# ---- design 1 ----
Figure 1. Placement view (design 1).
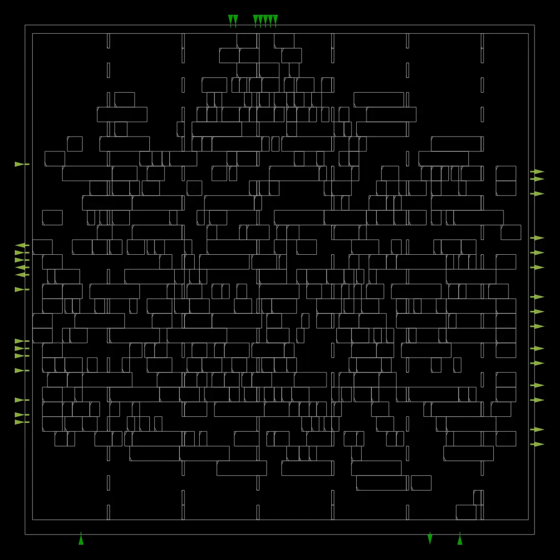

==> src/rtl/mul_pkg.sv <==
// Shared definitions for the sequential multiplier family: FSM state
// encoding and the iteration-counter width helper.
package mul_pkg;

  typedef logic [0:0] state_t;

  localparam logic [0:0] ST_IDLE = 1'b0;
  localparam logic [0:0] ST_RUN  = 1'b1;

  // Counter must be able to hold the value WIDTH itself.
  function automatic int cnt_width(input int width);
    return $clog2(width + 1);
  endfunction

endpackage

==> src/rtl/mul_sign_mag.sv <==
// Conditional two's-complement negate, used both to take operand magnitudes
// and to re-apply the sign to the unsigned product.
module mul_sign_mag #(
  parameter int WIDTH = 8
) (
  input  logic [WIDTH-1:0] x,
  input  logic             neg,
  output logic [WIDTH-1:0] y
);

  always_comb begin
    y = x;
    if (neg) begin
      y = (~x) + WIDTH'(1);
    end
  end

endmodule

==> src/rtl/mul_seq_param.sv <==
// Sequential shift-add multiplier: one multiplier bit per cycle, WIDTH cycles
// per product, signed operation by sign/magnitude conversion around the core.
//
// Handshake: start is sampled only on an edge where busy=0; a start seen while
// busy=1 is dropped. done pulses for one cycle with y valid, and in that same
// cycle busy=0, so a start held through it is accepted on the next edge.
module mul_seq_param
  import mul_pkg::*;
#(
  parameter int WIDTH = 8
) (
  input  logic                 clk,
  input  logic                 rst,
  input  logic                 start,
  input  logic                 is_signed,
  input  logic [WIDTH-1:0]     a,
  input  logic [WIDTH-1:0]     b,
  output logic                 busy,
  output logic                 done,
  output logic [2*WIDTH-1:0]   y,
  output logic [0:0]           dbg_state
);

  localparam int              CW   = cnt_width(WIDTH);
  localparam logic [CW-1:0]   LAST = CW'(WIDTH - 1);

  state_t              state;
  logic [WIDTH-1:0]    mcand;
  logic [2*WIDTH:0]    acc;
  logic [2*WIDTH:0]    acc_next;
  logic [CW-1:0]       cnt;
  logic                neg;

  logic                neg_a;
  logic                neg_b;
  logic [WIDTH-1:0]    a_mag;
  logic [WIDTH-1:0]    b_mag;
  logic [WIDTH:0]      upper_sum;
  logic [2*WIDTH-1:0]  prod_final;
  logic                last_step;

  assign neg_a = is_signed & a[WIDTH-1];
  assign neg_b = is_signed & b[WIDTH-1];

  mul_sign_mag #(.WIDTH(WIDTH)) u_mag_a (
    .x   (a),
    .neg (neg_a),
    .y   (a_mag)
  );

  mul_sign_mag #(.WIDTH(WIDTH)) u_mag_b (
    .x   (b),
    .neg (neg_b),
    .y   (b_mag)
  );

  // The multiplier magnitude sits in the low half of acc and is consumed from
  // bit 0 as product bits shift in from above.
  always_comb begin
    upper_sum = acc[2*WIDTH:WIDTH];
    if (acc[0]) begin
      upper_sum = upper_sum + {1'b0, mcand};
    end
    acc_next = {1'b0, upper_sum, acc[WIDTH-1:1]};
  end

  assign last_step = (cnt == LAST);

  // Sign is applied to the post-step value so y is ready at the completing edge.
  mul_sign_mag #(.WIDTH(2*WIDTH)) u_res (
    .x   (acc_next[2*WIDTH-1:0]),
    .neg (neg),
    .y   (prod_final)
  );

  always_ff @(posedge clk or posedge rst) begin
    if (rst) begin
      state <= ST_IDLE;
      mcand <= '0;
      acc   <= '0;
      cnt   <= '0;
      neg   <= 1'b0;
      done  <= 1'b0;
      y     <= '0;
    end else begin
      done <= 1'b0;
      if (state == ST_IDLE) begin
        if (start) begin
          mcand <= a_mag;
          acc   <= {{(WIDTH+1){1'b0}}, b_mag};
          cnt   <= '0;
          neg   <= neg_a ^ neg_b;
          state <= ST_RUN;
        end
      end else begin
        acc <= acc_next;
        cnt <= cnt + CW'(1);
        if (last_step) begin
          y     <= prod_final;
          done  <= 1'b1;
          state <= ST_IDLE;
        end
      end
    end
  end

  assign busy      = (state == ST_RUN);
  assign dbg_state = state;

endmodule

==> config.mk <==
export PLATFORM = sky130hd
export DESIGN_NAME = mul_seq_param
export DESIGN_NICKNAME = d
export VERILOG_FILES = /design/src/rtl/mul_pkg.sv /design/src/rtl/mul_sign_mag.sv /design/src/rtl/mul_seq_param.sv
export SDC_FILE = /design/constraint.sdc
export NUM_CORES = 1
export LEC_CHECK = 0
export CORE_UTILIZATION = 35
export DETAILED_ROUTE_END_ITERATION = 8
export HOLD_SLACK_MARGIN = 0.08
export SLEW_MARGIN = 20
export SYNTH_ARGS = -nofsm -noshare
export SYNTH_HDL_FRONTEND = slang
export SYNTH_SLANG_ARGS = --single-unit
==> constraint.sdc <==
create_clock -name clk -period 2.75 [get_ports clk]
set_input_delay 0.55 -clock clk [delete_from_list [all_inputs] [get_ports clk]]
set_output_delay 0.55 -clock clk [all_outputs]
set_load 0.02 [all_outputs]
# ---- design 2 ----
<file path="src/rtl/img_pkg.sv">
// Shared image-pipeline constants and types used by the gradient and Sqrt stages.
package img_pkg;

    localparam int IMG_G_WIDTH   = 11;
    localparam int IMG_OUT_WIDTH = 21;
    localparam int IMG_CNT_WIDTH = 16;

    typedef logic signed [IMG_G_WIDTH-1:0] grad_t;

    typedef struct packed {
        logic sof;
        logic eol;
    } sband_t;

endpackage

</file>
<file path="src/rtl/grad_mag_sq_if.sv">
// Stream handshake bundle for the squared-gradient-magnitude stage.
interface grad_mag_sq_if #(
    parameter int G_WIDTH   = img_pkg::IMG_G_WIDTH,
    parameter int OUT_WIDTH = img_pkg::IMG_OUT_WIDTH,
    parameter int CNT_WIDTH = img_pkg::IMG_CNT_WIDTH
);
    logic                       in_valid;
    logic                       in_ready;
    logic signed [G_WIDTH-1:0]  in_gx;
    logic signed [G_WIDTH-1:0]  in_gy;
    logic                       in_sof;
    logic                       in_eol;
    logic                       out_valid;
    logic                       out_ready;
    logic [OUT_WIDTH-1:0]       out_radical;
    logic                       out_sof;
    logic                       out_eol;
    logic                       out_sat;
    logic [CNT_WIDTH-1:0]       sat_cnt;

    modport master (
        output in_valid, in_gx, in_gy, in_sof, in_eol, out_ready,
        input  in_ready, out_valid, out_radical, out_sof, out_eol, out_sat, sat_cnt
    );

    modport slave (
        input  in_valid, in_gx, in_gy, in_sof, in_eol, out_ready,
        output in_ready, out_valid, out_radical, out_sof, out_eol, out_sat, sat_cnt
    );
endinterface

</file>
<file path="src/rtl/grad_abs_sq.sv">
// One gradient channel: absolute value (first stage) then square (second stage).
module grad_abs_sq #(
    parameter int G_WIDTH = 11
) (
    input  logic                     clk_main,
    input  logic                     en,
    input  logic signed [G_WIDTH-1:0] g,
    output logic [2*G_WIDTH-2:0]     sq
);
    localparam int SQ_W = 2*G_WIDTH-1;

    logic [G_WIDTH-1:0] g_u;
    logic [G_WIDTH-1:0] abs_next;
    logic [G_WIDTH-1:0] abs_reg;
    logic [SQ_W-1:0]    abs_ext;
    logic [SQ_W-1:0]    sq_next;
    logic [SQ_W-1:0]    sq_reg;

    // Unsigned result: the most negative input maps to 2^(G_WIDTH-1) without wrapping.
    assign g_u      = g;
    assign abs_next = g[G_WIDTH-1] ? (~g_u + G_WIDTH'(1)) : g_u;
    assign abs_ext  = {{(SQ_W-G_WIDTH){1'b0}}, abs_reg};
    assign sq_next  = abs_ext * abs_ext;

    always_ff @(posedge clk_main) begin
        if (en) begin
            abs_reg <= abs_next;
            sq_reg  <= sq_next;
        end
    end

    assign sq = sq_reg;
endmodule

</file>
<file path="src/rtl/grad_mag_sq.sv">
// Pipelined Gx^2+Gy^2 with saturation to the Sqrt radical width, global-stall handshake.
module grad_mag_sq
    import img_pkg::*;
#(
    parameter int G_WIDTH   = IMG_G_WIDTH,
    parameter int OUT_WIDTH = IMG_OUT_WIDTH,
    parameter int CNT_WIDTH = IMG_CNT_WIDTH
) (
    input  logic          clk_main,
    input  logic          sys_rst,
    grad_mag_sq_if.slave  bus
);
    localparam int SQ_W  = 2*G_WIDTH-1;
    localparam int SUM_W = SQ_W+1;
    localparam logic [SUM_W-1:0] SAT_LIM = SUM_W'(1) << OUT_WIDTH;

    logic                    en;
    logic                    v1_reg, v2_reg, v3_reg;
    sband_t                  sb1_reg, sb2_reg, sb3_reg;
    sband_t                  sb_in;
    logic [OUT_WIDTH-1:0]    rad_reg;
    logic [OUT_WIDTH-1:0]    rad_next;
    logic                    sat_reg;
    logic                    sat_next;
    logic [SUM_W-1:0]        sum;
    logic [CNT_WIDTH-1:0]    sat_cnt_reg;

    logic signed [G_WIDTH-1:0] g_in [2];
    logic [SQ_W-1:0]           sq   [2];

    // One enable for the whole pipe: advance whenever the output slot is free or draining.
    assign en = bus.out_ready | ~v3_reg;

    assign g_in[0] = bus.in_gx;
    assign g_in[1] = bus.in_gy;

    for (genvar gi = 0; gi < 2; gi++) begin : g_chan
        grad_abs_sq #(.G_WIDTH(G_WIDTH)) u_abs_sq (
            .clk_main (clk_main),
            .en       (en),
            .g        (g_in[gi]),
            .sq       (sq[gi])
        );
    end

    assign sb_in    = '{sof: bus.in_sof, eol: bus.in_eol};
    assign sum      = SUM_W'(sq[0]) + SUM_W'(sq[1]);
    assign sat_next = (sum >= SAT_LIM);
    assign rad_next = sat_next ? {OUT_WIDTH{1'b1}} : sum[OUT_WIDTH-1:0];

    always_ff @(posedge clk_main) begin
        if (sys_rst) begin
            v1_reg      <= 1'b0;
            v2_reg      <= 1'b0;
            v3_reg      <= 1'b0;
            sb1_reg     <= '0;
            sb2_reg     <= '0;
            sb3_reg     <= '0;
            rad_reg     <= '0;
            sat_reg     <= 1'b0;
            sat_cnt_reg <= '0;
        end else begin
            if (en) begin
                v1_reg  <= bus.in_valid;
                v2_reg  <= v1_reg;
                v3_reg  <= v2_reg;
                sb1_reg <= sb_in;
                sb2_reg <= sb1_reg;
                sb3_reg <= sb2_reg;
                rad_reg <= rad_next;
                sat_reg <= sat_next;
            end
            // Frame-local count: an sof beat restarts it with its own saturation flag.
            if (v3_reg && bus.out_ready) begin
                if (sb3_reg.sof) begin
                    sat_cnt_reg <= CNT_WIDTH'(sat_reg);
                end else if (sat_reg && (sat_cnt_reg != {CNT_WIDTH{1'b1}})) begin
                    sat_cnt_reg <= sat_cnt_reg + CNT_WIDTH'(1);
                end
            end
        end
    end

    assign bus.in_ready    = en;
    assign bus.out_valid   = v3_reg;
    assign bus.out_radical = rad_reg;
    assign bus.out_sof     = sb3_reg.sof;
    assign bus.out_eol     = sb3_reg.eol;
    assign bus.out_sat     = sat_reg;
    assign bus.sat_cnt     = sat_cnt_reg;
endmodule

</file>
<file path="src/flat_wrapper.sv">
// flat-port wrapper written by rule: the top's interface ports become plain ports
module grad_mag_sq_flat import img_pkg::*;
#(
    parameter int G_WIDTH   = IMG_G_WIDTH,
    parameter int OUT_WIDTH = IMG_OUT_WIDTH,
    parameter int CNT_WIDTH = IMG_CNT_WIDTH
)
  (clk_main, sys_rst, bus_in_valid, bus_in_gx, bus_in_gy, bus_in_sof, bus_in_eol, bus_out_ready, bus_in_ready, bus_out_valid, bus_out_radical, bus_out_sof, bus_out_eol, bus_out_sat, bus_sat_cnt);
  grad_mag_sq_if #(.G_WIDTH(G_WIDTH), .OUT_WIDTH(OUT_WIDTH), .CNT_WIDTH(CNT_WIDTH)) bus_i ();
  input  logic clk_main;
  input  logic sys_rst;
  input wire logic [$bits(bus_i.in_valid)-1:0] bus_in_valid;
  input wire logic [$bits(bus_i.in_gx)-1:0] bus_in_gx;
  input wire logic [$bits(bus_i.in_gy)-1:0] bus_in_gy;
  input wire logic [$bits(bus_i.in_sof)-1:0] bus_in_sof;
  input wire logic [$bits(bus_i.in_eol)-1:0] bus_in_eol;
  input wire logic [$bits(bus_i.out_ready)-1:0] bus_out_ready;
  output wire logic [$bits(bus_i.in_ready)-1:0] bus_in_ready;
  output wire logic [$bits(bus_i.out_valid)-1:0] bus_out_valid;
  output wire logic [$bits(bus_i.out_radical)-1:0] bus_out_radical;
  output wire logic [$bits(bus_i.out_sof)-1:0] bus_out_sof;
  output wire logic [$bits(bus_i.out_eol)-1:0] bus_out_eol;
  output wire logic [$bits(bus_i.out_sat)-1:0] bus_out_sat;
  output wire logic [$bits(bus_i.sat_cnt)-1:0] bus_sat_cnt;
  assign bus_i.in_valid = bus_in_valid;
  assign bus_i.in_gx = bus_in_gx;
  assign bus_i.in_gy = bus_in_gy;
  assign bus_i.in_sof = bus_in_sof;
  assign bus_i.in_eol = bus_in_eol;
  assign bus_i.out_ready = bus_out_ready;
  assign bus_in_ready = bus_i.in_ready;
  assign bus_out_valid = bus_i.out_valid;
  assign bus_out_radical = bus_i.out_radical;
  assign bus_out_sof = bus_i.out_sof;
  assign bus_out_eol = bus_i.out_eol;
  assign bus_out_sat = bus_i.out_sat;
  assign bus_sat_cnt = bus_i.sat_cnt;
  grad_mag_sq #(.G_WIDTH(G_WIDTH), .OUT_WIDTH(OUT_WIDTH), .CNT_WIDTH(CNT_WIDTH)) u_core (.clk_main(clk_main), .sys_rst(sys_rst), .bus(bus_i));
endmodule
</file>
<file path="config.mk">
export PLATFORM = sky130hd
export DESIGN_NAME = grad_mag_sq_flat
export DESIGN_NICKNAME = d
export VERILOG_FILES = /design/src/rtl/img_pkg.sv /design/src/rtl/grad_mag_sq_if.sv /design/src/rtl/grad_abs_sq.sv /design/src/rtl/grad_mag_sq.sv /design/src/flat_wrapper.sv
export SDC_FILE = /design/constraint.sdc
export NUM_CORES = 1
export LEC_CHECK = 0
export CAP_MARGIN = 20
export CORE_ASPECT_RATIO = 1.1
export CORE_MARGIN = 8
export CORE_UTILIZATION = 51
export DETAILED_ROUTE_END_ITERATION = 10
export MAX_ROUTING_LAYER = met4
export PLACE_DENSITY = 0.77
export SLEW_MARGIN = 0
export SYNTH_ARGS = -nofsm -noshare
export SYNTH_HDL_FRONTEND = slang
export SYNTH_SLANG_ARGS = --single-unit
</file>
<file path="constraint.sdc">
create_clock -name clk_main -period 10.36 [get_ports clk_main]
set_input_delay 2.072 -clock clk_main [delete_from_list [all_inputs] [get_ports clk_main]]
set_output_delay 2.072 -clock clk_main [all_outputs]
set_load 0.03 [all_outputs]
</file>
# ---- design 3 ----
--- src/rtl/dcache_snoop_if.sv ---
// Signal bundle between one core's L1 data cache, the coherence controller and the snoop agent.
// The agent takes the slave view; the core/controller side takes the master view.
interface dcache_snoop_if;
    logic        l_wen;
    logic [31:0] l_addr;
    logic [31:0] l_data;
    logic [1:0]  l_state;
    logic        l_req;
    logic        l_rdx;
    logic        l_busy;
    logic        ccwait;
    logic        ccinv;
    logic [31:0] ccsnoopaddr;
    logic        cctrans;
    logic        ccwrite;
    logic [31:0] dstore;

    modport slave (
        input  l_wen, l_addr, l_data, l_state, l_req, l_rdx,
        input  ccwait, ccinv, ccsnoopaddr,
        output l_busy, cctrans, ccwrite, dstore
    );

    modport master (
        output l_wen, l_addr, l_data, l_state, l_req, l_rdx,
        output ccwait, ccinv, ccsnoopaddr,
        input  l_busy, cctrans, ccwrite, dstore
    );
endinterface

--- src/rtl/dcache_snoop_agent.sv ---
// Responding end of the MSI bus protocol for one L1 data cache: per-frame tag/data/state,
// combinational snoop lookup and supply, and post-snoop invalidate/downgrade.
module dcache_snoop_agent #(
    parameter int SETS = 8
) (
    input  logic           CLK,
    input  logic           nRST,
    dcache_snoop_if.slave  bus_io
);
    localparam int IDX_W = $clog2(SETS);
    localparam int TAG_W = 29 - IDX_W;

    localparam logic [1:0] MSI_I = 2'd0;
    localparam logic [1:0] MSI_S = 2'd1;
    localparam logic [1:0] MSI_M = 2'd2;

    typedef enum logic [1:0] {
        ST_IDLE,
        ST_SNOOP,
        ST_UPDATE
    } fsm_t;

    fsm_t             fsm_q, fsm_d;
    logic [IDX_W-1:0] sidx_q, sidx_d;
    logic             hit_q, hit_d;
    logic             hitm_q, hitm_d;
    logic             inv_q, inv_d;
    logic             upd_en;

    logic [TAG_W-1:0] frame_tag   [SETS];
    logic [31:0]      frame_w0    [SETS];
    logic [31:0]      frame_w1    [SETS];
    logic [1:0]       frame_state [SETS];

    logic [IDX_W-1:0] snp_idx;
    logic [TAG_W-1:0] snp_tag;
    logic [IDX_W-1:0] loc_idx;
    logic             snp_hit;
    logic             snp_hitm;
    logic [31:0]      snp_word;
    logic             req_role;
    logic             snoop_act;
    logic             busy;
    logic             loc_we;
    logic             unused_ok;

    assign snp_idx  = bus_io.ccsnoopaddr[3 +: IDX_W];
    assign snp_tag  = bus_io.ccsnoopaddr[31 -: TAG_W];
    assign loc_idx  = bus_io.l_addr[3 +: IDX_W];
    assign snp_hit  = (frame_state[snp_idx] != MSI_I) && (frame_tag[snp_idx] == snp_tag);
    assign snp_hitm = snp_hit && (frame_state[snp_idx] == MSI_M);
    assign snp_word = bus_io.ccsnoopaddr[2] ? frame_w1[snp_idx] : frame_w0[snp_idx];

    // A same-block request from this core wins: we stay requester and never snoop ourselves.
    assign req_role  = bus_io.l_req && (bus_io.ccsnoopaddr[31:3] == bus_io.l_addr[31:3]);
    assign snoop_act = bus_io.ccwait && !req_role;
    assign busy      = snoop_act || (fsm_q != ST_IDLE);
    assign loc_we    = bus_io.l_wen && !busy;

    assign bus_io.l_busy  = nRST && busy;
    assign bus_io.cctrans = nRST && bus_io.l_req && !snoop_act;
    assign bus_io.ccwrite = nRST && (snoop_act ? snp_hitm : (bus_io.l_req && bus_io.l_rdx));
    assign bus_io.dstore  = (nRST && snoop_act && snp_hitm) ? snp_word : 32'd0;

    assign unused_ok = ^{bus_io.l_addr[1:0], bus_io.ccsnoopaddr[1:0]};

    always_ff @(posedge CLK or negedge nRST) begin
        if (!nRST) begin
            fsm_q  <= ST_IDLE;
            sidx_q <= '0;
            hit_q  <= 1'b0;
            hitm_q <= 1'b0;
            inv_q  <= 1'b0;
        end else begin
            fsm_q  <= fsm_d;
            sidx_q <= sidx_d;
            hit_q  <= hit_d;
            hitm_q <= hitm_d;
            inv_q  <= inv_d;
        end
    end

    always_comb begin
        fsm_d  = fsm_q;
        sidx_d = sidx_q;
        hit_d  = hit_q;
        hitm_d = hitm_q;
        inv_d  = inv_q;
        upd_en = 1'b0;
        case (fsm_q)
            ST_IDLE: begin
                if (snoop_act) begin
                    fsm_d  = ST_SNOOP;
                    sidx_d = snp_idx;
                    hit_d  = snp_hit;
                    hitm_d = snp_hitm;
                    inv_d  = bus_io.ccinv;
                end
            end
            ST_SNOOP: begin
                if (bus_io.ccwait) begin
                    inv_d = inv_q || bus_io.ccinv;
                end else begin
                    fsm_d = ST_UPDATE;
                end
            end
            ST_UPDATE: begin
                upd_en = 1'b1;
                fsm_d  = ST_IDLE;
            end
            default: fsm_d = ST_IDLE;
        endcase
    end

    genvar gi;
    generate
        for (gi = 0; gi < SETS; gi++) begin : g_frame
            logic [1:0]       state_q, state_d;
            logic [TAG_W-1:0] tag_q;
            logic [31:0]      w0_q;
            logic [31:0]      w1_q;
            logic             sel_loc;
            logic             sel_upd;

            assign sel_loc = loc_we && (loc_idx == IDX_W'(gi));
            assign sel_upd = upd_en && hit_q && (sidx_q == IDX_W'(gi));

            // Snoop outcome: invalidate wins over downgrade; S stays S unless invalidated.
            always_comb begin
                state_d = state_q;
                if (sel_loc) begin
                    state_d = bus_io.l_state;
                end else if (sel_upd) begin
                    if (inv_q) begin
                        state_d = MSI_I;
                    end else if (hitm_q) begin
                        state_d = MSI_S;
                    end
                end
            end

            always_ff @(posedge CLK or negedge nRST) begin
                if (!nRST) begin
                    state_q <= MSI_I;
                end else begin
                    state_q <= state_d;
                end
            end

            always_ff @(posedge CLK) begin
                if (sel_loc) begin
                    tag_q <= bus_io.l_addr[31 -: TAG_W];
                    if (bus_io.l_addr[2]) begin
                        w1_q <= bus_io.l_data;
                    end else begin
                        w0_q <= bus_io.l_data;
                    end
                end
            end

            assign frame_state[gi] = state_q;
            assign frame_tag[gi]   = tag_q;
            assign frame_w0[gi]    = w0_q;
            assign frame_w1[gi]    = w1_q;
        end
    endgenerate
endmodule

--- src/flat_wrapper.sv ---
// flat-port wrapper written by rule: the top's interface ports become plain ports
module dcache_snoop_agent_flat 
#(
    parameter int SETS = 8
)
  (CLK, nRST, bus_io_l_wen, bus_io_l_addr, bus_io_l_data, bus_io_l_state, bus_io_l_req, bus_io_l_rdx, bus_io_ccwait, bus_io_ccinv, bus_io_ccsnoopaddr, bus_io_l_busy, bus_io_cctrans, bus_io_ccwrite, bus_io_dstore);
  dcache_snoop_if bus_io_i ();
  input  logic CLK;
  input  logic nRST;
  input wire logic [$bits(bus_io_i.l_wen)-1:0] bus_io_l_wen;
  input wire logic [$bits(bus_io_i.l_addr)-1:0] bus_io_l_addr;
  input wire logic [$bits(bus_io_i.l_data)-1:0] bus_io_l_data;
  input wire logic [$bits(bus_io_i.l_state)-1:0] bus_io_l_state;
  input wire logic [$bits(bus_io_i.l_req)-1:0] bus_io_l_req;
  input wire logic [$bits(bus_io_i.l_rdx)-1:0] bus_io_l_rdx;
  input wire logic [$bits(bus_io_i.ccwait)-1:0] bus_io_ccwait;
  input wire logic [$bits(bus_io_i.ccinv)-1:0] bus_io_ccinv;
  input wire logic [$bits(bus_io_i.ccsnoopaddr)-1:0] bus_io_ccsnoopaddr;
  output wire logic [$bits(bus_io_i.l_busy)-1:0] bus_io_l_busy;
  output wire logic [$bits(bus_io_i.cctrans)-1:0] bus_io_cctrans;
  output wire logic [$bits(bus_io_i.ccwrite)-1:0] bus_io_ccwrite;
  output wire logic [$bits(bus_io_i.dstore)-1:0] bus_io_dstore;
  assign bus_io_i.l_wen = bus_io_l_wen;
  assign bus_io_i.l_addr = bus_io_l_addr;
  assign bus_io_i.l_data = bus_io_l_data;
  assign bus_io_i.l_state = bus_io_l_state;
  assign bus_io_i.l_req = bus_io_l_req;
  assign bus_io_i.l_rdx = bus_io_l_rdx;
  assign bus_io_i.ccwait = bus_io_ccwait;
  assign bus_io_i.ccinv = bus_io_ccinv;
  assign bus_io_i.ccsnoopaddr = bus_io_ccsnoopaddr;
  assign bus_io_l_busy = bus_io_i.l_busy;
  assign bus_io_cctrans = bus_io_i.cctrans;
  assign bus_io_ccwrite = bus_io_i.ccwrite;
  assign bus_io_dstore = bus_io_i.dstore;
  dcache_snoop_agent #(.SETS(SETS)) u_core (.CLK(CLK), .nRST(nRST), .bus_io(bus_io_i));
endmodule
--- config.mk ---
export PLATFORM = sky130hd
export DESIGN_NAME = dcache_snoop_agent_flat
export DESIGN_NICKNAME = d
export VERILOG_FILES = /design/src/rtl/dcache_snoop_if.sv /design/src/rtl/dcache_snoop_agent.sv /design/src/flat_wrapper.sv
export SDC_FILE = /design/constraint.sdc
export NUM_CORES = 1
export LEC_CHECK = 0
export CAP_MARGIN = 30
export CORE_AREA = 2 2 249 251
export DETAILED_ROUTE_END_ITERATION = 10
export DIE_AREA = 0 0 251 253
export DONT_BUFFER_PORTS = 1
export GPL_TIMING_DRIVEN = 0
export PLACE_DENSITY = 0.68
export SLEW_MARGIN = 5
export SYNTH_ARGS = -nofsm -noshare
export SYNTH_HDL_FRONTEND = slang
export SYNTH_SLANG_ARGS = --single-unit
export TNS_END_PERCENT = 100
--- constraint.sdc ---
create_clock -name CLK -period 5.05 [get_ports CLK]
set_input_delay 0.505 -clock CLK [delete_from_list [all_inputs] [get_ports CLK]]
set_output_delay 0.505 -clock CLK [all_outputs]
set_load 0.1 [all_outputs]

==> screenshots <==
Clock network drawn from the DEF.
(a)
Bar = 20 um.
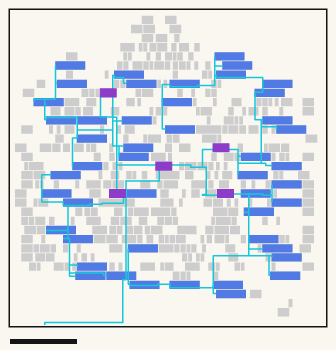
(b)
Bar = 50 um.
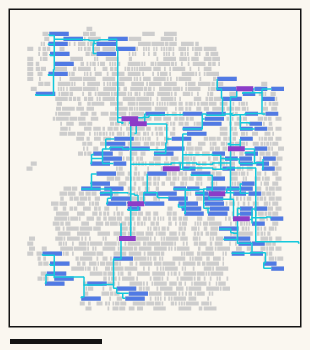
(c)
Bar = 100 um.
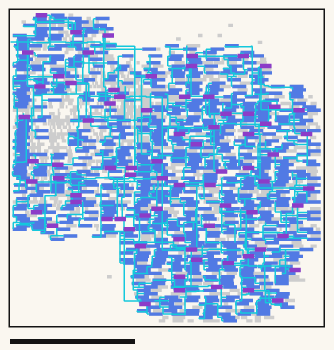
design 1 -> (a)
design 2 -> (b)
design 3 -> (c)
- largest die: (c)
- fewest sequential cells: (a)

Key to (c):
clock wires -> cyan  # length 8,000 um
flip-flops -> blue  # count 744
cells driving clock nets -> purple  # count 75
routed clock nets = 76
flops lie = spread over the die

Figure 2. Cell area per tile (design 1).
The die is cut into 9 by 9 equal tiles; white is low, dark blue is high, 0 to 100% covered.
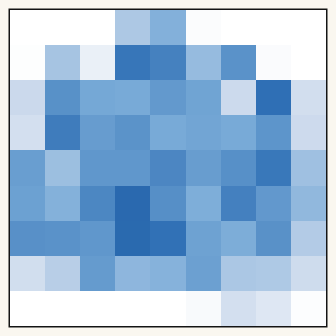
mean over tiles = 39%
densest ninth of the die = center
nearly empty tiles = 19%
tiles over 75% full = 2.5%
fullest tile = 77%

About Figure 1:
fillers: 822
tapcells inserted: 105
Core Region: 0.008217 mm^2
Non-Filler Instances: 478

==> deck_impl_summary.md, design 1 <==
Synthesis and Place & Route Summary

Synth
  – Count of library flops with an enable pin: 0
  – Post-synth top area cell: dfrtp_1
  – Avg Inst Size Synth: a little under 9 um^2
  – Synth top cells by count: 65 x nand2_1, 52 x o21ai_0, 47 x dfrtp_1
  – Ys Warns: 0

Drt
  – Routed wire length: between 6000 and 7000 um
  – Vias/cell: approximately 5.0
  – DR iter-0 viols: 124

Power and ir drop
  – Comb power frac: between 50% and 60%
  – Clock group: approximately 0.00049 W
  – Biggest consumer: combinational logic
  – Final Power: ~0.004 W

Placed design
  – Pre-CTS setup slack: approximately 0.26 ns
  – Cell Count Post-Placement: between 400 and 500
  – RD Place Congestion: 0.8470

Timing
  – Minimum clock period: approximately 2.5 ns
  – Slew Viols, Final: 0
  – Post-route setup TNS: 0 ns

Critical path
  – Crit-path slowest cell: fa_1
  – CP endpoint kind: flop

Floorplan
  – Die area: about 0.0088 mm^2
  – Number of core rows: 33

Finish
  – P&R area growth vs syn: 20.04%
  – Most numerous logic cells after layout: 65 x nand2_1, 52 x o21ai_0, 47 x dfrtp_1
  – Comb gate area: between 0.0015 and 0.002 mm^2
  – Flop count: around 47
  – Top flop regs: acc: 16 flops, y: 16 flops, mcand: 8 flops

Run status
  – Status: finished clean

CTS
  – Clock Sinks: 47
  – H-tree levels: 2

Job
  – Count of tool warnings: 26
  – Number of max-cap violations: 0

Hold path
  – Worst Hold Class: reg2reg
design 1: metal layers:
| metal | global-route usage, % | wire length, um |
|---|---|---|
| met2 | 24.45 | 2693 |
| met3 | 2.508 | 179 |
| met5 | 0 | 0 |
| met4 | 5.128 | 99 |
| met1 | 22.59 | 3343 |
design 1: how the worst min path moves through the flow:
stage / start / endpoint / cells past startpoint
4_1_cts: acc[7] / acc[6] / 2
3_5_place_dp: acc[7] / acc[6] / 2
6_report: y[11] / y[11] / 2
3_3_place_gp: y[4] / y[4] / 2
2_1_floorplan: acc[7] / acc[6] / 2
5_1_grt: y[5] / y[5] / 2
design 1: tightest hold or removal path, cell delays in order, from the launching register on:
cell and delay (ns):
dfrtp_1 0.35, nand2_1 0.05, nand2_1 0.05
design 1: cells by family (layout without fill, tap and decap cells):
| family | after synthesis | after routing | share of synthesized area [%] |
|---|---|---|---|
| simple gates | 122 | 122 | 20.80 |
| compound gates | 90 | 90 | 18.44 |
| flops | 47 | 47 | 39.66 |
| buf+inv | 29 | 64 | 3.966 |
| xor+xnor | 27 | 27 | 7.975 |
| fa+ha+maj | 13 | 13 | 5.738 |
| mux | 10 | 10 | 3.418 |
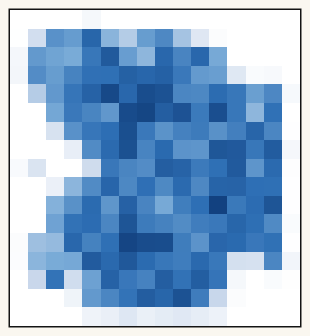
Figure 3: design 2, cell area per tile.
The die is cut into 16 by 17 equal tiles; white is low, dark blue is high, 0 to 100% covered.
densest ninth of the die = center
tiles over 75% full = 22%
mean over tiles = 45%

==> deck_impl_summary.md, design 2 <==
Synthesis and Place & Route Summary

Run status
  – Status: finished clean

Critical path
  – CP endpoint kind: primary output
  – CP max FO: ~55
  – Crit path cell chain: clkdlybuf4s50_1 > nor2b_1 > clkinv_2 > clkdlybuf4s50_1
  – CP delay by family, top: buffers and inverters
  – CP most frequent cell: clkdlybuf4s50_1
  – CP Data Arrival Time: roughly 5 ns

Hold path
  – Hold Startpoint: u_core.sb2_reg[1]

Floorplan
  – Core Region: roughly 0.022 mm^2
  – Tapcells inserted: approximately 300
  – Die area: 0.02718 mm^2
  – Die y size: ~170 um

Finish
  – Antenna Cells: 0
  – Flop share of the area: between 20% and 30%
  – Clock network share of area: between 2 and 2.5%
  – Most numerous logic cells after layout: 220 x inv_1, 128 x fa_1, 125 x ha_1
  – Layout cells sized above 1: 2.114%
  – P&R area growth vs syn: 10.81%
  – Non-Filler Instances: between 1,500 and 2,000

Job
  – Count of tool warnings: 30

Timing
  – Post-route setup TNS: 0 ns
  – Slew at the pin with the worst max-slew slack: 0.8980 ns

Synth
  – Synth top cells by count: 221 x inv_1, 128 x fa_1, 125 x ha_1
  – Most common cell in the synthesized netlist: inv_1
  – And+or+nand+nor area frac: a little over an eighth
  – Avg Inst Size Synth: 9.560 um^2

CTS
  – Num CTS Buffers: 9
  – Buffer depth of the longest clock path: 2

Drt
  – DRC: 0
  – Uppermost layer routed: met4

Placed design
  – Cell Count Post-Placement: 1,509
## design 2: worst reg2reg max path, delay by kind of cell (launching register included)
family          cells  cell delay [ns]
compound gates      3             0.99
xor+xnor            1             0.08
fa+ha+maj           6             2.99
buf+inv             2             0.12
flops               1             0.62
simple gates        4             0.77
## design 2: report_power, final
part	internal (W)	total, W	switching, W
Sequential	0.000729	0.000813	0.0000839
Combinational	0.00142	0.00324	0.00182
Clock	0.000189	0.000352	0.000164
## design 2: through the flow
step                      hold WS, ns  area [um^2]  setup WS (ns)  utilization, %
after floorplan                0.4321        11300          3.964               -
after global placement         0.4407        12220          3.366           55.82
after detailed placement       0.4450        12220          3.272           55.82
after CTS                      0.4548        12520          3.217           57.19
after global routing           0.4703        12520          2.972           57.19
final                          0.4528        12520          3.238           57.19
## design 2: worst paths after layout
kind | end | slack [ns] | cells past startpoint
setup / recovery | bus_in_ready | 3.24 | 4
hold / removal | u_core.sb2_reg[1] | 0.45 | 2
setup reg to reg | u_core.g_chan[0].u_abs_sq.sq[20] | 4.54 | 16
hold reg to reg | u_core.sb2_reg[1] | 0.45 | 2
Figure 4. M3 wires (design 3).
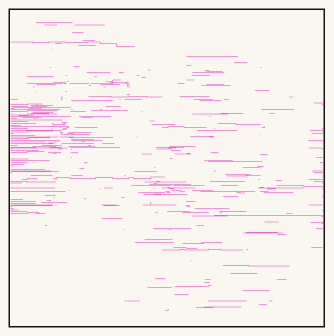
longest straight run = 87.2 um
share of all routed wire = 7.0%
nets with wire on the layer = 210
main direction = horizontal

==> deck_impl_summary.md, design 3 <==
Synthesis and Place & Route Summary

Synth
  – Count of different cell masters after synthesis: around 58
  – Synth top cells by count: 720 x edfxtp_1, 186 x mux4_2, 56 x mux2i_1
  – Synth Cell Area: 0.02965 mm^2

Power and ir drop
  – Comb. pwr: ~0.00075 W
  – Leakage: between 10 and 15 nW
  – Clock group: about 0.0054 W

Drt
  – Met1 WL: 27,070 um
  – Vias/cell: 5.982

CTS
  – Clock latency at the later pin of the worst-skew pair: 0.63 ns
  – Postcts setup bufs: 0
  – CTS Hold Bufs: 63
  – Buffer depth of the longest clock path: 3

Run status
  – Status: finished clean

Finish
  – Non-Filler Instances: approximately 2,400
  – Comb area share: 20.63%
  – Layout Utilization: 56.63%
  – Fin nets: ~1,600
  – Most frequent logic cell in the layout: edfxtp_1
  – Most numerous logic cells after layout: 720 x edfxtp_1, 186 x mux4_2, 76 x clkbuf_16
  – Clock network share of area: under 10%

Job
  – Number of max-cap violations: 0
  – Count of tool warnings: 30

Placed design
  – RD Place Congestion: ~0.87
  – Pre-CTS setup slack: 0.3999 ns

Floorplan
  – Number of core rows: a little over 90
  – Init Core Util: around 50%

Critical path
  – CP Data Arrival Time: approximately 4.1 ns

Timing
  – Period utilization: between 90% and 100%
[design 3: flip-flops by register name (all words and copies together) (netlist names)]
register                count
u_core.g_frame.w0_q       256
u_core.g_frame.w1_q       256
u_core.g_frame.tag_q      208
u_core.g_frame.state_q     16
u_core.sidx_q               3
u_core.fsm_q                2
u_core.hit_q                1
u_core.hitm_q               1
u_core.inv_q                1
[design 3: final timing paths]
check                                 startpoint                            to  slack, ns  depth (start not counted)
max in group asynchronous                   nRST  u_core.g_frame[3].state_q[1]       4.55                          2
max reg2reg                      u_core.fsm_q[1]     u_core.g_frame[7].w0_q[3]       1.85                          5
min in group asynchronous                   nRST                 u_core.hitm_q       0.33                          2
min                            bus_io_l_state[0]  u_core.g_frame[7].state_q[0]       0.04                          1
min reg2reg                         u_core.hit_q                  u_core.hit_q       0.49                          2
max                        bus_io_ccsnoopaddr[4]              bus_io_dstore[0]       0.40                          8
[design 3: worst max-delay path, cell delays in order]
cell and delay (ns):
buf_6 0.15, buf_2 0.35, buf_2 0.41, clkbuf_1 0.47, buf_1 0.76, mux4_2 0.43
mux4_2 0.47, and2b_1 0.55

# ---- design 4 ----
--- config.mk ---
export PLATFORM = sky130hd
export DESIGN_NAME = byte_pixel_packer
export DESIGN_NICKNAME = d
export VERILOG_FILES = /design/src/rtl/byte_pixel_packer.sv
export SDC_FILE = /design/constraint.sdc
export NUM_CORES = 1
export LEC_CHECK = 0
export ABC_AREA = 1
export ABC_CLOCK_PERIOD_IN_PS = 5030
export CORE_ASPECT_RATIO = 1.2
export CORE_UTILIZATION = 61
export DETAILED_ROUTE_END_ITERATION = 6
export PLACE_DENSITY_LB_ADDON = 0.1
export SYNTH_ARGS = -nofsm -noshare
export SYNTH_HDL_FRONTEND = slang
export SYNTH_SLANG_ARGS = --single-unit
--- constraint.sdc ---
create_clock -name clk -period 5.03 [get_ports clk]
set_input_delay 0.503 -clock clk [delete_from_list [all_inputs] [get_ports clk]]
set_output_delay 0.503 -clock clk [all_outputs]
set_load 0.02 [all_outputs]
--- src/rtl/byte_pixel_packer.sv ---
// rtl/byte_pixel_packer.sv - packs a byte stream into fixed-width pixels with frame markers
module byte_pixel_packer #(
    parameter int BYTE_W          = 8,
    parameter int BYTES_PER_PIXEL = 3,
    parameter int WIDTH           = 1280,
    parameter int HEIGHT          = 720,
    parameter int MSB_FIRST       = 1,
    parameter int IDLE_TIMEOUT    = 0
) (
    input  logic                              clk,
    input  logic                              rst,
    input  logic                              resync,
    input  logic [BYTE_W-1:0]                 in_data,
    input  logic                              in_valid,
    output logic                              in_ready,
    output logic [BYTE_W*BYTES_PER_PIXEL-1:0] out_data,
    output logic                              out_valid,
    input  logic                              out_ready,
    output logic                              out_sop,
    output logic                              out_eop,
    output logic                              align_err
);

    localparam int N     = BYTES_PER_PIXEL;
    localparam int PIX_W = BYTE_W * N;
    localparam int TOTAL = WIDTH * HEIGHT;
    localparam int BW    = (N > 1) ? $clog2(N) : 1;
    localparam int PW    = (TOTAL > 1) ? $clog2(TOTAL) : 1;
    localparam int IW    = (IDLE_TIMEOUT > 0) ? $clog2(IDLE_TIMEOUT + 1) : 1;

    localparam logic [BW-1:0] LAST_BYTE  = BW'(N - 1);
    localparam logic [PW-1:0] LAST_PIX   = PW'(TOTAL - 1);
    localparam logic [IW-1:0] IDLE_LIMIT = IW'(IDLE_TIMEOUT);

    logic [BW-1:0]    byte_cnt;
    logic [PW-1:0]    pix_cnt;
    logic [IW-1:0]    idle_cnt;
    logic [PIX_W-1:0] acc;
    logic [PIX_W-1:0] acc_next;
    logic [PIX_W-1:0] data_q;
    logic             valid_q;
    logic             sop_q;
    logic             eop_q;
    logic             err_q;
    logic             last_byte;
    logic             in_hs;
    logic             out_hs;
    logic             load;
    logic             timeout;
    logic [BW-1:0]    slot;

    assign last_byte = (byte_cnt == LAST_BYTE);

    // The last byte may only enter when the output register is free or draining this cycle
    assign in_ready = !(rst || resync || (last_byte && valid_q && !out_ready));
    assign in_hs    = in_valid && in_ready;
    assign out_hs   = valid_q && out_ready;
    assign load     = in_hs && last_byte;

    // An accepted byte always beats an expiring idle count; resync suppresses it entirely
    assign timeout = (IDLE_TIMEOUT > 0) && (byte_cnt != '0) && (idle_cnt == IDLE_LIMIT)
                     && !in_hs && !resync;

    assign slot = (MSB_FIRST != 0) ? (LAST_BYTE - byte_cnt) : byte_cnt;

    // Accumulator with the current byte merged in, so the last byte loads straight to the output
    always_comb begin
        acc_next = acc;
        acc_next[int'(slot)*BYTE_W +: BYTE_W] = in_data;
    end

    // Outputs are forced low while reset is held, not just from the following edge
    assign out_valid = valid_q && !rst;
    assign out_sop   = sop_q && !rst;
    assign out_eop   = eop_q && !rst;
    assign align_err = err_q && !rst;
    assign out_data  = rst ? '0 : data_q;

    // Byte position within the current pixel
    always_ff @(posedge clk) begin
        if (rst || resync || timeout) begin
            byte_cnt <= '0;
        end else if (in_hs) begin
            byte_cnt <= last_byte ? '0 : byte_cnt + BW'(1);
        end
    end

    // Pixel position within the frame; a timeout leaves it untouched
    always_ff @(posedge clk) begin
        if (rst || resync) begin
            pix_cnt <= '0;
        end else if (load) begin
            pix_cnt <= (pix_cnt == LAST_PIX) ? '0 : pix_cnt + PW'(1);
        end
    end

    // Idle cycles spent mid-pixel, saturating at the limit
    always_ff @(posedge clk) begin
        if (rst || resync || timeout || in_hs || byte_cnt == '0) begin
            idle_cnt <= '0;
        end else if (idle_cnt != IDLE_LIMIT) begin
            idle_cnt <= idle_cnt + IW'(1);
        end
    end

    // Partial pixel storage; stale slots are always overwritten before the next load
    always_ff @(posedge clk) begin
        if (rst) begin
            acc <= '0;
        end else if (in_hs) begin
            acc <= acc_next;
        end
    end

    // Output register: load (or replace on drain) a completed pixel, otherwise clear on drain
    always_ff @(posedge clk) begin
        if (rst) begin
            data_q  <= '0;
            valid_q <= 1'b0;
            sop_q   <= 1'b0;
            eop_q   <= 1'b0;
        end else if (load) begin
            data_q  <= acc_next;
            valid_q <= 1'b1;
            sop_q   <= (pix_cnt == '0);
            eop_q   <= (pix_cnt == LAST_PIX);
        end else if (out_hs) begin
            valid_q <= 1'b0;
        end
    end

    // Single-cycle flag whenever a partial pixel is thrown away
    always_ff @(posedge clk) begin
        if (rst) begin
            err_q <= 1'b0;
        end else begin
            err_q <= (resync && byte_cnt != '0) || timeout;
        end
    end

endmodule

# ---- design 5 ----
**config.mk**
```make
export PLATFORM = sky130hd
export DESIGN_NAME = fake_source
export DESIGN_NICKNAME = d
export VERILOG_FILES = /design/src/rtl/fake_source_pkg.sv /design/src/rtl/fake_source.sv
export SDC_FILE = /design/constraint.sdc
export NUM_CORES = 1
export LEC_CHECK = 0
export CAP_MARGIN = 10
export CORE_MARGIN = 5
export CORE_UTILIZATION = 35
export CTS_BUF_LIST = sky130_fd_sc_hd__clkbuf_8
export CTS_CLUSTER_DIAMETER = 40
export DETAILED_ROUTE_END_ITERATION = 10
export REMOVE_ABC_BUFFERS = 1
export SYNTH_ARGS = -nofsm -noshare
export SYNTH_HDL_FRONTEND = slang
export SYNTH_SLANG_ARGS = --single-unit
```
**constraint.sdc**
```tcl
create_clock -name clk -period 2.5 [get_ports clk]
set_input_delay 0.5 -clock clk [delete_from_list [all_inputs] [get_ports clk]]
set_output_delay 0.5 -clock clk [all_outputs]
set_load 0.05 [all_outputs]
```
**src/rtl/fake_source_pkg.sv**
```systemverilog
// Shared types for the fake_source stream generator.
package fake_source_pkg;

    typedef enum logic {
        FS_IDLE = 1'b0,
        FS_RUN  = 1'b1
    } fs_state_t;

endpackage

```
**src/rtl/fake_source.sv**
```systemverilog
// Stream generator emitting a programmable arithmetic sequence on a valid/ready
// interface, with producer-side stall injection and beat/completion reporting.
module fake_source
    import fake_source_pkg::*;
#(
    parameter int unsigned DATA_WIDTH    = 8,
    parameter int unsigned COUNTER_WIDTH = 4
) (
    input  logic                     clk,
    input  logic                     reset_n,
    input  logic                     start,
    input  logic [DATA_WIDTH-1:0]    first_value,
    input  logic [DATA_WIDTH-1:0]    increment,
    input  logic [COUNTER_WIDTH-1:0] count,
    input  logic                     stall,
    output logic [DATA_WIDTH-1:0]    data,
    output logic                     valid,
    input  logic                     ready,
    output logic                     busy,
    output logic                     done,
    output logic [COUNTER_WIDTH-1:0] num_sent
);

    fs_state_t                state;
    logic [DATA_WIDTH-1:0]    next_value;
    logic [DATA_WIDTH-1:0]    step_value;
    logic [COUNTER_WIDTH-1:0] remaining;

    always_ff @(posedge clk) begin
        if (!reset_n) begin
            state      <= FS_IDLE;
            data       <= '0;
            valid      <= 1'b0;
            busy       <= 1'b0;
            done       <= 1'b0;
            num_sent   <= '0;
            next_value <= '0;
            step_value <= '0;
            remaining  <= '0;
        end else begin
            done <= 1'b0;
            unique case (state)
                FS_IDLE: begin
                    if (start) begin
                        num_sent <= '0;
                        if (count == '0) begin
                            done <= 1'b1;
                        end else begin
                            state      <= FS_RUN;
                            busy       <= 1'b1;
                            remaining  <= count;
                            step_value <= increment;
                            if (!stall) begin
                                valid      <= 1'b1;
                                data       <= first_value;
                                next_value <= first_value + increment;
                            end else begin
                                valid      <= 1'b0;
                                next_value <= first_value;
                            end
                        end
                    end
                end
                FS_RUN: begin
                    if (!valid) begin
                        if (!stall) begin
                            valid      <= 1'b1;
                            data       <= next_value;
                            next_value <= next_value + step_value;
                        end
                    end else if (ready) begin
                        num_sent  <= num_sent + COUNTER_WIDTH'(1);
                        remaining <= remaining - COUNTER_WIDTH'(1);
                        if (remaining == COUNTER_WIDTH'(1)) begin
                            valid <= 1'b0;
                            busy  <= 1'b0;
                            done  <= 1'b1;
                            state <= FS_IDLE;
                        end else if (!stall) begin
                            data       <= next_value;
                            next_value <= next_value + step_value;
                        end else begin
                            valid <= 1'b0;
                        end
                    end
                    // valid && !ready: the presented beat is held regardless of stall
                end
                default: state <= FS_IDLE;
            endcase
        end
    end

endmodule

```
# ---- design 6 ----
### src/rtl/alu_operand_stage_pkg.sv
// Shared definitions for the ID/EX ALU operand stage: forward-select encoding
// and immediate extension.
package alu_operand_pkg;

    localparam int FWD_RF    = 0;    // select value meaning "register file"
    localparam int IMM_MAX_W = 128;  // widest datapath ext_imm16 can produce

    function automatic int sel_width(input int n);
        return $clog2(n + 1);
    endfunction

    // Result is IMM_MAX_W wide; callers truncate to their datapath width.
    function automatic logic [IMM_MAX_W-1:0] ext_imm16(input logic [15:0] imm,
                                                       input logic        sext,
                                                       input int          width);
        logic [IMM_MAX_W-1:0] r;
        r       = '0;
        r[15:0] = imm;
        for (int i = 16; i < IMM_MAX_W; i++)
            if (i < width) r[i] = sext & imm[15];
        return r;
    endfunction

endpackage

### src/rtl/alu_operand_stage_fwd_mux.sv
// One operand's forwarding mux: register file or one of NFWD forwarded results.
// Out-of-range selects fall back to the register file and raise illegal.
module fwd_mux
    import alu_operand_pkg::*;
#(
    parameter int WIDTH = 32,
    parameter int NFWD  = 3,
    parameter int SELW  = sel_width(NFWD)
) (
    input  logic [SELW-1:0]       sel,
    input  logic [WIDTH-1:0]      rf,
    input  logic [NFWD*WIDTH-1:0] fwd_data,
    output logic [WIDTH-1:0]      out,
    output logic                  illegal
);

    always_comb begin
        out     = rf;
        illegal = int'(sel) > NFWD;
        for (int k = FWD_RF + 1; k <= NFWD; k++)
            if (sel == SELW'(k)) out = fwd_data[k*WIDTH-1 -: WIDTH];
    end

endmodule

### src/rtl/alu_operand_stage.sv
// ID/EX boundary: resolves ALU operands A/B and store data in ID, registers
// them into EX with stall (hold) and flush (bubble) control.
module alu_operand_stage
    import alu_operand_pkg::*;
#(
    parameter int WIDTH = 32,
    parameter int NFWD  = 3,
    parameter int SELW  = sel_width(NFWD)
) (
    input  logic                  clk,
    input  logic                  rst,
    input  logic                  d_valid,
    input  logic [WIDTH-1:0]      d_qa,
    input  logic [WIDTH-1:0]      d_qb,
    input  logic [SELW-1:0]       d_fwda,
    input  logic [SELW-1:0]       d_fwdb,
    input  logic [NFWD*WIDTH-1:0] fwd_data,
    input  logic [15:0]           d_imm16,
    input  logic                  d_sext,
    input  logic                  d_aluimm,
    input  logic                  d_shift,
    input  logic [4:0]            d_sa,
    input  logic                  stall,
    input  logic                  flush,
    output logic                  e_valid,
    output logic [WIDTH-1:0]      e_a,
    output logic [WIDTH-1:0]      e_b,
    output logic [WIDTH-1:0]      e_qb,
    output logic                  sel_err
);

    logic [WIDTH-1:0] fa, fb, imm, op_a, op_b;
    logic             ill_a, ill_b, load;

    fwd_mux #(.WIDTH(WIDTH), .NFWD(NFWD), .SELW(SELW)) u_fwd_a (
        .sel(d_fwda), .rf(d_qa), .fwd_data(fwd_data), .out(fa), .illegal(ill_a)
    );

    fwd_mux #(.WIDTH(WIDTH), .NFWD(NFWD), .SELW(SELW)) u_fwd_b (
        .sel(d_fwdb), .rf(d_qb), .fwd_data(fwd_data), .out(fb), .illegal(ill_b)
    );

    assign imm  = WIDTH'(ext_imm16(d_imm16, d_sext, WIDTH));
    assign op_a = d_shift ? {{(WIDTH-5){1'b0}}, d_sa} : fa;
    assign op_b = d_aluimm ? imm : fb;
    assign load = !flush && !stall;

    always_ff @(posedge clk) begin
        if (rst) begin
            e_valid <= 1'b0;
            e_a     <= '0;
            e_b     <= '0;
            e_qb    <= '0;
        end else if (flush) begin
            e_valid <= 1'b0;
            e_a     <= '0;
            e_b     <= '0;
            e_qb    <= '0;
        end else if (!stall) begin
            // data loads even for invalid slots so EX never sees stale values
            e_valid <= d_valid;
            e_a     <= op_a;
            e_b     <= op_b;
            e_qb    <= fb;
        end
    end

    // sticky until reset; only a real (valid, loaded) instruction can flag
    always_ff @(posedge clk) begin
        if (rst)
            sel_err <= 1'b0;
        else if (load && d_valid && (ill_a || ill_b))
            sel_err <= 1'b1;
    end

endmodule

### config.mk
export PLATFORM = sky130hd
export DESIGN_NAME = alu_operand_stage
export DESIGN_NICKNAME = d
export VERILOG_FILES = /design/src/rtl/alu_operand_stage_pkg.sv /design/src/rtl/alu_operand_stage_fwd_mux.sv /design/src/rtl/alu_operand_stage.sv
export SDC_FILE = /design/constraint.sdc
export NUM_CORES = 1
export LEC_CHECK = 0
export CAP_MARGIN = 30
export CORE_MARGIN = 8
export CORE_UTILIZATION = 35
export CTS_CLUSTER_SIZE = 8
export DETAILED_ROUTE_END_ITERATION = 6
export PLACE_DENSITY_LB_ADDON = 0.12
export REMOVE_ABC_BUFFERS = 1
export SLEW_MARGIN = 20
export SYNTH_ARGS = -nofsm -noshare
export SYNTH_HDL_FRONTEND = slang
export SYNTH_SLANG_ARGS = --single-unit
### constraint.sdc
create_clock -name clk -period 1.65 [get_ports clk]
set_clock_uncertainty 0.15 [all_clocks]
set_input_delay 0.33 -clock clk [delete_from_list [all_inputs] [get_ports clk]]
set_output_delay 0.33 -clock clk [all_outputs]
set_load 0.005 [all_outputs]
Figure 5. Cell area per tile (design 4).
The die is cut into 7 by 9 equal tiles; white is low, dark blue is high, 0 to 100% covered.
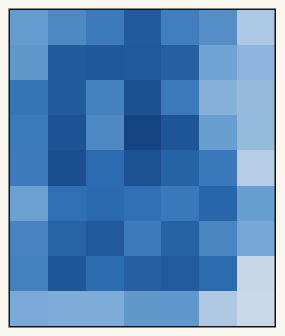
mean over tiles = 66%
tiles over 75% full = 38%
fullest tile = 92%
Init Core Util: 62.68%
Layout Utilization: 73.38%

==> deck_impl_summary.md, design 4 <==
Synthesis and Place & Route Summary

Synth
  – Ys cells: between 500 and 600
  – Count of different cell masters after synthesis: 27
  – Synth Seq Share: ~40%
  – And+or+nand+nor area frac: 28.32%
  – Largest logic family: simple AND/OR/NAND/NOR gates

Drt
  – Vias/cell: a little over 5
  – Routed vias: approximately 3,500
  – DRC: 0

Critical path
  – CP endpoint kind: primary output
  – Crit path cell chain: clkdlybuf4s50_1 > nor2_8 > inv_2 > a21oi_4 > clkdlybuf4s50_1
  – Crit-path max cell delay: roughly 0.7 ns
  – Crit-path slowest cell: clkdlybuf4s50_1

Finish
  – Count of plain and timing-repair buffers: approximately 43
  – Post-route cell area: approximately 0.0044 mm^2
  – Comb gate area: approximately 0.0017 mm^2
  – Layout cells sized above 1: around 6.2%
  – Clock buf count: 10
  – Clock network share of area: around 5.7%

CTS
  – Clock Tree Root: clkbuf_8
  – Buffer depth of the longest clock path: 2

Run status
  – Status: finished clean

Placed design
  – RD Place Congestion: about 0.95
  – Cell Count Post-Placement: about 660

Floorplan
  – Core Region: about 0.0060 mm^2
  – Die area: around 0.0065 mm^2
  – I/O pin count: 42

Timing
  – Final hold vios: 0
  – Skew final: 0.008355 ns
  – Slew Viols, Final: 0
  – Period utilization: around three fifths

Global route
  – Most Crowded Layer GR: met2
  – GR met2 Demand/Resource: between 50% and 60%
-- design 4: metrics by stage --
step           hold slack (ns)  worst slack [ns]
2_1_floorplan           0.4435             3.180
3_3_place_gp            0.4513             2.042
3_5_place_dp            0.4564             2.040
4_1_cts                 0.4699             2.030
5_1_grt                 0.4840             1.947
6_report                0.4681             2.027
-- design 4: cell usage after synthesis (all sizes together) --
| master | instances | area (um^2) |
|---|---|---|
| nor3 | 16 | 80.08 |
| nand4 | 6 | 52.55 |
| o22ai | 23 | 143.9 |
| nand3 | 44 | 220.2 |
| or2 | 1 | 6.260 |
| mux2 | 7 | 78.83 |
| nor2 | 86 | 339.1 |
| nand2 | 93 | 361.6 |
| ha | 8 | 100.1 |
| dfxtp | 74 | 1481 |
| buf | 15 | 93.84 |
| nand3b | 1 | 7.510 |
| clkbuf | 10 | 37.54 |
| inv | 111 | 416.7 |
| o21ai | 29 | 145.1 |
| a21oi | 37 | 204.0 |
-- design 4: path summary, 6_finish.rpt --
path,endpoint,slack (ns),from
worst max-delay path,in_ready,2.03,resync
worst min-delay path,acc[10],0.47,acc[10]
worst max register to register,acc[23],2.77,byte_cnt[0]
worst min register to register,acc[10],0.47,acc[10]
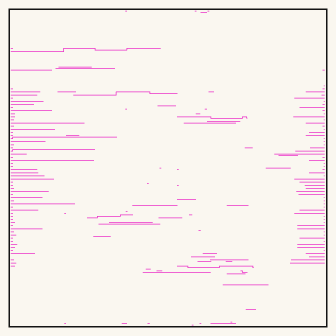
Figure 6: design 6, M3 wires.
longest straight run = 45.5 um
main direction = horizontal
nets with wire on the layer = 148
share of all routed wire = 6.4%
routed wire length: 20,920 um
routed vias: 5,203
global routing met3 resource utilization: 6.507%

==> deck_impl_summary.md, design 6 <==
Synthesis and Place & Route Summary

Finish
  – Top flop regs: e_a: 32 flops, e_b: 32 flops, e_qb: 32 flops
  – Layout cells sized above 1: 19.84%
  – Fin nets: between 900 and 1,000

Power and ir drop
  – Cell-internal power: 0.004731 W
  – Final Power: between 0.006 and 0.007 W
  – Switching pwr: 0.001502 W
  – Comb. pwr: ~0.0015 W
  – Flop pwr share: 39.5%

Global route
  – M1 GR Usage: roughly a quarter
  – Most Crowded Layer GR: met2
  – Pin count of the biggest net entering global routing: 34

Run status
  – Status: finished clean

Hold path
  – Hold Path End: e_qb[1]

Critical path
  – Crit-path max cell delay: ~0.43 ns
  – CP Capture Point: e_a[31]
  – Crit path cell chain: clkdlybuf4s50_1 > or2_2 > nor3_4 > buf_4 > a22o_1
  – CP endpoint kind: flop
  – Origin of the worst setup path: flush
  – Stages on worst setup path: 5

Drt
  – DRC: 0
  – Met3 WL: 1345 um

Synth
  – Ys cells: around 470
  – Synth Seq Share: a little under two fifths
  – Post-synth regs: a little under 100
  – XOR Share, Synth: 0%
  – Ys Warns: 0

Floorplan
  – Core Region: approximately 0.015 mm^2

CTS
  – Clock Tree Root: clkbuf_16
design 6: cell usage after synthesis, drive strengths merged:
library cell | number | area share [%]
nor4 | 1 | 0.24
nand3 | 18 | 1.7
or2 | 2 | 0.24
buf | 34 | 4.0
o221a | 5 | 1.1
nand2 | 68 | 4.9
a31oi | 1 | 0.12
mux4 | 42 | 18
nor4b | 1 | 0.45
a22o | 27 | 4.5
and4b | 1 | 0.19
o21ai | 22 | 2.1
a22oi | 1 | 0.14
mux2 | 34 | 7.3
nor2 | 4 | 0.48
mux2i | 28 | 5.4
nor3 | 2 | 0.62
clkbuf | 13 | 0.93
a221oi | 16 | 2.7
o2bb2ai | 15 | 2.5
nor3b | 1 | 0.36
inv | 1 | 0.072
a21oi | 21 | 2.0
conb | 1 | 0.072
nand2b | 1 | 0.12
dfxtp | 97 | 37
a32oi | 15 | 2.5
design 6: cell type report:
type | instances | area [um^2]
antenna | 1 | 2.502
clock buffer | 11 | 252.7
clock inverter | 3 | 65.06
fill | 1262 | 5757
inverter | 1 | 3.754
multi-input combinational | 327 | 3040
sequential | 97 | 1943
tap | 184 | 230.2
timing repair buffer | 332 | 3294
Figure 7. Ports around the boundary (design 5).
Pins as bars across the die edge, other pins in gray.
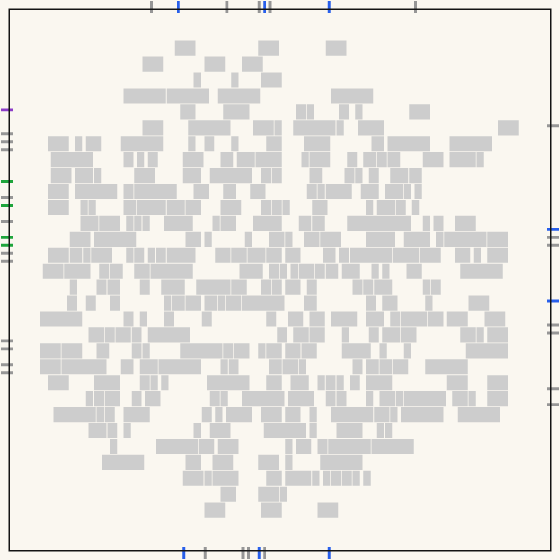
increment -> blue  # pins 8, direction input, edge 3 bottom, 3 top, 2 right
clk -> purple  # pins 1, direction input, edge left
num_sent -> green  # pins 4, direction output, edge left
die y size: 92.20 um
port bufs: 39
die x size: 92.20 um

Figure 8. Cell area per tile (design 5).
The die is cut into 9 by 9 equal tiles; white is low, dark blue is high, 0 to 100% covered.
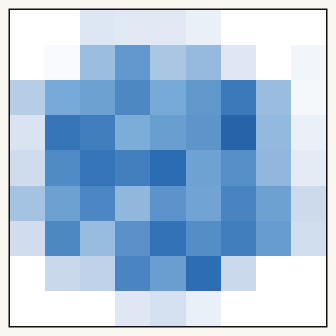
densest ninth of the die = center
emptiest ninth of the die = upper right
fullest tile = 79%
tiles over 75% full = 3.7%
nearly empty tiles = 20%

==> deck_impl_summary.md, design 5 <==
Synthesis and Place & Route Summary

Synth
  – XOR Share, Synth: roughly 2.2%
  – Avg Inst Size Synth: around 8.0 um^2
  – Ys Warns: 0
  – Top cells by area: dfxtp_1 30%, ha_1 9.0%, nand2_1 6.0%
  – Post-Synth AOI/OAI Area: about 24%
  – Most common cell in the synthesized netlist: nand2_1
  – Post-synthesis mux area share: between 4 and 5%

Power and ir drop
  – Comb. pwr: 0.000498 W
  – Comb power frac: 30.0%
  – Sw frac: a little under a third
  – Leakage: 1.232 nW
  – Flop pwr share: between 30% and 40%

Finish
  – Most numerous logic cells after layout: 39 x clkdlybuf4s50_1, 38 x nand2_1, 36 x dfxtp_1

Critical path
  – Crit path required time: 2.74 ns

Hold path
  – Hold Startpoint: step_value[5]

Timing
  – Worst setup margin: 0.2254 ns
  – Final hold vios: 0

Global route
  – Overflow after GRT: 0
  – GRT Total Usage: between 15 and 20%

Run status
  – Status: finished clean

Job
  – Count of tool warnings: 26

Floorplan
  – I/O pin count: 40

Drt
  – DR iter-0 viols: 193
  – DR WL/cell: 14.59 um

CTS
  – Num CTS Buffers: 5
## design 5: path summary, 6_finish.rpt
kind | cells after the start | to
worst min register to register | 2 | step_value[5]
worst min-delay path | 2 | step_value[5]
worst max register to register | 6 | next_value[7]
worst max-delay path | 9 | next_value[6]
## design 5: final cells by class
type | count | area [um^2]
clock buffers | 5 | 68.82
clock inverters | 3 | 38.79
fillers | 674 | 3613
inverters | 11 | 41.29
multi-input cells | 234 | 1528
flip-flops and latches | 36 | 720.7
well taps | 80 | 100.1
repair buffers | 63 | 570.5
## design 5: cell families after synthesis
family,after synthesis
XOR/XNOR,6
AND-OR/OR-AND,87
multiplexers,10
adder cells (fa/ha/maj),19
AND/OR/NAND/NOR,112
flip-flops,36
buffers and inverters,24
## design 5: per-stage QoR
stage	cell area, um^2	hold WS [ns]	utilization (%)	instances
4_1_cts	3068	0.4631	45.92	432
6_report	3068	0.4624	45.92	432
5_1_grt	3068	0.4947	45.92	432
2_1_floorplan	2290	0.4400	-	281
3_5_place_dp	2960	0.4530	44.31	424
3_3_place_gp	2960	0.4499	44.31	424
## design 5: sequential cells by signal (all words and copies together), names as in the netlist
signal	flops
remaining	4
done	1
num_sent	4
next_value	8
step_value	8
valid	1
state	1
busy	1
data	8

==> screenshots <==
Clock network drawn from the DEF.
panel A
Bar = 50 um.
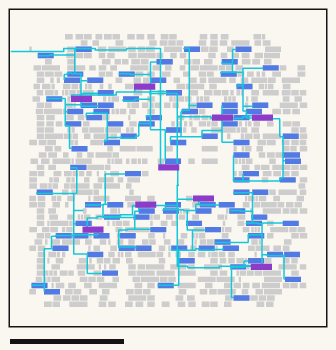
panel B
Bar = 20 um.
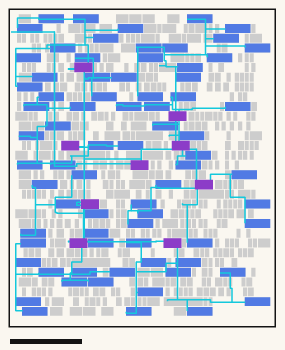
panel C
Bar = 20 um.
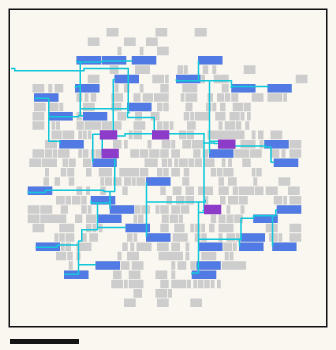
Panel B comes from design 4.
Panel A comes from design 6.
Panel C comes from design 5.
The one with the fewest sequential cells is panel C.
The one with the smallest die is panel B.


# ---- design 7 ----
### src/rtl/uart_tx_framer.sv
// UART transmit framer: start bit, DATA_BITS data bits LSB-first, optional parity, STOP_BITS stop bits.
// Define UART_TX_BAUD_SYNC_EN to pass i_baud_clk through a 2-flop synchronizer before edge detection.
module uart_tx_framer #(
    parameter int DATA_BITS   = 8,
    parameter int STOP_BITS   = 1,
    parameter int PARITY_MODE = 0
) (
    input  logic                 i_clk,
    input  logic                 i_reset_n,
    input  logic                 i_baud_clk,
    input  logic [DATA_BITS-1:0] i_data,
    input  logic                 i_tx_stb,
    output logic                 o_tx,
    output logic                 o_busy,
    output logic                 o_done_stb,
    output logic                 o_div_start_stb,
    output logic                 o_div_reset_stb,
    output logic [2:0]           o_state
);
    typedef enum logic [2:0] {IDLE, START, DATA, PARITY, STOP} state_t;

    localparam logic [2:0] LAST_BIT  = 3'(DATA_BITS - 1);
    localparam logic       LAST_STOP = 1'(STOP_BITS - 1);

    state_t               state, state_n;
    logic [DATA_BITS-1:0] shift, shift_n;
    logic [2:0]           bit_cnt, bit_cnt_n;
    logic                 stop_cnt, stop_cnt_n;
    logic                 par, par_n, par_next;
    logic                 tx_n, busy_n, done_n, div_start_n, div_reset_n;
    logic                 baud_cur, baud_q, tick;

`ifdef UART_TX_BAUD_SYNC_EN
    logic baud_s1, baud_s2;
    always_ff @(posedge i_clk or negedge i_reset_n) begin
        if (!i_reset_n) begin
            baud_s1 <= 1'b1;
            baud_s2 <= 1'b1;
        end else begin
            baud_s1 <= i_baud_clk;
            baud_s2 <= baud_s1;
        end
    end
    assign baud_cur = baud_s2;
`else
    assign baud_cur = i_baud_clk;
`endif

    // One tick per rising edge of the divided clock, i.e. one per bit time.
    assign tick     = !baud_q && baud_cur;
    assign par_next = par ^ shift[0];
    assign o_state  = state;

    always_ff @(posedge i_clk or negedge i_reset_n) begin
        if (!i_reset_n) begin
            state           <= IDLE;
            shift           <= '0;
            bit_cnt         <= '0;
            stop_cnt        <= 1'b0;
            par             <= 1'b0;
            baud_q          <= 1'b1;
            o_tx            <= 1'b1;
            o_busy          <= 1'b0;
            o_done_stb      <= 1'b0;
            o_div_start_stb <= 1'b0;
            o_div_reset_stb <= 1'b0;
        end else begin
            state           <= state_n;
            shift           <= shift_n;
            bit_cnt         <= bit_cnt_n;
            stop_cnt        <= stop_cnt_n;
            par             <= par_n;
            baud_q          <= baud_cur;
            o_tx            <= tx_n;
            o_busy          <= busy_n;
            o_done_stb      <= done_n;
            o_div_start_stb <= div_start_n;
            o_div_reset_stb <= div_reset_n;
        end
    end

    always_comb begin
        state_n     = state;
        shift_n     = shift;
        bit_cnt_n   = bit_cnt;
        stop_cnt_n  = stop_cnt;
        par_n       = par;
        tx_n        = o_tx;
        busy_n      = o_busy;
        done_n      = 1'b0;
        div_start_n = 1'b0;
        div_reset_n = 1'b0;
        case (state)
            IDLE: begin
                if (i_tx_stb) begin
                    state_n     = START;
                    shift_n     = i_data;
                    bit_cnt_n   = '0;
                    stop_cnt_n  = 1'b0;
                    par_n       = 1'b0;
                    tx_n        = 1'b0;
                    busy_n      = 1'b1;
                    div_start_n = 1'b1;
                end
            end
            START: begin
                if (tick) begin
                    state_n = DATA;
                    tx_n    = shift[0];
                end
            end
            DATA: begin
                if (tick) begin
                    shift_n = shift >> 1;
                    par_n   = par_next;
                    if (bit_cnt == LAST_BIT) begin
                        bit_cnt_n = '0;
                        if (PARITY_MODE != 0) begin
                            state_n = PARITY;
                            tx_n    = (PARITY_MODE == 1) ? ~par_next : par_next;
                        end else begin
                            state_n = STOP;
                            tx_n    = 1'b1;
                        end
                    end else begin
                        bit_cnt_n = bit_cnt + 3'd1;
                        tx_n      = shift[1];
                    end
                end
            end
            PARITY: begin
                if (tick) begin
                    state_n = STOP;
                    tx_n    = 1'b1;
                end
            end
            STOP: begin
                if (tick) begin
                    if (stop_cnt == LAST_STOP) begin
                        // Frame ends: divider is stopped so it only runs while a frame is on the wire.
                        state_n     = IDLE;
                        stop_cnt_n  = 1'b0;
                        busy_n      = 1'b0;
                        done_n      = 1'b1;
                        div_reset_n = 1'b1;
                        tx_n        = 1'b1;
                    end else begin
                        stop_cnt_n = 1'b1;
                    end
                end
            end
            default: state_n = IDLE;
        endcase
    end
endmodule

### config.mk
export PLATFORM = sky130hd
export DESIGN_NAME = uart_tx_framer
export DESIGN_NICKNAME = d
export VERILOG_FILES = /design/src/rtl/uart_tx_framer.sv
export SDC_FILE = /design/constraint.sdc
export NUM_CORES = 1
export LEC_CHECK = 0
export CORE_MARGIN = 2
export CORE_UTILIZATION = 53
export CTS_CLUSTER_DIAMETER = 50
export CTS_CLUSTER_SIZE = 20
export DETAILED_ROUTE_END_ITERATION = 10
export PLACE_DENSITY = 0.9
export SYNTH_ARGS = -nofsm -noshare
export SYNTH_HDL_FRONTEND = slang
export SYNTH_SLANG_ARGS = --single-unit
### constraint.sdc
create_clock -name i_clk -period 2.9 [get_ports i_clk]
set_input_delay 0.58 -clock i_clk [delete_from_list [all_inputs] [get_ports i_clk]]
set_output_delay 0.58 -clock i_clk [all_outputs]
set_load 0.03 [all_outputs]
# ---- design 8 ----
**config.mk**
```make
export PLATFORM = sky130hd
export DESIGN_NAME = in_port_fifo
export DESIGN_NICKNAME = d
export VERILOG_FILES = /design/src/rtl/in_port_fifo_pkg.sv /design/src/rtl/in_port_fifo_mem.sv /design/src/rtl/in_port_fifo.sv
export SDC_FILE = /design/constraint.sdc
export NUM_CORES = 1
export LEC_CHECK = 0
export ABC_AREA = 1
export CAP_MARGIN = 20
export CORE_MARGIN = 3
export CORE_UTILIZATION = 28
export CTS_CLUSTER_SIZE = 14
export DETAILED_ROUTE_END_ITERATION = 10
export PLACE_DENSITY = 0.52
export SLEW_MARGIN = 20
export SYNTH_ARGS = -nofsm -noshare
export SYNTH_HDL_FRONTEND = slang
export SYNTH_HIERARCHICAL = 1
export SYNTH_SLANG_ARGS = --single-unit
export TNS_END_PERCENT = 50
```
**constraint.sdc**
```tcl
create_clock -name clk -period 2.4 [get_ports clk]
set_input_delay 0.48 -clock clk [delete_from_list [all_inputs] [get_ports clk]]
set_output_delay 0.48 -clock clk [all_outputs]
set_load 0.01 [all_outputs]
```
**src/rtl/in_port_fifo_pkg.sv**
```systemverilog
// rtl/in_port_fifo_pkg.sv - shared constants and types for the inbound port FIFO
//
// IRD_POS    : control-word bit that drives i_read (shared with the decoder)
// fifo_op_e  : per-cycle FIFO operation, encoded as {push, pop}
package in_port_fifo_pkg;

    // Position of the "read input port" bit inside the CPU control word.
    localparam int IRD_POS = 12;

    // Encoding matches the concatenation {push, pop} so it can be cast directly.
    typedef enum logic [1:0] {
        OP_IDLE = 2'b00,
        OP_POP  = 2'b01,
        OP_PUSH = 2'b10,
        OP_BOTH = 2'b11
    } fifo_op_e;

    // Next occupancy for a given operation; a simultaneous push and pop cancel.
    function automatic logic [7:0] next_count(input logic [7:0] cnt, input fifo_op_e op);
        logic [7:0] res;
        res = cnt;
        case (op)
            OP_PUSH: res = cnt + 8'd1;
            OP_POP:  res = cnt - 8'd1;
            default: res = cnt;
        endcase
        return res;
    endfunction

endpackage

```
**src/rtl/in_port_fifo_mem.sv**
```systemverilog
// rtl/in_port_fifo_mem.sv - DEPTH x WIDTH storage, one clocked write port, async read
//
// Ports:
//   clk    in   system clock
//   we     in   write enable
//   waddr  in   write address (PTR_W)
//   wdata  in   write data (WIDTH)
//   raddr  in   read address (PTR_W)
//   rdata  out  combinational read data (WIDTH)
module in_port_fifo_mem #(
    parameter int WIDTH = 16,
    parameter int DEPTH = 8,
    parameter int PTR_W = 3
) (
    input  logic             clk,
    input  logic             we,
    input  logic [PTR_W-1:0] waddr,
    input  logic [WIDTH-1:0] wdata,
    input  logic [PTR_W-1:0] raddr,
    output logic [WIDTH-1:0] rdata
);

    // Contents are deliberately not reset; the occupancy count masks stale data.
    logic [WIDTH-1:0] mem [DEPTH];

    always_ff @(posedge clk) begin
        if (we) begin
            mem[waddr] <= wdata;
        end
    end

    assign rdata = mem[raddr];

endmodule

```
**src/rtl/in_port_fifo.sv**
```systemverilog
// rtl/in_port_fifo.sv - inbound peripheral FIFO: producer valid/ready push, CPU read/pop
//
// Optional feature macro: IN_PORT_FLAGS_EN (sticky o_underflow flag)
//
// Ports:
//   clk          in   system clock
//   rst_n        in   asynchronous active-low reset
//   clk_en       in   CPU clock enable, gates the pop side only
//   i_ext_valid  in   producer presents a word
//   i_ext_data   in   producer word (WIDTH)
//   o_ext_ready  out  registered ready, = not full
//   i_read       in   CPU control-word read/pop bit
//   o_data       out  head word to bus mux, 0 when empty (WIDTH)
//   o_empty      out  FIFO empty
//   o_full       out  FIFO full
//   o_count      out  entries held, 0..DEPTH (PTR_W+1)
//   o_underflow  out  sticky read-while-empty flag (0 unless IN_PORT_FLAGS_EN)
module in_port_fifo
    import in_port_fifo_pkg::*;
#(
    parameter  int WIDTH = 16,
    parameter  int DEPTH = 8,
    localparam int PTR_W = $clog2(DEPTH)
) (
    input  logic             clk,
    input  logic             rst_n,
    input  logic             clk_en,
    input  logic             i_ext_valid,
    input  logic [WIDTH-1:0] i_ext_data,
    output logic             o_ext_ready,
    input  logic             i_read,
    output logic [WIDTH-1:0] o_data,
    output logic             o_empty,
    output logic             o_full,
    output logic [PTR_W:0]   o_count,
    output logic             o_underflow
);

    localparam logic [PTR_W:0] FULL_CNT = (PTR_W+1)'(DEPTH);

    logic [PTR_W-1:0] wr_ptr;
    logic [PTR_W-1:0] rd_ptr;
    logic [PTR_W:0]   count;
    logic [PTR_W:0]   count_next;
    logic             ready_q;
    logic             push;
    logic             pop;
    logic [WIDTH-1:0] head_word;
    fifo_op_e         op;

    assign o_empty     = (count == '0);
    assign o_full      = (count == FULL_CNT);
    assign o_count     = count;
    assign o_ext_ready = ready_q;

    // The full term is redundant with ready_q in normal operation but keeps the
    // FIFO safe if ready ever lags occupancy.
    assign push = i_ext_valid & ready_q & ~o_full;
    // A read while empty never pops; a same-cycle push only becomes visible next cycle.
    assign pop  = clk_en & i_read & ~o_empty;
    assign op   = fifo_op_e'({push, pop});

    always_comb begin
        logic [7:0] wide;
        wide       = next_count(8'(count), op);
        count_next = wide[PTR_W:0];
    end

    always_ff @(posedge clk or negedge rst_n) begin
        if (!rst_n) begin
            wr_ptr  <= '0;
            rd_ptr  <= '0;
            count   <= '0;
            ready_q <= 1'b0;
        end else begin
            if (push) begin
                wr_ptr <= wr_ptr + 1'b1;
            end
            if (pop) begin
                rd_ptr <= rd_ptr + 1'b1;
            end
            count <= count_next;
            // Ready follows the next occupancy, so it reasserts the cycle after a pop from full.
            ready_q <= (count_next != FULL_CNT);
        end
    end

    in_port_fifo_mem #(
        .WIDTH (WIDTH),
        .DEPTH (DEPTH),
        .PTR_W (PTR_W)
    ) u_mem (
        .clk   (clk),
        .we    (push),
        .waddr (wr_ptr),
        .wdata (i_ext_data),
        .raddr (rd_ptr),
        .rdata (head_word)
    );

    assign o_data = o_empty ? '0 : head_word;

`ifdef IN_PORT_FLAGS_EN
    logic underflow_q;

    always_ff @(posedge clk or negedge rst_n) begin
        if (!rst_n) begin
            underflow_q <= 1'b0;
        end else if (clk_en & i_read & o_empty) begin
            underflow_q <= 1'b1;
        end
    end

    assign o_underflow = underflow_q;
`else
    assign o_underflow = 1'b0;
`endif

endmodule
```
Figure 9. Ports around the boundary (design 8).
Pins as bars across the die edge, other pins in gray.
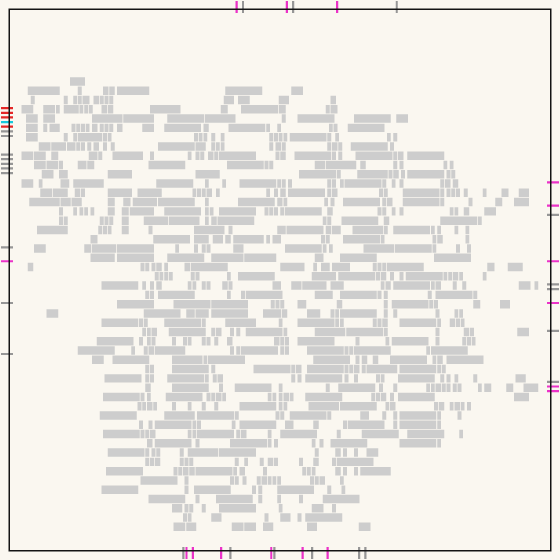
o_count -> red  # pins 4, direction output, edge left
o_data -> magenta  # pins 16, direction output, edge 6 bottom, 6 right, 3 top, 1 left
clk -> cyan  # pins 1, direction input, edge left
port bufs: 43
die x size: 158.3 um
die y size: 158.3 um

==> deck_impl_summary.md, design 8 <==
Synthesis and Place & Route Summary

CTS
  – Clock Tree Root: clkbuf_16
  – Postcts setup bufs: 0

Critical path
  – R2R cell count: 12
  – CP Capture Point: o_data[14]
  – R2R Path Start: o_count[0]

Run status
  – Status: finished clean

Finish
  – Comb gate area: roughly 0.0016 mm^2
  – Flop count: around 140

Synth
  – Synth Instances: roughly 690
  – Top cells by area: edfxtp_1 59%, nand2_1 14%, inv_1 9.2%
  – Top cell area share: 59.17%

Floorplan
  – I/O pin count: ~45

Drt
  – Routed vias: 4,388

Timing
  – Post-route setup TNS: 0 ns

Placed design
  – DP HPWL: slightly below 9000 um
==> design 8: repair_timing <==
action                                  CTS  global route
endpoints found under the setup margin   17            16
resized                                  24            13
gates cloned                              0             0
==> design 8: layer usage <==
| layer | share of wire [%] | wire length, um | vias up | track usage, % |
|---|---|---|---|---|
| met2 | 49 | 6966 | 70 | 19.74 |
| met3 | 2.9 | 407 | 15 | 2.419 |
| met5 | 0 | 0 | - | 0 |
| li1 | - | - | 2240 | - |
| met4 | 1.6 | 234 | 0 | 4.793 |
| met1 | 47 | 6637 | 2063 | 15.71 |
==> design 8: flip-flops by register name, summed over array words and instances (netlist names) <==
name	count
u_mem/mem	128
o_count	4
rd_ptr	3
wr_ptr	3
o_ext_ready	1
==> design 8: power by group through the flow <==
| stage | registers, W | logic [W] | clock network (W) |
|---|---|---|---|
| 5_1_grt | 0.00333 | 0.00464 | 0.00273 |
| 4_1_cts | 0.00328 | 0.00417 | 0.00262 |
| 6_report | 0.00328 | 0.00408 | 0.00256 |
| 3_5_place_dp | 0.00331 | 0.00426 | 0 |
| 2_1_floorplan | 0.00330 | 0.00256 | 0 |
| 3_3_place_gp | 0.00331 | 0.00423 | 0 |
Figure 10. M3 wires (design 7).
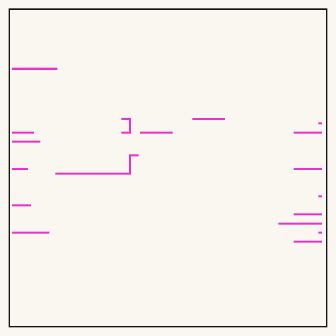
main direction = horizontal
wire length on this layer = 74.2 um
nets with wire on the layer = 16
share of all routed wire = 4.3%
routed wire length: 1719 um
routed vias: 694
global routing met3 resource utilization: 3.462%

==> deck_impl_summary.md, design 7 <==
Synthesis and Place & Route Summary

Run status
  – Status: finished clean

Placed design
  – Port bufs: 19
  – DP HPWL: about 1300 um

Power and ir drop
  – Biggest consumer: registers
  – Comb power frac: roughly 43%
  – Power per Cell Area: around 900 mW/mm^2
  – Clock power frac: 12.5%

Timing
  – Hold WS: ~0.52 ns
  – Minimum clock period: 2.284 ns
  – Final hold vios: 0
  – Skew final: around 0.0068 ns

Global route
  – Pin count of the biggest net entering global routing: 20
  – Overflow after GRT: 0
  – Global-route wire length before repair: about 3000 um

Synth
  – Count of library flops with an enable pin: 0
  – Synth Cell Area: 989.7 um^2
  – Top cell area share: a little over two fifths
  – Top cells by area: dfrtp_1 43%, mux2_2 16%, dfstp_2 5.3%
  – Post-synth regs: 19
  – Adder share: between 2 and 3%
  – Post-synthesis mux area share: between 10% and 20%
  – Synth top cells by count: 17 x dfrtp_1, 14 x mux2_2, 5 x inv_1, 5 x o21ai_0

Critical path
  – CP max FO: 13
  – Crit-path slowest cell: clkdlybuf4s50_1
  – Crit-path max cell delay: roughly 0.76 ns

Finish
  – Antenna Cells: 0
  – Most numerous logic cells after layout: 19 x clkdlybuf4s50_1, 17 x dfrtp_1, 14 x mux2_2
  – Layout cells sized above 1: roughly a quarter
  – Largest reg by FF count: shift

Floorplan
  – Number of core rows: 15
  – Die area: ~0.0022 mm^2

Drt
  – Pre-antenna DRT Iters: 4
  – DR WL/cell: 13.75 um
  – DRC: 0

CTS
  – Clock Sinks: 19
  – CTS tree: built
  – H-tree levels: 1
  – Clock Tree Root: clkbuf_4
  – CTS Hold Bufs: 0

Job
  – Count of tool warnings: 26

Hold path
  – Worst Hold Class: reg2reg
==> design 7: layout make-up <==
cell class	instances	area, um^2
repair buffers	19	190.2
well taps	25	31.28
inverters	5	18.77
fillers	145	545.5
flip-flops and latches	19	478.0
multi-input cells	53	455.4
clock buffers	4	26.28
==> design 7: stage by stage <==
step | instance area, um^2 | total power [W] | instances
floorplan | 989.7 | 0.0008143 | 81
global placement | 1174 | 0.0009070 | 121
detailed placement | 1174 | 0.0009313 | 121
CTS | 1200 | 0.001064 | 125
global route | 1200 | 0.001134 | 125
finish | 1200 | 0.001052 | 125
==> design 7: layer usage <==
layer | wire length [um] | vias up | global-route usage (%)
met5 | 0 | - | 0
met4 | 15 | 0 | 8.333
met3 | 74 | 2 | 3.462
met2 | 901 | 20 | 33.70
met1 | 728 | 343 | 24.51
li1 | - | 329 | -
==> design 7: final timing paths <==
kind                            depth (start not counted)  slack, ns          to        from
min in group asynchronous                               1       0.75  o_state[1]   i_reset_n
worst min-delay path                                    1       0.52    shift[4]    shift[4]
worst max-delay path                                    1       0.62  o_state[0]  o_state[0]
worst min register to register                          1       0.52    shift[4]    shift[4]
max in group asynchronous                               1       1.64    shift[5]   i_reset_n
worst max register to register                          3       1.09    shift[3]  o_state[1]

==> notes/layouts.md <==
Pictures saved along the way, in no particular order.

Clock network drawn from the DEF.
shot_01.png
Bar = 50 um.
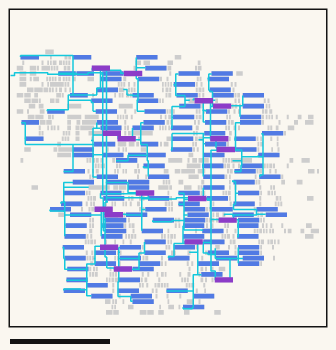
shot_02.png
Bar = 10 um.
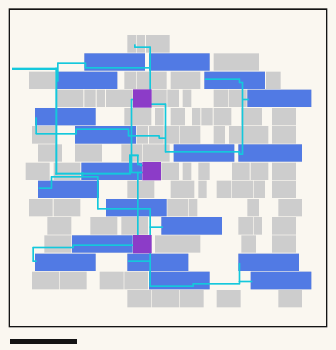
The one with the largest die is shot_01.png.
The one with the most sequential cells is shot_01.png.
- shot_02.png = design 7
- shot_01.png = design 8


# ---- design 9 ----
Figure 11. Placement view (design 9).
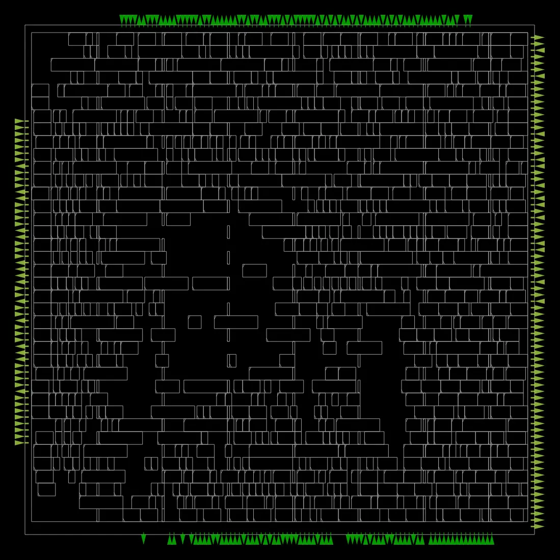

### src/rtl/mem_arb_pkg.sv
// Shared types and widths for the memory port arbiter.
package mem_arb_pkg;

  typedef enum logic {
    ST_IDLE,
    ST_BUSY
  } state_t;

  localparam logic GRANT_IF = 1'b0;
  localparam logic GRANT_LS = 1'b1;

  localparam int unsigned CONSEC_W = 4;
  localparam int unsigned WDOG_W   = 16;

endpackage

### src/rtl/mem_port_arbiter_if.sv
// Handshake bundle between fetch/LSU requesters, the arbiter and the memory bus.
interface mem_port_arbiter_if #(
  parameter int AW = 32,
  parameter int DW = 32
);

  logic              if_req_i;
  logic [AW-1:0]     if_addr_i;
  logic              if_ack_o;
  logic [DW-1:0]     if_rdata_o;
  logic              if_err_o;

  logic              ls_req_i;
  logic              ls_we_i;
  logic [DW/8-1:0]   ls_be_i;
  logic [AW-1:0]     ls_addr_i;
  logic [DW-1:0]     ls_wdata_i;
  logic              ls_ack_o;
  logic [DW-1:0]     ls_rdata_o;
  logic              ls_err_o;

  logic              mem_req_o;
  logic              mem_we_o;
  logic [DW/8-1:0]   mem_be_o;
  logic [AW-1:0]     mem_addr_o;
  logic [DW-1:0]     mem_wdata_o;
  logic              mem_ack_i;
  logic [DW-1:0]     mem_rdata_i;

  modport slave (
    input  if_req_i, if_addr_i,
    input  ls_req_i, ls_we_i, ls_be_i, ls_addr_i, ls_wdata_i,
    input  mem_ack_i, mem_rdata_i,
    output if_ack_o, if_rdata_o, if_err_o,
    output ls_ack_o, ls_rdata_o, ls_err_o,
    output mem_req_o, mem_we_o, mem_be_o, mem_addr_o, mem_wdata_o
  );

  modport master (
    output if_req_i, if_addr_i,
    output ls_req_i, ls_we_i, ls_be_i, ls_addr_i, ls_wdata_i,
    output mem_ack_i, mem_rdata_i,
    input  if_ack_o, if_rdata_o, if_err_o,
    input  ls_ack_o, ls_rdata_o, ls_err_o,
    input  mem_req_o, mem_we_o, mem_be_o, mem_addr_o, mem_wdata_o
  );

endinterface

### src/rtl/mem_arb_wdog.sv
// Bus timeout counter: counts enabled cycles, flags expiry on the TIMEOUT_CYC-th one.
module mem_arb_wdog
  import mem_arb_pkg::*;
#(
  parameter int TIMEOUT_CYC = 64
) (
  input  logic clk,
  input  logic reset_n,
  input  logic clear,
  input  logic enable,
  output logic expire
);

  logic [WDOG_W-1:0] cnt;

  assign expire = enable && (cnt == WDOG_W'(TIMEOUT_CYC - 1));

  always_ff @(posedge clk or negedge reset_n) begin
    if (!reset_n) begin
      cnt <= '0;
    end else if (clear) begin
      cnt <= '0;
    end else if (enable && !expire) begin
      cnt <= cnt + 1'b1;
    end
  end

endmodule

### src/rtl/mem_port_arbiter.sv
// Shares one memory port between instruction fetch and load/store, LS-priority with
// an anti-starvation limit. Bus timeout is built in when MEM_ARB_TIMEOUT_EN is defined.
module mem_port_arbiter
  import mem_arb_pkg::*;
#(
  parameter int AW            = 32,
  parameter int DW            = 32,
  parameter int MAX_LS_CONSEC = 4,
  parameter int TIMEOUT_CYC   = 64
) (
  input  logic              clk,
  input  logic              reset_n,
  mem_port_arbiter_if.slave bus,
  output logic              busy_o,
  output logic              grant_o
);

  localparam logic [CONSEC_W-1:0] CONSEC_MAX = CONSEC_W'(MAX_LS_CONSEC);

  state_t              state;
  logic [CONSEC_W-1:0] consec_cnt;
  logic                just_done;
  logic                ls_win, if_win;
  logic                timed_out, done;
  logic                if_own, ls_own;

  assign busy_o = (state == ST_BUSY);

`ifdef MEM_ARB_TIMEOUT_EN
  logic expire;

  mem_arb_wdog #(.TIMEOUT_CYC(TIMEOUT_CYC)) u_wdog (
    .clk     (clk),
    .reset_n (reset_n),
    .clear   (!busy_o),
    .enable  (busy_o),
    .expire  (expire)
  );

  assign timed_out = expire && !bus.mem_ack_i;
`else
  assign timed_out = 1'b0;
`endif

  // The first IDLE cycle after a completion grants nobody, so the finished requester
  // (whose req may still be high) is masked and LS can keep its priority on re-request.
  always_comb begin
    ls_win = 1'b0;
    if_win = 1'b0;
    if (state == ST_IDLE && !just_done) begin
      ls_win = bus.ls_req_i && !(bus.if_req_i && consec_cnt == CONSEC_MAX);
      if_win = bus.if_req_i && !ls_win;
    end
  end

  assign done   = busy_o && (bus.mem_ack_i || timed_out);
  assign if_own = done && (grant_o == GRANT_IF);
  assign ls_own = done && (grant_o == GRANT_LS);

  assign bus.if_ack_o   = if_own;
  assign bus.if_err_o   = if_own && timed_out;
  assign bus.if_rdata_o = (if_own && !timed_out) ? bus.mem_rdata_i : '0;
  assign bus.ls_ack_o   = ls_own;
  assign bus.ls_err_o   = ls_own && timed_out;
  assign bus.ls_rdata_o = (ls_own && !timed_out) ? bus.mem_rdata_i : '0;

  always_ff @(posedge clk or negedge reset_n) begin
    if (!reset_n) begin
      state           <= ST_IDLE;
      grant_o         <= GRANT_IF;
      just_done       <= 1'b0;
      consec_cnt      <= '0;
      bus.mem_req_o   <= 1'b0;
      bus.mem_we_o    <= 1'b0;
      bus.mem_be_o    <= '0;
      bus.mem_addr_o  <= '0;
      bus.mem_wdata_o <= '0;
    end else begin
      case (state)
        ST_IDLE: begin
          just_done <= 1'b0;
          if (ls_win) begin
            state           <= ST_BUSY;
            grant_o         <= GRANT_LS;
            bus.mem_req_o   <= 1'b1;
            bus.mem_we_o    <= bus.ls_we_i;
            bus.mem_be_o    <= bus.ls_be_i;
            bus.mem_addr_o  <= bus.ls_addr_i;
            bus.mem_wdata_o <= bus.ls_wdata_i;
            if (bus.if_req_i && consec_cnt != CONSEC_MAX) begin
              consec_cnt <= consec_cnt + 1'b1;
            end
          end else if (if_win) begin
            state           <= ST_BUSY;
            grant_o         <= GRANT_IF;
            bus.mem_req_o   <= 1'b1;
            bus.mem_we_o    <= 1'b0;
            bus.mem_be_o    <= '1;
            bus.mem_addr_o  <= bus.if_addr_i;
            bus.mem_wdata_o <= '0;
            consec_cnt      <= '0;
          end
        end
        ST_BUSY: begin
          if (done) begin
            state         <= ST_IDLE;
            bus.mem_req_o <= 1'b0;
            just_done     <= 1'b1;
          end
        end
        default: state <= ST_IDLE;
      endcase
    end
  end

endmodule

### src/flat_wrapper.sv
// flat-port wrapper written by rule: the top's interface ports become plain ports
module mem_port_arbiter_flat import mem_arb_pkg::*;
#(
  parameter int AW            = 32,
  parameter int DW            = 32,
  parameter int MAX_LS_CONSEC = 4,
  parameter int TIMEOUT_CYC   = 64
)
  (clk, reset_n, busy_o, grant_o, bus_if_req_i, bus_if_addr_i, bus_ls_req_i, bus_ls_we_i, bus_ls_be_i, bus_ls_addr_i, bus_ls_wdata_i, bus_mem_ack_i, bus_mem_rdata_i, bus_if_ack_o, bus_if_rdata_o, bus_if_err_o, bus_ls_ack_o, bus_ls_rdata_o, bus_ls_err_o, bus_mem_req_o, bus_mem_we_o, bus_mem_be_o, bus_mem_addr_o, bus_mem_wdata_o);
  mem_port_arbiter_if #(.AW(AW), .DW(DW)) bus_i ();
  input  logic clk;
  input  logic reset_n;
  output logic busy_o;
  output logic grant_o;
  input wire logic [$bits(bus_i.if_req_i)-1:0] bus_if_req_i;
  input wire logic [$bits(bus_i.if_addr_i)-1:0] bus_if_addr_i;
  input wire logic [$bits(bus_i.ls_req_i)-1:0] bus_ls_req_i;
  input wire logic [$bits(bus_i.ls_we_i)-1:0] bus_ls_we_i;
  input wire logic [$bits(bus_i.ls_be_i)-1:0] bus_ls_be_i;
  input wire logic [$bits(bus_i.ls_addr_i)-1:0] bus_ls_addr_i;
  input wire logic [$bits(bus_i.ls_wdata_i)-1:0] bus_ls_wdata_i;
  input wire logic [$bits(bus_i.mem_ack_i)-1:0] bus_mem_ack_i;
  input wire logic [$bits(bus_i.mem_rdata_i)-1:0] bus_mem_rdata_i;
  output wire logic [$bits(bus_i.if_ack_o)-1:0] bus_if_ack_o;
  output wire logic [$bits(bus_i.if_rdata_o)-1:0] bus_if_rdata_o;
  output wire logic [$bits(bus_i.if_err_o)-1:0] bus_if_err_o;
  output wire logic [$bits(bus_i.ls_ack_o)-1:0] bus_ls_ack_o;
  output wire logic [$bits(bus_i.ls_rdata_o)-1:0] bus_ls_rdata_o;
  output wire logic [$bits(bus_i.ls_err_o)-1:0] bus_ls_err_o;
  output wire logic [$bits(bus_i.mem_req_o)-1:0] bus_mem_req_o;
  output wire logic [$bits(bus_i.mem_we_o)-1:0] bus_mem_we_o;
  output wire logic [$bits(bus_i.mem_be_o)-1:0] bus_mem_be_o;
  output wire logic [$bits(bus_i.mem_addr_o)-1:0] bus_mem_addr_o;
  output wire logic [$bits(bus_i.mem_wdata_o)-1:0] bus_mem_wdata_o;
  assign bus_i.if_req_i = bus_if_req_i;
  assign bus_i.if_addr_i = bus_if_addr_i;
  assign bus_i.ls_req_i = bus_ls_req_i;
  assign bus_i.ls_we_i = bus_ls_we_i;
  assign bus_i.ls_be_i = bus_ls_be_i;
  assign bus_i.ls_addr_i = bus_ls_addr_i;
  assign bus_i.ls_wdata_i = bus_ls_wdata_i;
  assign bus_i.mem_ack_i = bus_mem_ack_i;
  assign bus_i.mem_rdata_i = bus_mem_rdata_i;
  assign bus_if_ack_o = bus_i.if_ack_o;
  assign bus_if_rdata_o = bus_i.if_rdata_o;
  assign bus_if_err_o = bus_i.if_err_o;
  assign bus_ls_ack_o = bus_i.ls_ack_o;
  assign bus_ls_rdata_o = bus_i.ls_rdata_o;
  assign bus_ls_err_o = bus_i.ls_err_o;
  assign bus_mem_req_o = bus_i.mem_req_o;
  assign bus_mem_we_o = bus_i.mem_we_o;
  assign bus_mem_be_o = bus_i.mem_be_o;
  assign bus_mem_addr_o = bus_i.mem_addr_o;
  assign bus_mem_wdata_o = bus_i.mem_wdata_o;
  mem_port_arbiter #(.AW(AW), .DW(DW), .MAX_LS_CONSEC(MAX_LS_CONSEC), .TIMEOUT_CYC(TIMEOUT_CYC)) u_core (.clk(clk), .reset_n(reset_n), .bus(bus_i), .busy_o(busy_o), .grant_o(grant_o));
endmodule
### config.mk
export PLATFORM = sky130hd
export DESIGN_NAME = mem_port_arbiter_flat
export DESIGN_NICKNAME = d
export VERILOG_FILES = /design/src/rtl/mem_arb_pkg.sv /design/src/rtl/mem_port_arbiter_if.sv /design/src/rtl/mem_arb_wdog.sv /design/src/rtl/mem_port_arbiter.sv /design/src/flat_wrapper.sv
export SDC_FILE = /design/constraint.sdc
export NUM_CORES = 1
export LEC_CHECK = 0
export ABC_AREA = 1
export ABC_CLOCK_PERIOD_IN_PS = 1820
export CAP_MARGIN = 20
export CORE_UTILIZATION = 36
export CTS_CLUSTER_DIAMETER = 100
export DETAILED_ROUTE_END_ITERATION = 8
export MAX_ROUTING_LAYER = met4
export PLACE_DENSITY = 0.87
export SLEW_MARGIN = 20
export SYNTH_ARGS = -nofsm -noshare
export SYNTH_HDL_FRONTEND = slang
export SYNTH_SLANG_ARGS = --single-unit
### constraint.sdc
create_clock -name clk -period 1.82 [get_ports clk]
set_input_delay 0.364 -clock clk [delete_from_list [all_inputs] [get_ports clk]]
set_output_delay 0.364 -clock clk [all_outputs]
set_load 0.02 [all_outputs]
# ---- design 10 ----
## src/rtl/bitcount_arb_pkg.sv

```systemverilog
`default_nettype none
// ============================================================================
// Package : bitcount_pkg
// Purpose : Shared state encoding and default sizing for the bit-count arbiter.
// Rev     : 1.0
// ============================================================================
package bitcount_pkg;

    localparam int DEFAULT_N = 8;
    localparam int DEFAULT_K = 4;
    localparam int DEFAULT_M = 4;
    localparam int ID_W      = $clog2(DEFAULT_M);

    typedef enum logic [1:0] {
        IDLE  = 2'd0,
        ISSUE = 2'd1,
        WAIT  = 2'd2,
        RESP  = 2'd3
    } state_t;

endpackage
`default_nettype wire

```

## src/rtl/bitcount_arb_rr_pick.sv

```systemverilog
`default_nettype none
// ============================================================================
// Module  : rr_pick
// Purpose : Combinational round-robin picker; searches upward from rr_ptr+1.
// Rev     : 1.0
// ============================================================================
module rr_pick
    import bitcount_pkg::*;
#(
    parameter int M     = DEFAULT_M,
    parameter int IDX_W = $clog2(M)
) (
    input  logic [M-1:0]     i_req,
    input  logic [IDX_W-1:0] i_rr_ptr,
    output logic [M-1:0]     o_gnt,
    output logic [IDX_W-1:0] o_idx
);

    int               w_cand;
    logic [IDX_W-1:0] w_cand_idx;

    // Walk from lowest to highest priority; the last hit written wins.
    always_comb begin
        o_gnt      = '0;
        o_idx      = '0;
        w_cand     = 0;
        w_cand_idx = '0;
        for (int i = M; i >= 1; i--) begin
            w_cand     = (int'(i_rr_ptr) + i) % M;
            w_cand_idx = w_cand[IDX_W-1:0];
            if (i_req[w_cand_idx]) begin
                o_gnt             = '0;
                o_gnt[w_cand_idx] = 1'b1;
                o_idx             = w_cand_idx;
            end
        end
    end

endmodule
`default_nettype wire

```

## src/rtl/bitcount_arb.sv

```systemverilog
`default_nettype none
// ============================================================================
// Module  : bitcount_arb
// Purpose : Round-robin sequencer sharing one bit-count engine between M
//           requesters. Optional engine watchdog: BITCOUNT_ARB_TIMEOUT_EN.
// Rev     : 1.0
// ============================================================================
module bitcount_arb
    import bitcount_pkg::*;
#(
    parameter int N       = DEFAULT_N,
    parameter int K       = DEFAULT_K,
    parameter int M       = DEFAULT_M,
    parameter int TMO_CYC = 32
) (
    input  logic                 clk,
    input  logic                 rst,
    input  logic [M-1:0]         req,
    input  logic [M*N-1:0]       req_data,
    output logic [M-1:0]         ack,
    output logic [K-1:0]         rsp_cnt,
    output logic [$clog2(M)-1:0] rsp_id,
    output logic                 rsp_err,
    output logic                 busy,
    output logic                 eng_start,
    output logic [N-1:0]         eng_a,
    input  logic                 eng_done,
    input  logic [K-1:0]         eng_cnt
);

    localparam int c_ID_W = $clog2(M);

    state_t              r_state_q,     w_state_d;
    logic [c_ID_W-1:0]   r_gidx_q,      w_gidx_d;
    logic [c_ID_W-1:0]   r_rr_ptr_q,    w_rr_ptr_d;
    logic [M-1:0]        r_ack_q,       w_ack_d;
    logic [K-1:0]        r_rsp_cnt_q,   w_rsp_cnt_d;
    logic [c_ID_W-1:0]   r_rsp_id_q,    w_rsp_id_d;
    logic                r_rsp_err_q,   w_rsp_err_d;
    logic                r_busy_q,      w_busy_d;
    logic                r_eng_start_q, w_eng_start_d;
    logic [N-1:0]        r_eng_a_q,     w_eng_a_d;

    logic [M-1:0]        w_pick_gnt;
    logic [c_ID_W-1:0]   w_pick_idx;

`ifdef BITCOUNT_ARB_TIMEOUT_EN
    localparam int                c_TMO_W    = $clog2(TMO_CYC + 1);
    localparam logic [c_TMO_W-1:0] c_TMO_LAST = c_TMO_W'(TMO_CYC - 1);
    logic [c_TMO_W-1:0]           r_tmo_q, w_tmo_d;
`endif

    rr_pick #(
        .M     (M),
        .IDX_W (c_ID_W)
    ) u_rr_pick (
        .i_req    (req),
        .i_rr_ptr (r_rr_ptr_q),
        .o_gnt    (w_pick_gnt),
        .o_idx    (w_pick_idx)
    );

    always_comb begin
        w_state_d     = r_state_q;
        w_gidx_d      = r_gidx_q;
        w_rr_ptr_d    = r_rr_ptr_q;
        w_ack_d       = '0;
        w_rsp_cnt_d   = r_rsp_cnt_q;
        w_rsp_id_d    = r_rsp_id_q;
        w_rsp_err_d   = r_rsp_err_q;
        w_eng_start_d = 1'b0;
        w_eng_a_d     = r_eng_a_q;
`ifdef BITCOUNT_ARB_TIMEOUT_EN
        w_tmo_d       = r_tmo_q;
`endif
        // Outputs are registered, so each is set on the transition into
        // the state where it must be visible.
        case (r_state_q)
            IDLE: begin
                if (|w_pick_gnt) begin
                    w_gidx_d      = w_pick_idx;
                    w_eng_a_d     = req_data[w_pick_idx*N +: N];
                    w_eng_start_d = 1'b1;
                    w_state_d     = ISSUE;
                end
            end
            ISSUE: begin
                w_state_d = WAIT;
`ifdef BITCOUNT_ARB_TIMEOUT_EN
                w_tmo_d   = '0;
`endif
            end
            WAIT: begin
                if (eng_done) begin
                    w_rsp_cnt_d       = eng_cnt;
                    w_rsp_err_d       = 1'b0;
                    w_rsp_id_d        = r_gidx_q;
                    w_ack_d[r_gidx_q] = 1'b1;
                    w_state_d         = RESP;
                end
`ifdef BITCOUNT_ARB_TIMEOUT_EN
                else if (r_tmo_q == c_TMO_LAST) begin
                    w_rsp_cnt_d       = '0;
                    w_rsp_err_d       = 1'b1;
                    w_rsp_id_d        = r_gidx_q;
                    w_ack_d[r_gidx_q] = 1'b1;
                    w_state_d         = RESP;
                end else begin
                    w_tmo_d = r_tmo_q + 1'b1;
                end
`endif
            end
            RESP: begin
                w_rr_ptr_d = r_gidx_q;
                w_state_d  = IDLE;
            end
            default: w_state_d = IDLE;
        endcase
        w_busy_d = (w_state_d != IDLE);
    end

    always_ff @(posedge clk or posedge rst) begin
        if (rst) begin
            r_state_q     <= IDLE;
            r_gidx_q      <= '0;
            r_rr_ptr_q    <= c_ID_W'(M - 1);
            r_ack_q       <= '0;
            r_rsp_cnt_q   <= '0;
            r_rsp_id_q    <= '0;
            r_rsp_err_q   <= 1'b0;
            r_busy_q      <= 1'b0;
            r_eng_start_q <= 1'b0;
            r_eng_a_q     <= '0;
`ifdef BITCOUNT_ARB_TIMEOUT_EN
            r_tmo_q       <= '0;
`endif
        end else begin
            r_state_q     <= w_state_d;
            r_gidx_q      <= w_gidx_d;
            r_rr_ptr_q    <= w_rr_ptr_d;
            r_ack_q       <= w_ack_d;
            r_rsp_cnt_q   <= w_rsp_cnt_d;
            r_rsp_id_q    <= w_rsp_id_d;
            r_rsp_err_q   <= w_rsp_err_d;
            r_busy_q      <= w_busy_d;
            r_eng_start_q <= w_eng_start_d;
            r_eng_a_q     <= w_eng_a_d;
`ifdef BITCOUNT_ARB_TIMEOUT_EN
            r_tmo_q       <= w_tmo_d;
`endif
        end
    end

    assign ack       = r_ack_q;
    assign rsp_cnt   = r_rsp_cnt_q;
    assign rsp_id    = r_rsp_id_q;
    assign rsp_err   = r_rsp_err_q;
    assign busy      = r_busy_q;
    assign eng_start = r_eng_start_q;
    assign eng_a     = r_eng_a_q;

endmodule
`default_nettype wire
```

## config.mk

```make
export PLATFORM = sky130hd
export DESIGN_NAME = bitcount_arb
export DESIGN_NICKNAME = d
export VERILOG_FILES = /design/src/rtl/bitcount_arb_pkg.sv /design/src/rtl/bitcount_arb_rr_pick.sv /design/src/rtl/bitcount_arb.sv
export SDC_FILE = /design/constraint.sdc
export NUM_CORES = 1
export LEC_CHECK = 0
export CAP_MARGIN = 20
export CORE_MARGIN = 3
export CORE_UTILIZATION = 35
export DETAILED_ROUTE_END_ITERATION = 8
export GPL_ROUTABILITY_DRIVEN = 1
export HOLD_SLACK_MARGIN = 0.02
export PLACE_DENSITY = 0.63
export SLEW_MARGIN = 40
export SYNTH_ARGS = -nofsm -noshare
export SYNTH_HDL_FRONTEND = slang
export SYNTH_SLANG_ARGS = --single-unit
```

## constraint.sdc

```tcl
create_clock -name clk -period 4.8 [get_ports clk]
set_clock_uncertainty 0.15 [all_clocks]
set_input_delay 1.44 -clock clk [delete_from_list [all_inputs] [get_ports clk]]
set_output_delay 1.44 -clock clk [all_outputs]
set_load 0.02 [all_outputs]
```


==> gallery <==
Ports around the boundary.
Pins as bars across the die edge, other pins in gray.
Plate I
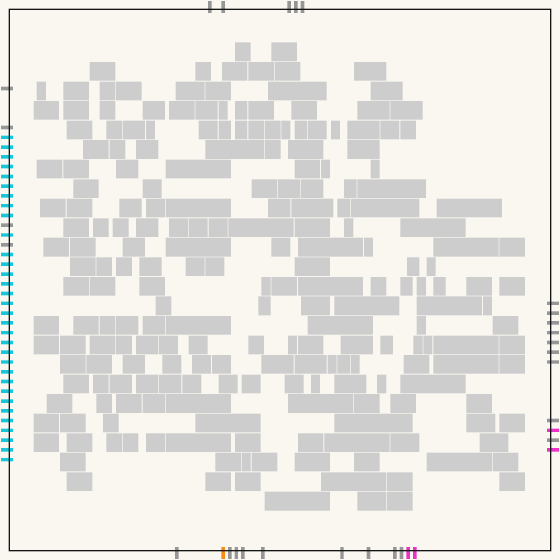
Plate II
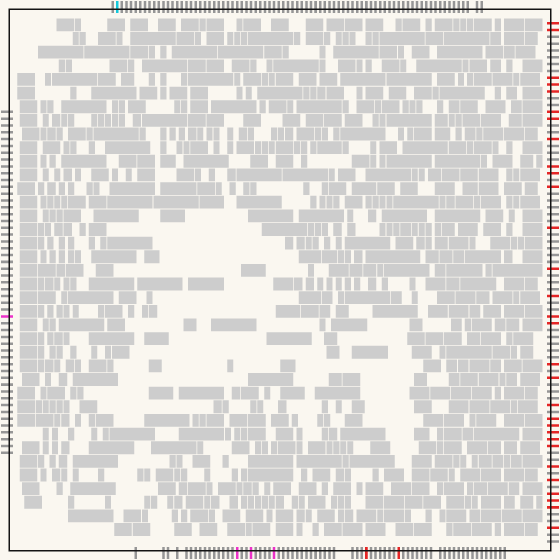
| picture | from |
|---|---|
| Plate I | design 10 |
| Plate II | design 9 |

Figure 12. Cell area per tile (design 10).
The die is cut into 8 by 8 equal tiles; white is low, dark blue is high, 0 to 100% covered.
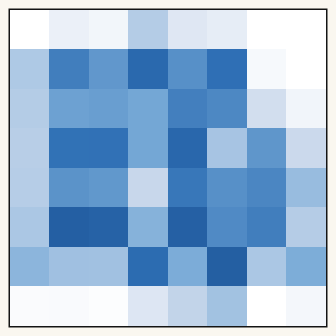
densest ninth of the die = center
tiles over 75% full = 11%
fullest tile = 81%
nearly empty tiles = 9.4%
emptiest ninth of the die = upper right
Core Region: 0.004474 mm^2
Init Core Util: 37.44%
Layout Utilization: 53.05%

==> deck_impl_summary.md, design 10 <==
Synthesis and Place & Route Summary

Job
  – Number of max-cap violations: 0

Critical path
  – Stages on worst setup path: 7
  – WP buf/inv: 2
  – Crit Path Class: in2reg
  – Reg2reg end: r_gidx_q[1]
  – R2R cell count: 8
  – Crit-path max cell delay: around 0.55 ns

Synth
  – Ys Warns: 0
  – Post-synth top area cell: dfrtp_1
  – Avg Inst Size Synth: roughly 10 um^2
  – Count of different cell masters after synthesis: 46
  – Post-synth top flop: dfrtp_1

Finish
  – Flop area: between 600 and 700 um^2
  – Antenna Cells: 0
  – Most frequent logic cell in the layout: clkdlybuf4s50_1
  – P&R area growth vs syn: 41.67%

Timing
  – Post-route setup TNS: 0 ns
  – RSZ-0062 raised after global routing: false
  – Worst setup margin: 0.8616 ns

Power and ir drop
  – Seq power: a little over 0.0004 W
  – Clock power frac: between 10% and 20%
  – Sw frac: a little over two fifths

Placed design
  – Pre-CTS setup slack: 0.5938 ns

Global route
  – GR met2 Demand/Resource: approximately 29%
  – Initial antenna violation count: 0

CTS
  – Reg clk slew, reported paths: approximately 0.090 ns
  – CTS Hold Bufs: 0

Floorplan
  – I/O pin count: roughly 64

Run status
  – Status: finished clean
-- design 10: state kept, by name (all words and copies together) (netlist names) --
name        cells
rsp_id          2
r_gidx_q        2
busy            1
r_state_q       2
eng_start       1
ack             4
r_rr_ptr_q      2
rsp_cnt         4
eng_a           8
-- design 10: logic make-up after synthesis --
kind of cell               share of synthesized area [%]
AOI/OAI and AO/OA                                  23.38
and+or+nand+nor                                    14.79
DFF                                                38.98
buffers and inverters                              6.049
muxes                                              9.111
adders and majority gates                          7.468
other                                             0.2238
-- design 10: synthesized netlist by cell type (2+ instances only) --
cell type,number
a2111oi_0,8
a21oi_1,3
a221oi_1,8
and3_1,15
buf_6,3
clkbuf_1,4
clkbuf_2,2
dfrtp_1,24
dfstp_2,2
ha_1,10
inv_1,7
mux2_2,5
mux2i_1,4
mux4_2,2
nand2_1,7
nand2b_1,2
nand3_1,2
nor2_1,6
nor3_1,2
nor4_1,2
o21ai_0,3
o31ai_1,16
or3_1,2
-- design 10: layout make-up --
cell class	instances	share of cell area [%]
Timing Repair Buffer	62	26.15
Sequential cell	26	27.52
Clock inverter	1	1.265
Clock buffer	3	1.740
Multi-Input combinational cell	117	39.11
Tap cell	52	2.741
Inverter	9	1.476
Figure 13. Clock network drawn from the DEF (design 9).
Bar = 20 um.
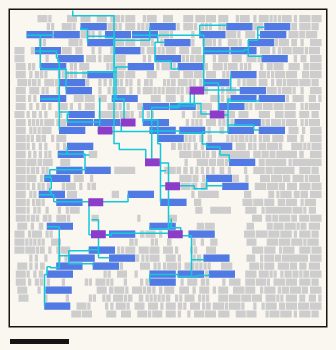
cells driving clock nets -> purple  # count 9
flip-flops -> blue  # count 77
clock wires -> cyan  # length 966 um
routed clock nets = 10
Clock power frac: 12.8%
Clock group: 0.00135 W
skew final: 0.01614 ns
clock latency at the later pin of the worst-skew pair: 0.35 ns

Figure 14. M3 wires (design 9).
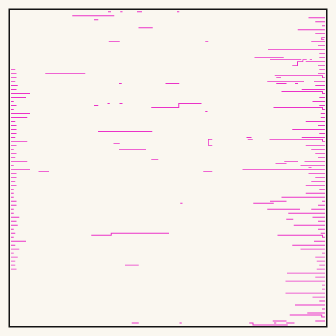
nets with wire on the layer = 157
main direction = horizontal
longest straight run = 27.8 um

About Figure 11:
number of core rows: 38
Core Region: 0.01084 mm^2
tapcells inserted: 140
fillers: 839

==> deck_impl_summary.md, design 9 <==
Synthesis and Place & Route Summary

CTS
  – Postcts setup bufs: 3
  – Num CTS Buffers: 9
  – Clock Sinks: ~77

Run status
  – Failing checks: setup timing
  – Status: finished with violations

Critical path
  – CP delay by family, top: buffers and inverters
  – Crit-path slowest cell: dfrtp_1
  – WP buf/inv: 4

Power and ir drop
  – Sw frac: between 40% and 50%

Timing
  – Minimum clock period: 1.907 ns
  – Fmax: ~0.52 GHz
  – Setup violators final: 37
  – Worst setup margin: -0.08721 ns

Finish
  – Flop area: around 0.0019 mm^2
  – Fin nets: just over 1,000
  – Count of plain and timing-repair buffers: ~310

Synth
  – Avg Inst Size Synth: between 6 and 7 um^2

Global route
  – Vias in the first global route: around 4,300
## design 9: how the worst min path moves through the flow
| stage | from | slack, ns | depth (start not counted) | endpoint |
|---|---|---|---|---|
| final | bus_mem_ack_i | 0.42 | 2 | u_core.busy_o |
| after global routing | bus_mem_ack_i | 0.40 | 2 | u_core.busy_o |
| after CTS | bus_mem_ack_i | 0.37 | 2 | u_core.busy_o |
| after detailed placement | reset_n | 0.34 | 1 | u_core.bus.mem_wdata_o[6] |
| after global placement | reset_n | 0.34 | 1 | u_core.bus.mem_wdata_o[6] |
| after floorplan | reset_n | 0.07 | 0 | u_core.bus.mem_addr_o[0] |
## design 9: cells in the mapped netlist
library cell	instances	area share (%)
nand2_2	3	0.47
dfrtp_1	77	48
inv_1	114	11
o21ai_1	3	0.37
nor2_4	1	0.28
o21ai_0	39	4.9
nand3_1	4	0.50
nand2_1	243	23
xor2_1	1	0.22
buf_4	6	1.1
buf_6	4	1.1
buf_2	9	1.1
inv_2	3	0.28
nor2_2	1	0.16
conb_1	1	0.093
nor2_1	72	6.7
clkbuf_1	9	0.84
ha_1	2	0.62

# ---- design 11 ----
Figure 15. Placement view (design 11).
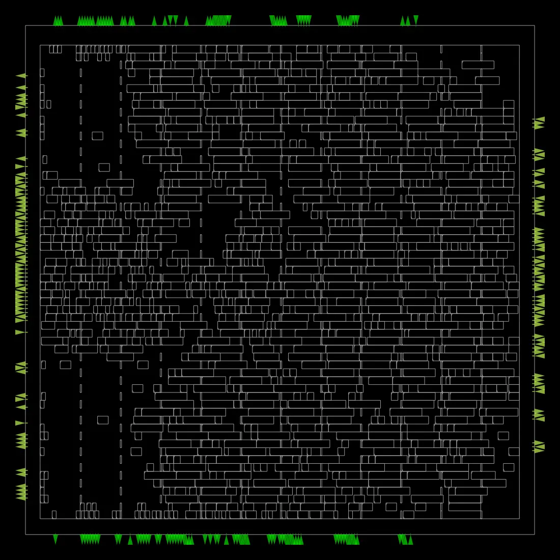
Figure 16. Clock network drawn from the DEF (design 11).
Bar = 50 um.
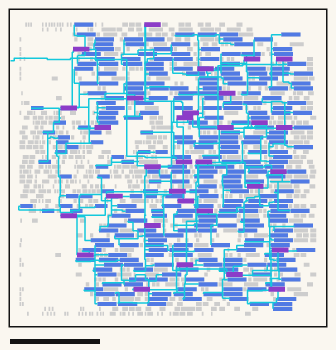
Figure 17. Cell area per tile (design 11).
The die is cut into 18 by 18 equal tiles; white is low, dark blue is high, 0 to 100% covered.
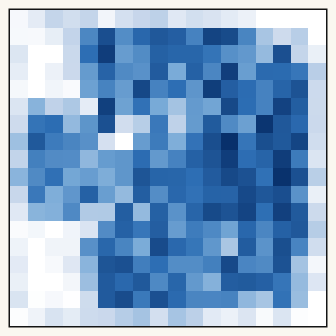
==> config.mk <==
export PLATFORM = sky130hd
export DESIGN_NAME = accumulator_drain_flat
export DESIGN_NICKNAME = d
export VERILOG_FILES = /design/src/rtl/accumulator_drain_if.sv /design/src/rtl/accumulator_drain.sv /design/src/flat_wrapper.sv
export SDC_FILE = /design/constraint.sdc
export NUM_CORES = 1
export LEC_CHECK = 0
export CAP_MARGIN = 20
export CORE_MARGIN = 5
export CORE_UTILIZATION = 50
export DETAILED_ROUTE_END_ITERATION = 8
export GPL_ROUTABILITY_DRIVEN = 0
export HOLD_SLACK_MARGIN = 0.12
export PLACE_DENSITY = 0.76
export SYNTH_ARGS = -nofsm -noshare
export SYNTH_HDL_FRONTEND = slang
export SYNTH_SLANG_ARGS = --single-unit
==> constraint.sdc <==
create_clock -name clk -period 8.2 [get_ports clk]
set_clock_uncertainty 0.15 [all_clocks]
set_input_delay 1.64 -clock clk [delete_from_list [all_inputs] [get_ports clk]]
set_output_delay 1.64 -clock clk [all_outputs]
set_load 0.005 [all_outputs]
==> src/rtl/accumulator_drain_if.sv <==
// accumulator_drain_if: valid/ready word stream from the drain to the downstream consumer
interface accumulator_drain_if #(parameter int DATA_WIDTH = 64);
  logic                  out_valid;
  logic                  out_ready;
  logic [DATA_WIDTH-1:0] out_data;
  logic                  out_last;
  modport master(output out_valid, out_data, out_last, input out_ready);
  modport slave(input out_valid, out_data, out_last, output out_ready);
endinterface

==> src/rtl/accumulator_drain.sv <==
// accumulator_drain: sweeps an address window of the accumulator RAM and streams it out with backpressure
// ACC_CLEAR_ON_READ_EN zeroes each word through the write port as it is read.
module accumulator_drain #(
  parameter int ADDR_WIDTH = 9,
  parameter int DATA_WIDTH = 64,
  parameter int RD_LAT     = 2,
  parameter int FIFO_DEPTH = 4
) (
  input  logic                  clk,
  input  logic                  rst,
  input  logic                  i_start,
  input  logic [ADDR_WIDTH-1:0] i_base_addr,
  input  logic [ADDR_WIDTH:0]   i_len,
  output logic                  o_busy,
  output logic                  o_done,
  output logic                  o_rd_en,
  output logic [ADDR_WIDTH-1:0] o_rd_addr,
  input  logic [DATA_WIDTH-1:0] i_rd_rdata,
  output logic                  o_wr_en,
  output logic                  o_wr_we,
  output logic [ADDR_WIDTH-1:0] o_wr_addr,
  output logic [DATA_WIDTH-1:0] o_wr_wdata,
  output logic                  o_acc_mode,
  accumulator_drain_if.master   o_stream
);
  localparam int PW = $clog2(FIFO_DEPTH);
  localparam int CW = $clog2(FIFO_DEPTH) + 2;
  localparam logic [ADDR_WIDTH-1:0] A_ONE = ADDR_WIDTH'(1);
  localparam logic [ADDR_WIDTH:0]   L_ONE = (ADDR_WIDTH + 1)'(1);
  localparam logic [PW-1:0]         P_ONE = PW'(1);
  localparam logic [PW-1:0]         P_TOP = PW'(FIFO_DEPTH - 1);
  if (FIFO_DEPTH < RD_LAT + 1) begin : g_depth_check
    $error("FIFO_DEPTH must be at least RD_LAT+1");
  end
  typedef enum logic [1:0] {IDLE, ISSUE, DRAIN, DONE} state_t;
  state_t                r_state, w_next;
  logic [ADDR_WIDTH-1:0] r_addr;
  logic [ADDR_WIDTH:0]   r_remain;
  logic [RD_LAT-1:0]     r_tag_v, r_tag_l;
  logic [DATA_WIDTH:0]   r_fifo [FIFO_DEPTH];
  logic [PW-1:0]         r_wp, r_rp;
  logic [CW-1:0]         r_count, w_out;
  logic                  w_issue, w_push, w_pop;
  always_comb begin
    w_out = '0;
    for (int k = 0; k < RD_LAT; k++) w_out = w_out + CW'(r_tag_v[k]);
  end
  // Credit covers buffered words plus reads still in the RAM pipeline, so the FIFO push never needs a check.
  assign w_issue = (r_state == ISSUE) && ((r_count + w_out) < CW'(FIFO_DEPTH));
  assign w_push  = r_tag_v[RD_LAT-1];
  assign w_pop   = (r_count != '0) && o_stream.out_ready;
  always_comb begin
    w_next = r_state;
    case (r_state)
      IDLE:    if (i_start) w_next = (i_len == '0) ? DONE : ISSUE;
      ISSUE:   if (w_issue && r_remain == L_ONE) w_next = DRAIN;
      DRAIN:   if (w_out == '0 && (r_count == '0 || (r_count == CW'(1) && w_pop))) w_next = DONE;
      default: w_next = IDLE;
    endcase
  end
  always_ff @(posedge clk) begin
    if (rst) begin
      r_state  <= IDLE;
      r_addr   <= '0;
      r_remain <= '0;
      r_tag_v  <= '0;
      r_tag_l  <= '0;
      r_wp     <= '0;
      r_rp     <= '0;
      r_count  <= '0;
      for (int k = 0; k < FIFO_DEPTH; k++) r_fifo[k] <= '0;
    end else begin
      r_state <= w_next;
      if (r_state == IDLE && i_start) begin
        r_addr   <= i_base_addr;
        r_remain <= i_len;
      end else if (w_issue) begin
        r_addr   <= r_addr + A_ONE;
        r_remain <= r_remain - L_ONE;
      end
      r_tag_v[0] <= w_issue;
      r_tag_l[0] <= w_issue && (r_remain == L_ONE);
      for (int k = 1; k < RD_LAT; k++) begin
        r_tag_v[k] <= r_tag_v[k-1];
        r_tag_l[k] <= r_tag_l[k-1];
      end
      if (w_push) begin
        r_fifo[r_wp] <= {i_rd_rdata, r_tag_l[RD_LAT-1]};
        r_wp         <= (r_wp == P_TOP) ? '0 : r_wp + P_ONE;
      end
      if (w_pop) r_rp <= (r_rp == P_TOP) ? '0 : r_rp + P_ONE;
      r_count <= r_count + CW'(w_push) - CW'(w_pop);
    end
  end
  assign o_busy             = r_state != IDLE;
  assign o_done             = r_state == DONE;
  assign o_rd_en            = w_issue;
  assign o_rd_addr          = r_addr;
  assign o_stream.out_valid = r_count != '0;
  assign o_stream.out_data  = r_fifo[r_rp][DATA_WIDTH:1];
  assign o_stream.out_last  = (r_count != '0) && r_fifo[r_rp][0];
  // The accumulator's write commits after the read samples, so the read still returns the pre-clear word.
`ifdef ACC_CLEAR_ON_READ_EN
  assign o_wr_en   = w_issue;
  assign o_wr_we   = w_issue;
  assign o_wr_addr = r_addr;
`else
  assign o_wr_en   = 1'b0;
  assign o_wr_we   = 1'b0;
  assign o_wr_addr = '0;
`endif
  assign o_wr_wdata = '0;
  assign o_acc_mode = 1'b0;
endmodule

==> src/flat_wrapper.sv <==
// flat-port wrapper written by rule: the top's interface ports become plain ports
module accumulator_drain_flat 
#(
  parameter int ADDR_WIDTH = 9,
  parameter int DATA_WIDTH = 64,
  parameter int RD_LAT     = 2,
  parameter int FIFO_DEPTH = 4
)
  (clk, rst, i_start, i_base_addr, i_len, o_busy, o_done, o_rd_en, o_rd_addr, i_rd_rdata, o_wr_en, o_wr_we, o_wr_addr, o_wr_wdata, o_acc_mode, o_stream_out_valid, o_stream_out_data, o_stream_out_last, o_stream_out_ready);
  accumulator_drain_if #(.DATA_WIDTH(DATA_WIDTH)) o_stream_i ();
  input  logic clk;
  input  logic rst;
  input  logic i_start;
  input  logic [ADDR_WIDTH-1:0] i_base_addr;
  input  logic [ADDR_WIDTH:0] i_len;
  output logic o_busy;
  output logic o_done;
  output logic o_rd_en;
  output logic [ADDR_WIDTH-1:0] o_rd_addr;
  input  logic [DATA_WIDTH-1:0] i_rd_rdata;
  output logic o_wr_en;
  output logic o_wr_we;
  output logic [ADDR_WIDTH-1:0] o_wr_addr;
  output logic [DATA_WIDTH-1:0] o_wr_wdata;
  output logic o_acc_mode;
  output wire logic [$bits(o_stream_i.out_valid)-1:0] o_stream_out_valid;
  output wire logic [$bits(o_stream_i.out_data)-1:0] o_stream_out_data;
  output wire logic [$bits(o_stream_i.out_last)-1:0] o_stream_out_last;
  input wire logic [$bits(o_stream_i.out_ready)-1:0] o_stream_out_ready;
  assign o_stream_out_valid = o_stream_i.out_valid;
  assign o_stream_out_data = o_stream_i.out_data;
  assign o_stream_out_last = o_stream_i.out_last;
  assign o_stream_i.out_ready = o_stream_out_ready;
  accumulator_drain #(.ADDR_WIDTH(ADDR_WIDTH), .DATA_WIDTH(DATA_WIDTH), .RD_LAT(RD_LAT), .FIFO_DEPTH(FIFO_DEPTH)) u_core (.clk(clk), .rst(rst), .i_start(i_start), .i_base_addr(i_base_addr), .i_len(i_len), .o_busy(o_busy), .o_done(o_done), .o_rd_en(o_rd_en), .o_rd_addr(o_rd_addr), .i_rd_rdata(i_rd_rdata), .o_wr_en(o_wr_en), .o_wr_we(o_wr_we), .o_wr_addr(o_wr_addr), .o_wr_wdata(o_wr_wdata), .o_acc_mode(o_acc_mode), .o_stream(o_stream_i));
endmodule
==> deck_impl_summary.md <==
Synthesis and Place & Route Summary

Run status
  – Status: finished clean

CTS
  – Clock Tree Root: clkbuf_16
  – CTS Hold Bufs: 0
  – CTS tree: built
  – Postcts setup bufs: 0
  – Clock Sinks: between 200 and 300

Job
  – Count of tool warnings: 32

Synth
  – Ys cells: between 900 and 1,000
  – And+or+nand+nor area frac: between 10% and 20%
  – Post-synth top area cell: edfxtp_1
  – Adder share: approximately 1.8%
  – XOR Share, Synth: less than 1%
  – Synth Seq Share: between 60% and 70%
  – Asr flop ratio synth: 0%
  – Synth top cells by count: 262 x and2_1, 260 x edfxtp_1, 76 x buf_4
  – Avg Inst Size Synth: 14.51 um^2
  – Count of library flops with an enable pin: around 260

Timing
  – Minimum clock period: 4.944 ns
  – Slew Viols, Final: 0
  – Normalized max-slew margin: between 20% and 30%

Critical path
  – CP delay by family, top: buffers and inverters
  – CP Capture Point: o_stream_out_data[26]
  – Crit Path Class: reg2out
  – WP buf/inv: 2

Drt
  – Routed wire length: 28,880 um
  – Uppermost layer routed: met5
  – Routed vias: 7,787
  – DRC: 0
  – DR WL/cell: between 15 and 20 um

Finish
  – Most frequent logic cell in the layout: and2_1
  – Layout cells sized above 1: 11.59%

Floorplan
  – I/O pin count: between 200 and 250

Global route
  – GR met2 Demand/Resource: a little under a third

Placed design
  – Cell Count Post-Placement: 1,398
About Figure 15:
flop count: 295
Layout Utilization: 60.46%
number of core rows: 60
Non-Filler Instances: 1,454

About Figure 16:
clock wires -> cyan  # length 3,440 um
cells driving clock nets -> purple  # count 31
flip-flops -> blue  # count 295
routed clock nets = 32

About Figure 17:
mean over tiles = 52%
emptiest ninth of the die = lower left
nearly empty tiles = 6.5%

## where the power goes
group          switching (W)  internal, W  total (W)  leakage [nW]
clock               0.000549     0.000750    0.00130         0.452
sequential          0.000130      0.00175    0.00188          2.97
combinational       0.000388     0.000511   0.000899          2.55
total                0.00107      0.00301    0.00407          5.97
## cell families (layout without fill, tap and decap cells)
kind of cell,after synthesis,after routing
AND/OR/NAND/NOR,359,359
flip-flops,295,295
buffers and inverters,147,242
multiplexers,70,70
AND-OR/OR-AND,50,50
adder cells (fa/ha/maj),19,19
XOR/XNOR,2,2
other,1,76
## final cells by class
cell class / instances / area, um^2
fillers: 2019 / 10660
flip-flops and latches: 295 / 8516
multi-input cells: 576 / 4642
repair buffers: 171 / 1717
clock buffers: 38 / 802.0
well taps: 341 / 426.7
clock inverters: 16 / 127.6
inverters: 17 / 63.81
## flip-flops by register name, summed over array words and instances, names as in the netlist, 4 cells and up, named ones only
signal            cells
u_core.r_fifo       260
u_core.r_remain      10
u_core.o_rd_addr      9
u_core.r_count        4


==> layout pictures side by side <==
Cell area per tile.
image #1
The die is cut into 14 by 14 equal tiles; white is low, dark blue is high, 0 to 100% covered.
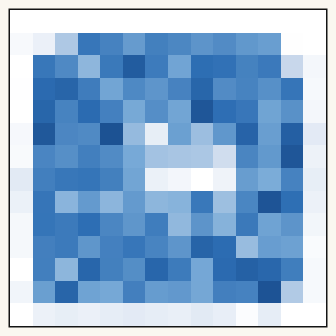
image #2
The die is cut into 25 by 25 equal tiles; white is low, dark blue is high, 0 to 100% covered.
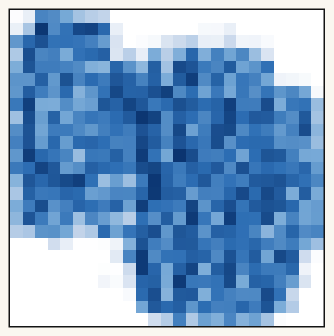
image #3
The die is cut into 11 by 11 equal tiles; white is low, dark blue is high, 0 to 100% covered.
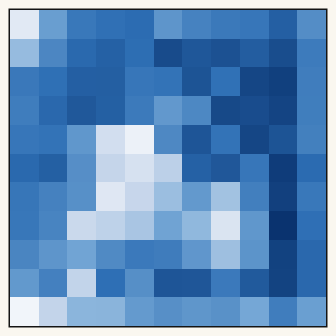
image #4
The die is cut into 16 by 16 equal tiles; white is low, dark blue is high, 0 to 100% covered.
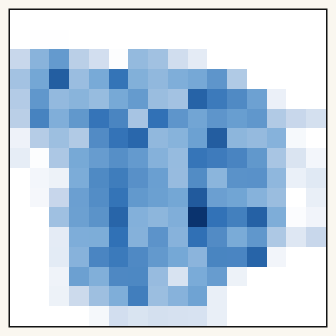
image #5
The die is cut into 9 by 9 equal tiles; white is low, dark blue is high, 0 to 100% covered.
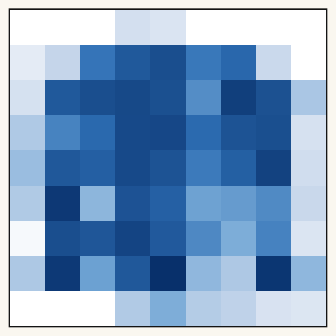
- lowest utilization: image #4
- image #3 = design 9
- image #1 = design 6
- image #2 = design 3
- image #5 = design 7
- image #4 = design 8

Key to image #2:
tiles over 75% full = 31%
fullest tile = 98%
emptiest ninth of the die = lower left
mean over tiles = 53%
nearly empty tiles = 19%


==> layout pictures side by side <==
M3 wires.
picture 1
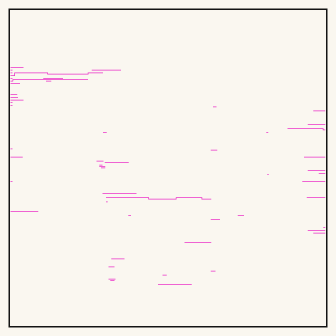
picture 2
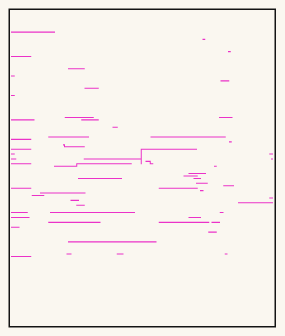
picture 3
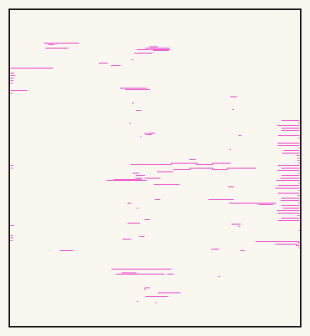
picture 4
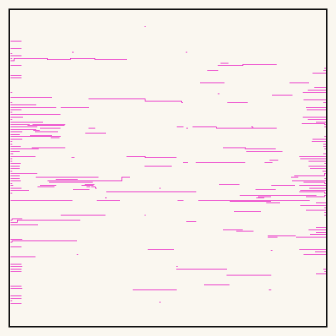
picture 5
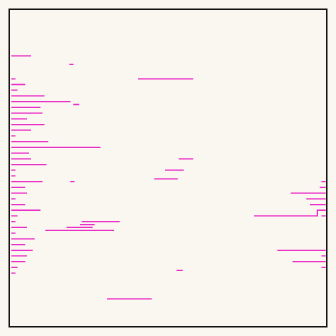
picture 6
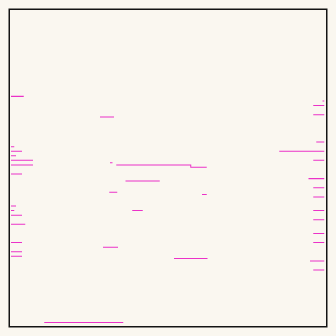
| picture | from |
|---|---|
| picture 4 | design 11 |
| picture 6 | design 1 |
| picture 3 | design 2 |
| picture 5 | design 10 |
| picture 1 | design 8 |
| picture 2 | design 4 |

Key to picture 6:
nets with wire on the layer = 34
share of all routed wire = 2.8%
longest straight run = 23.2 um
main direction = horizontal

Power and IR drop assume default switching activity.
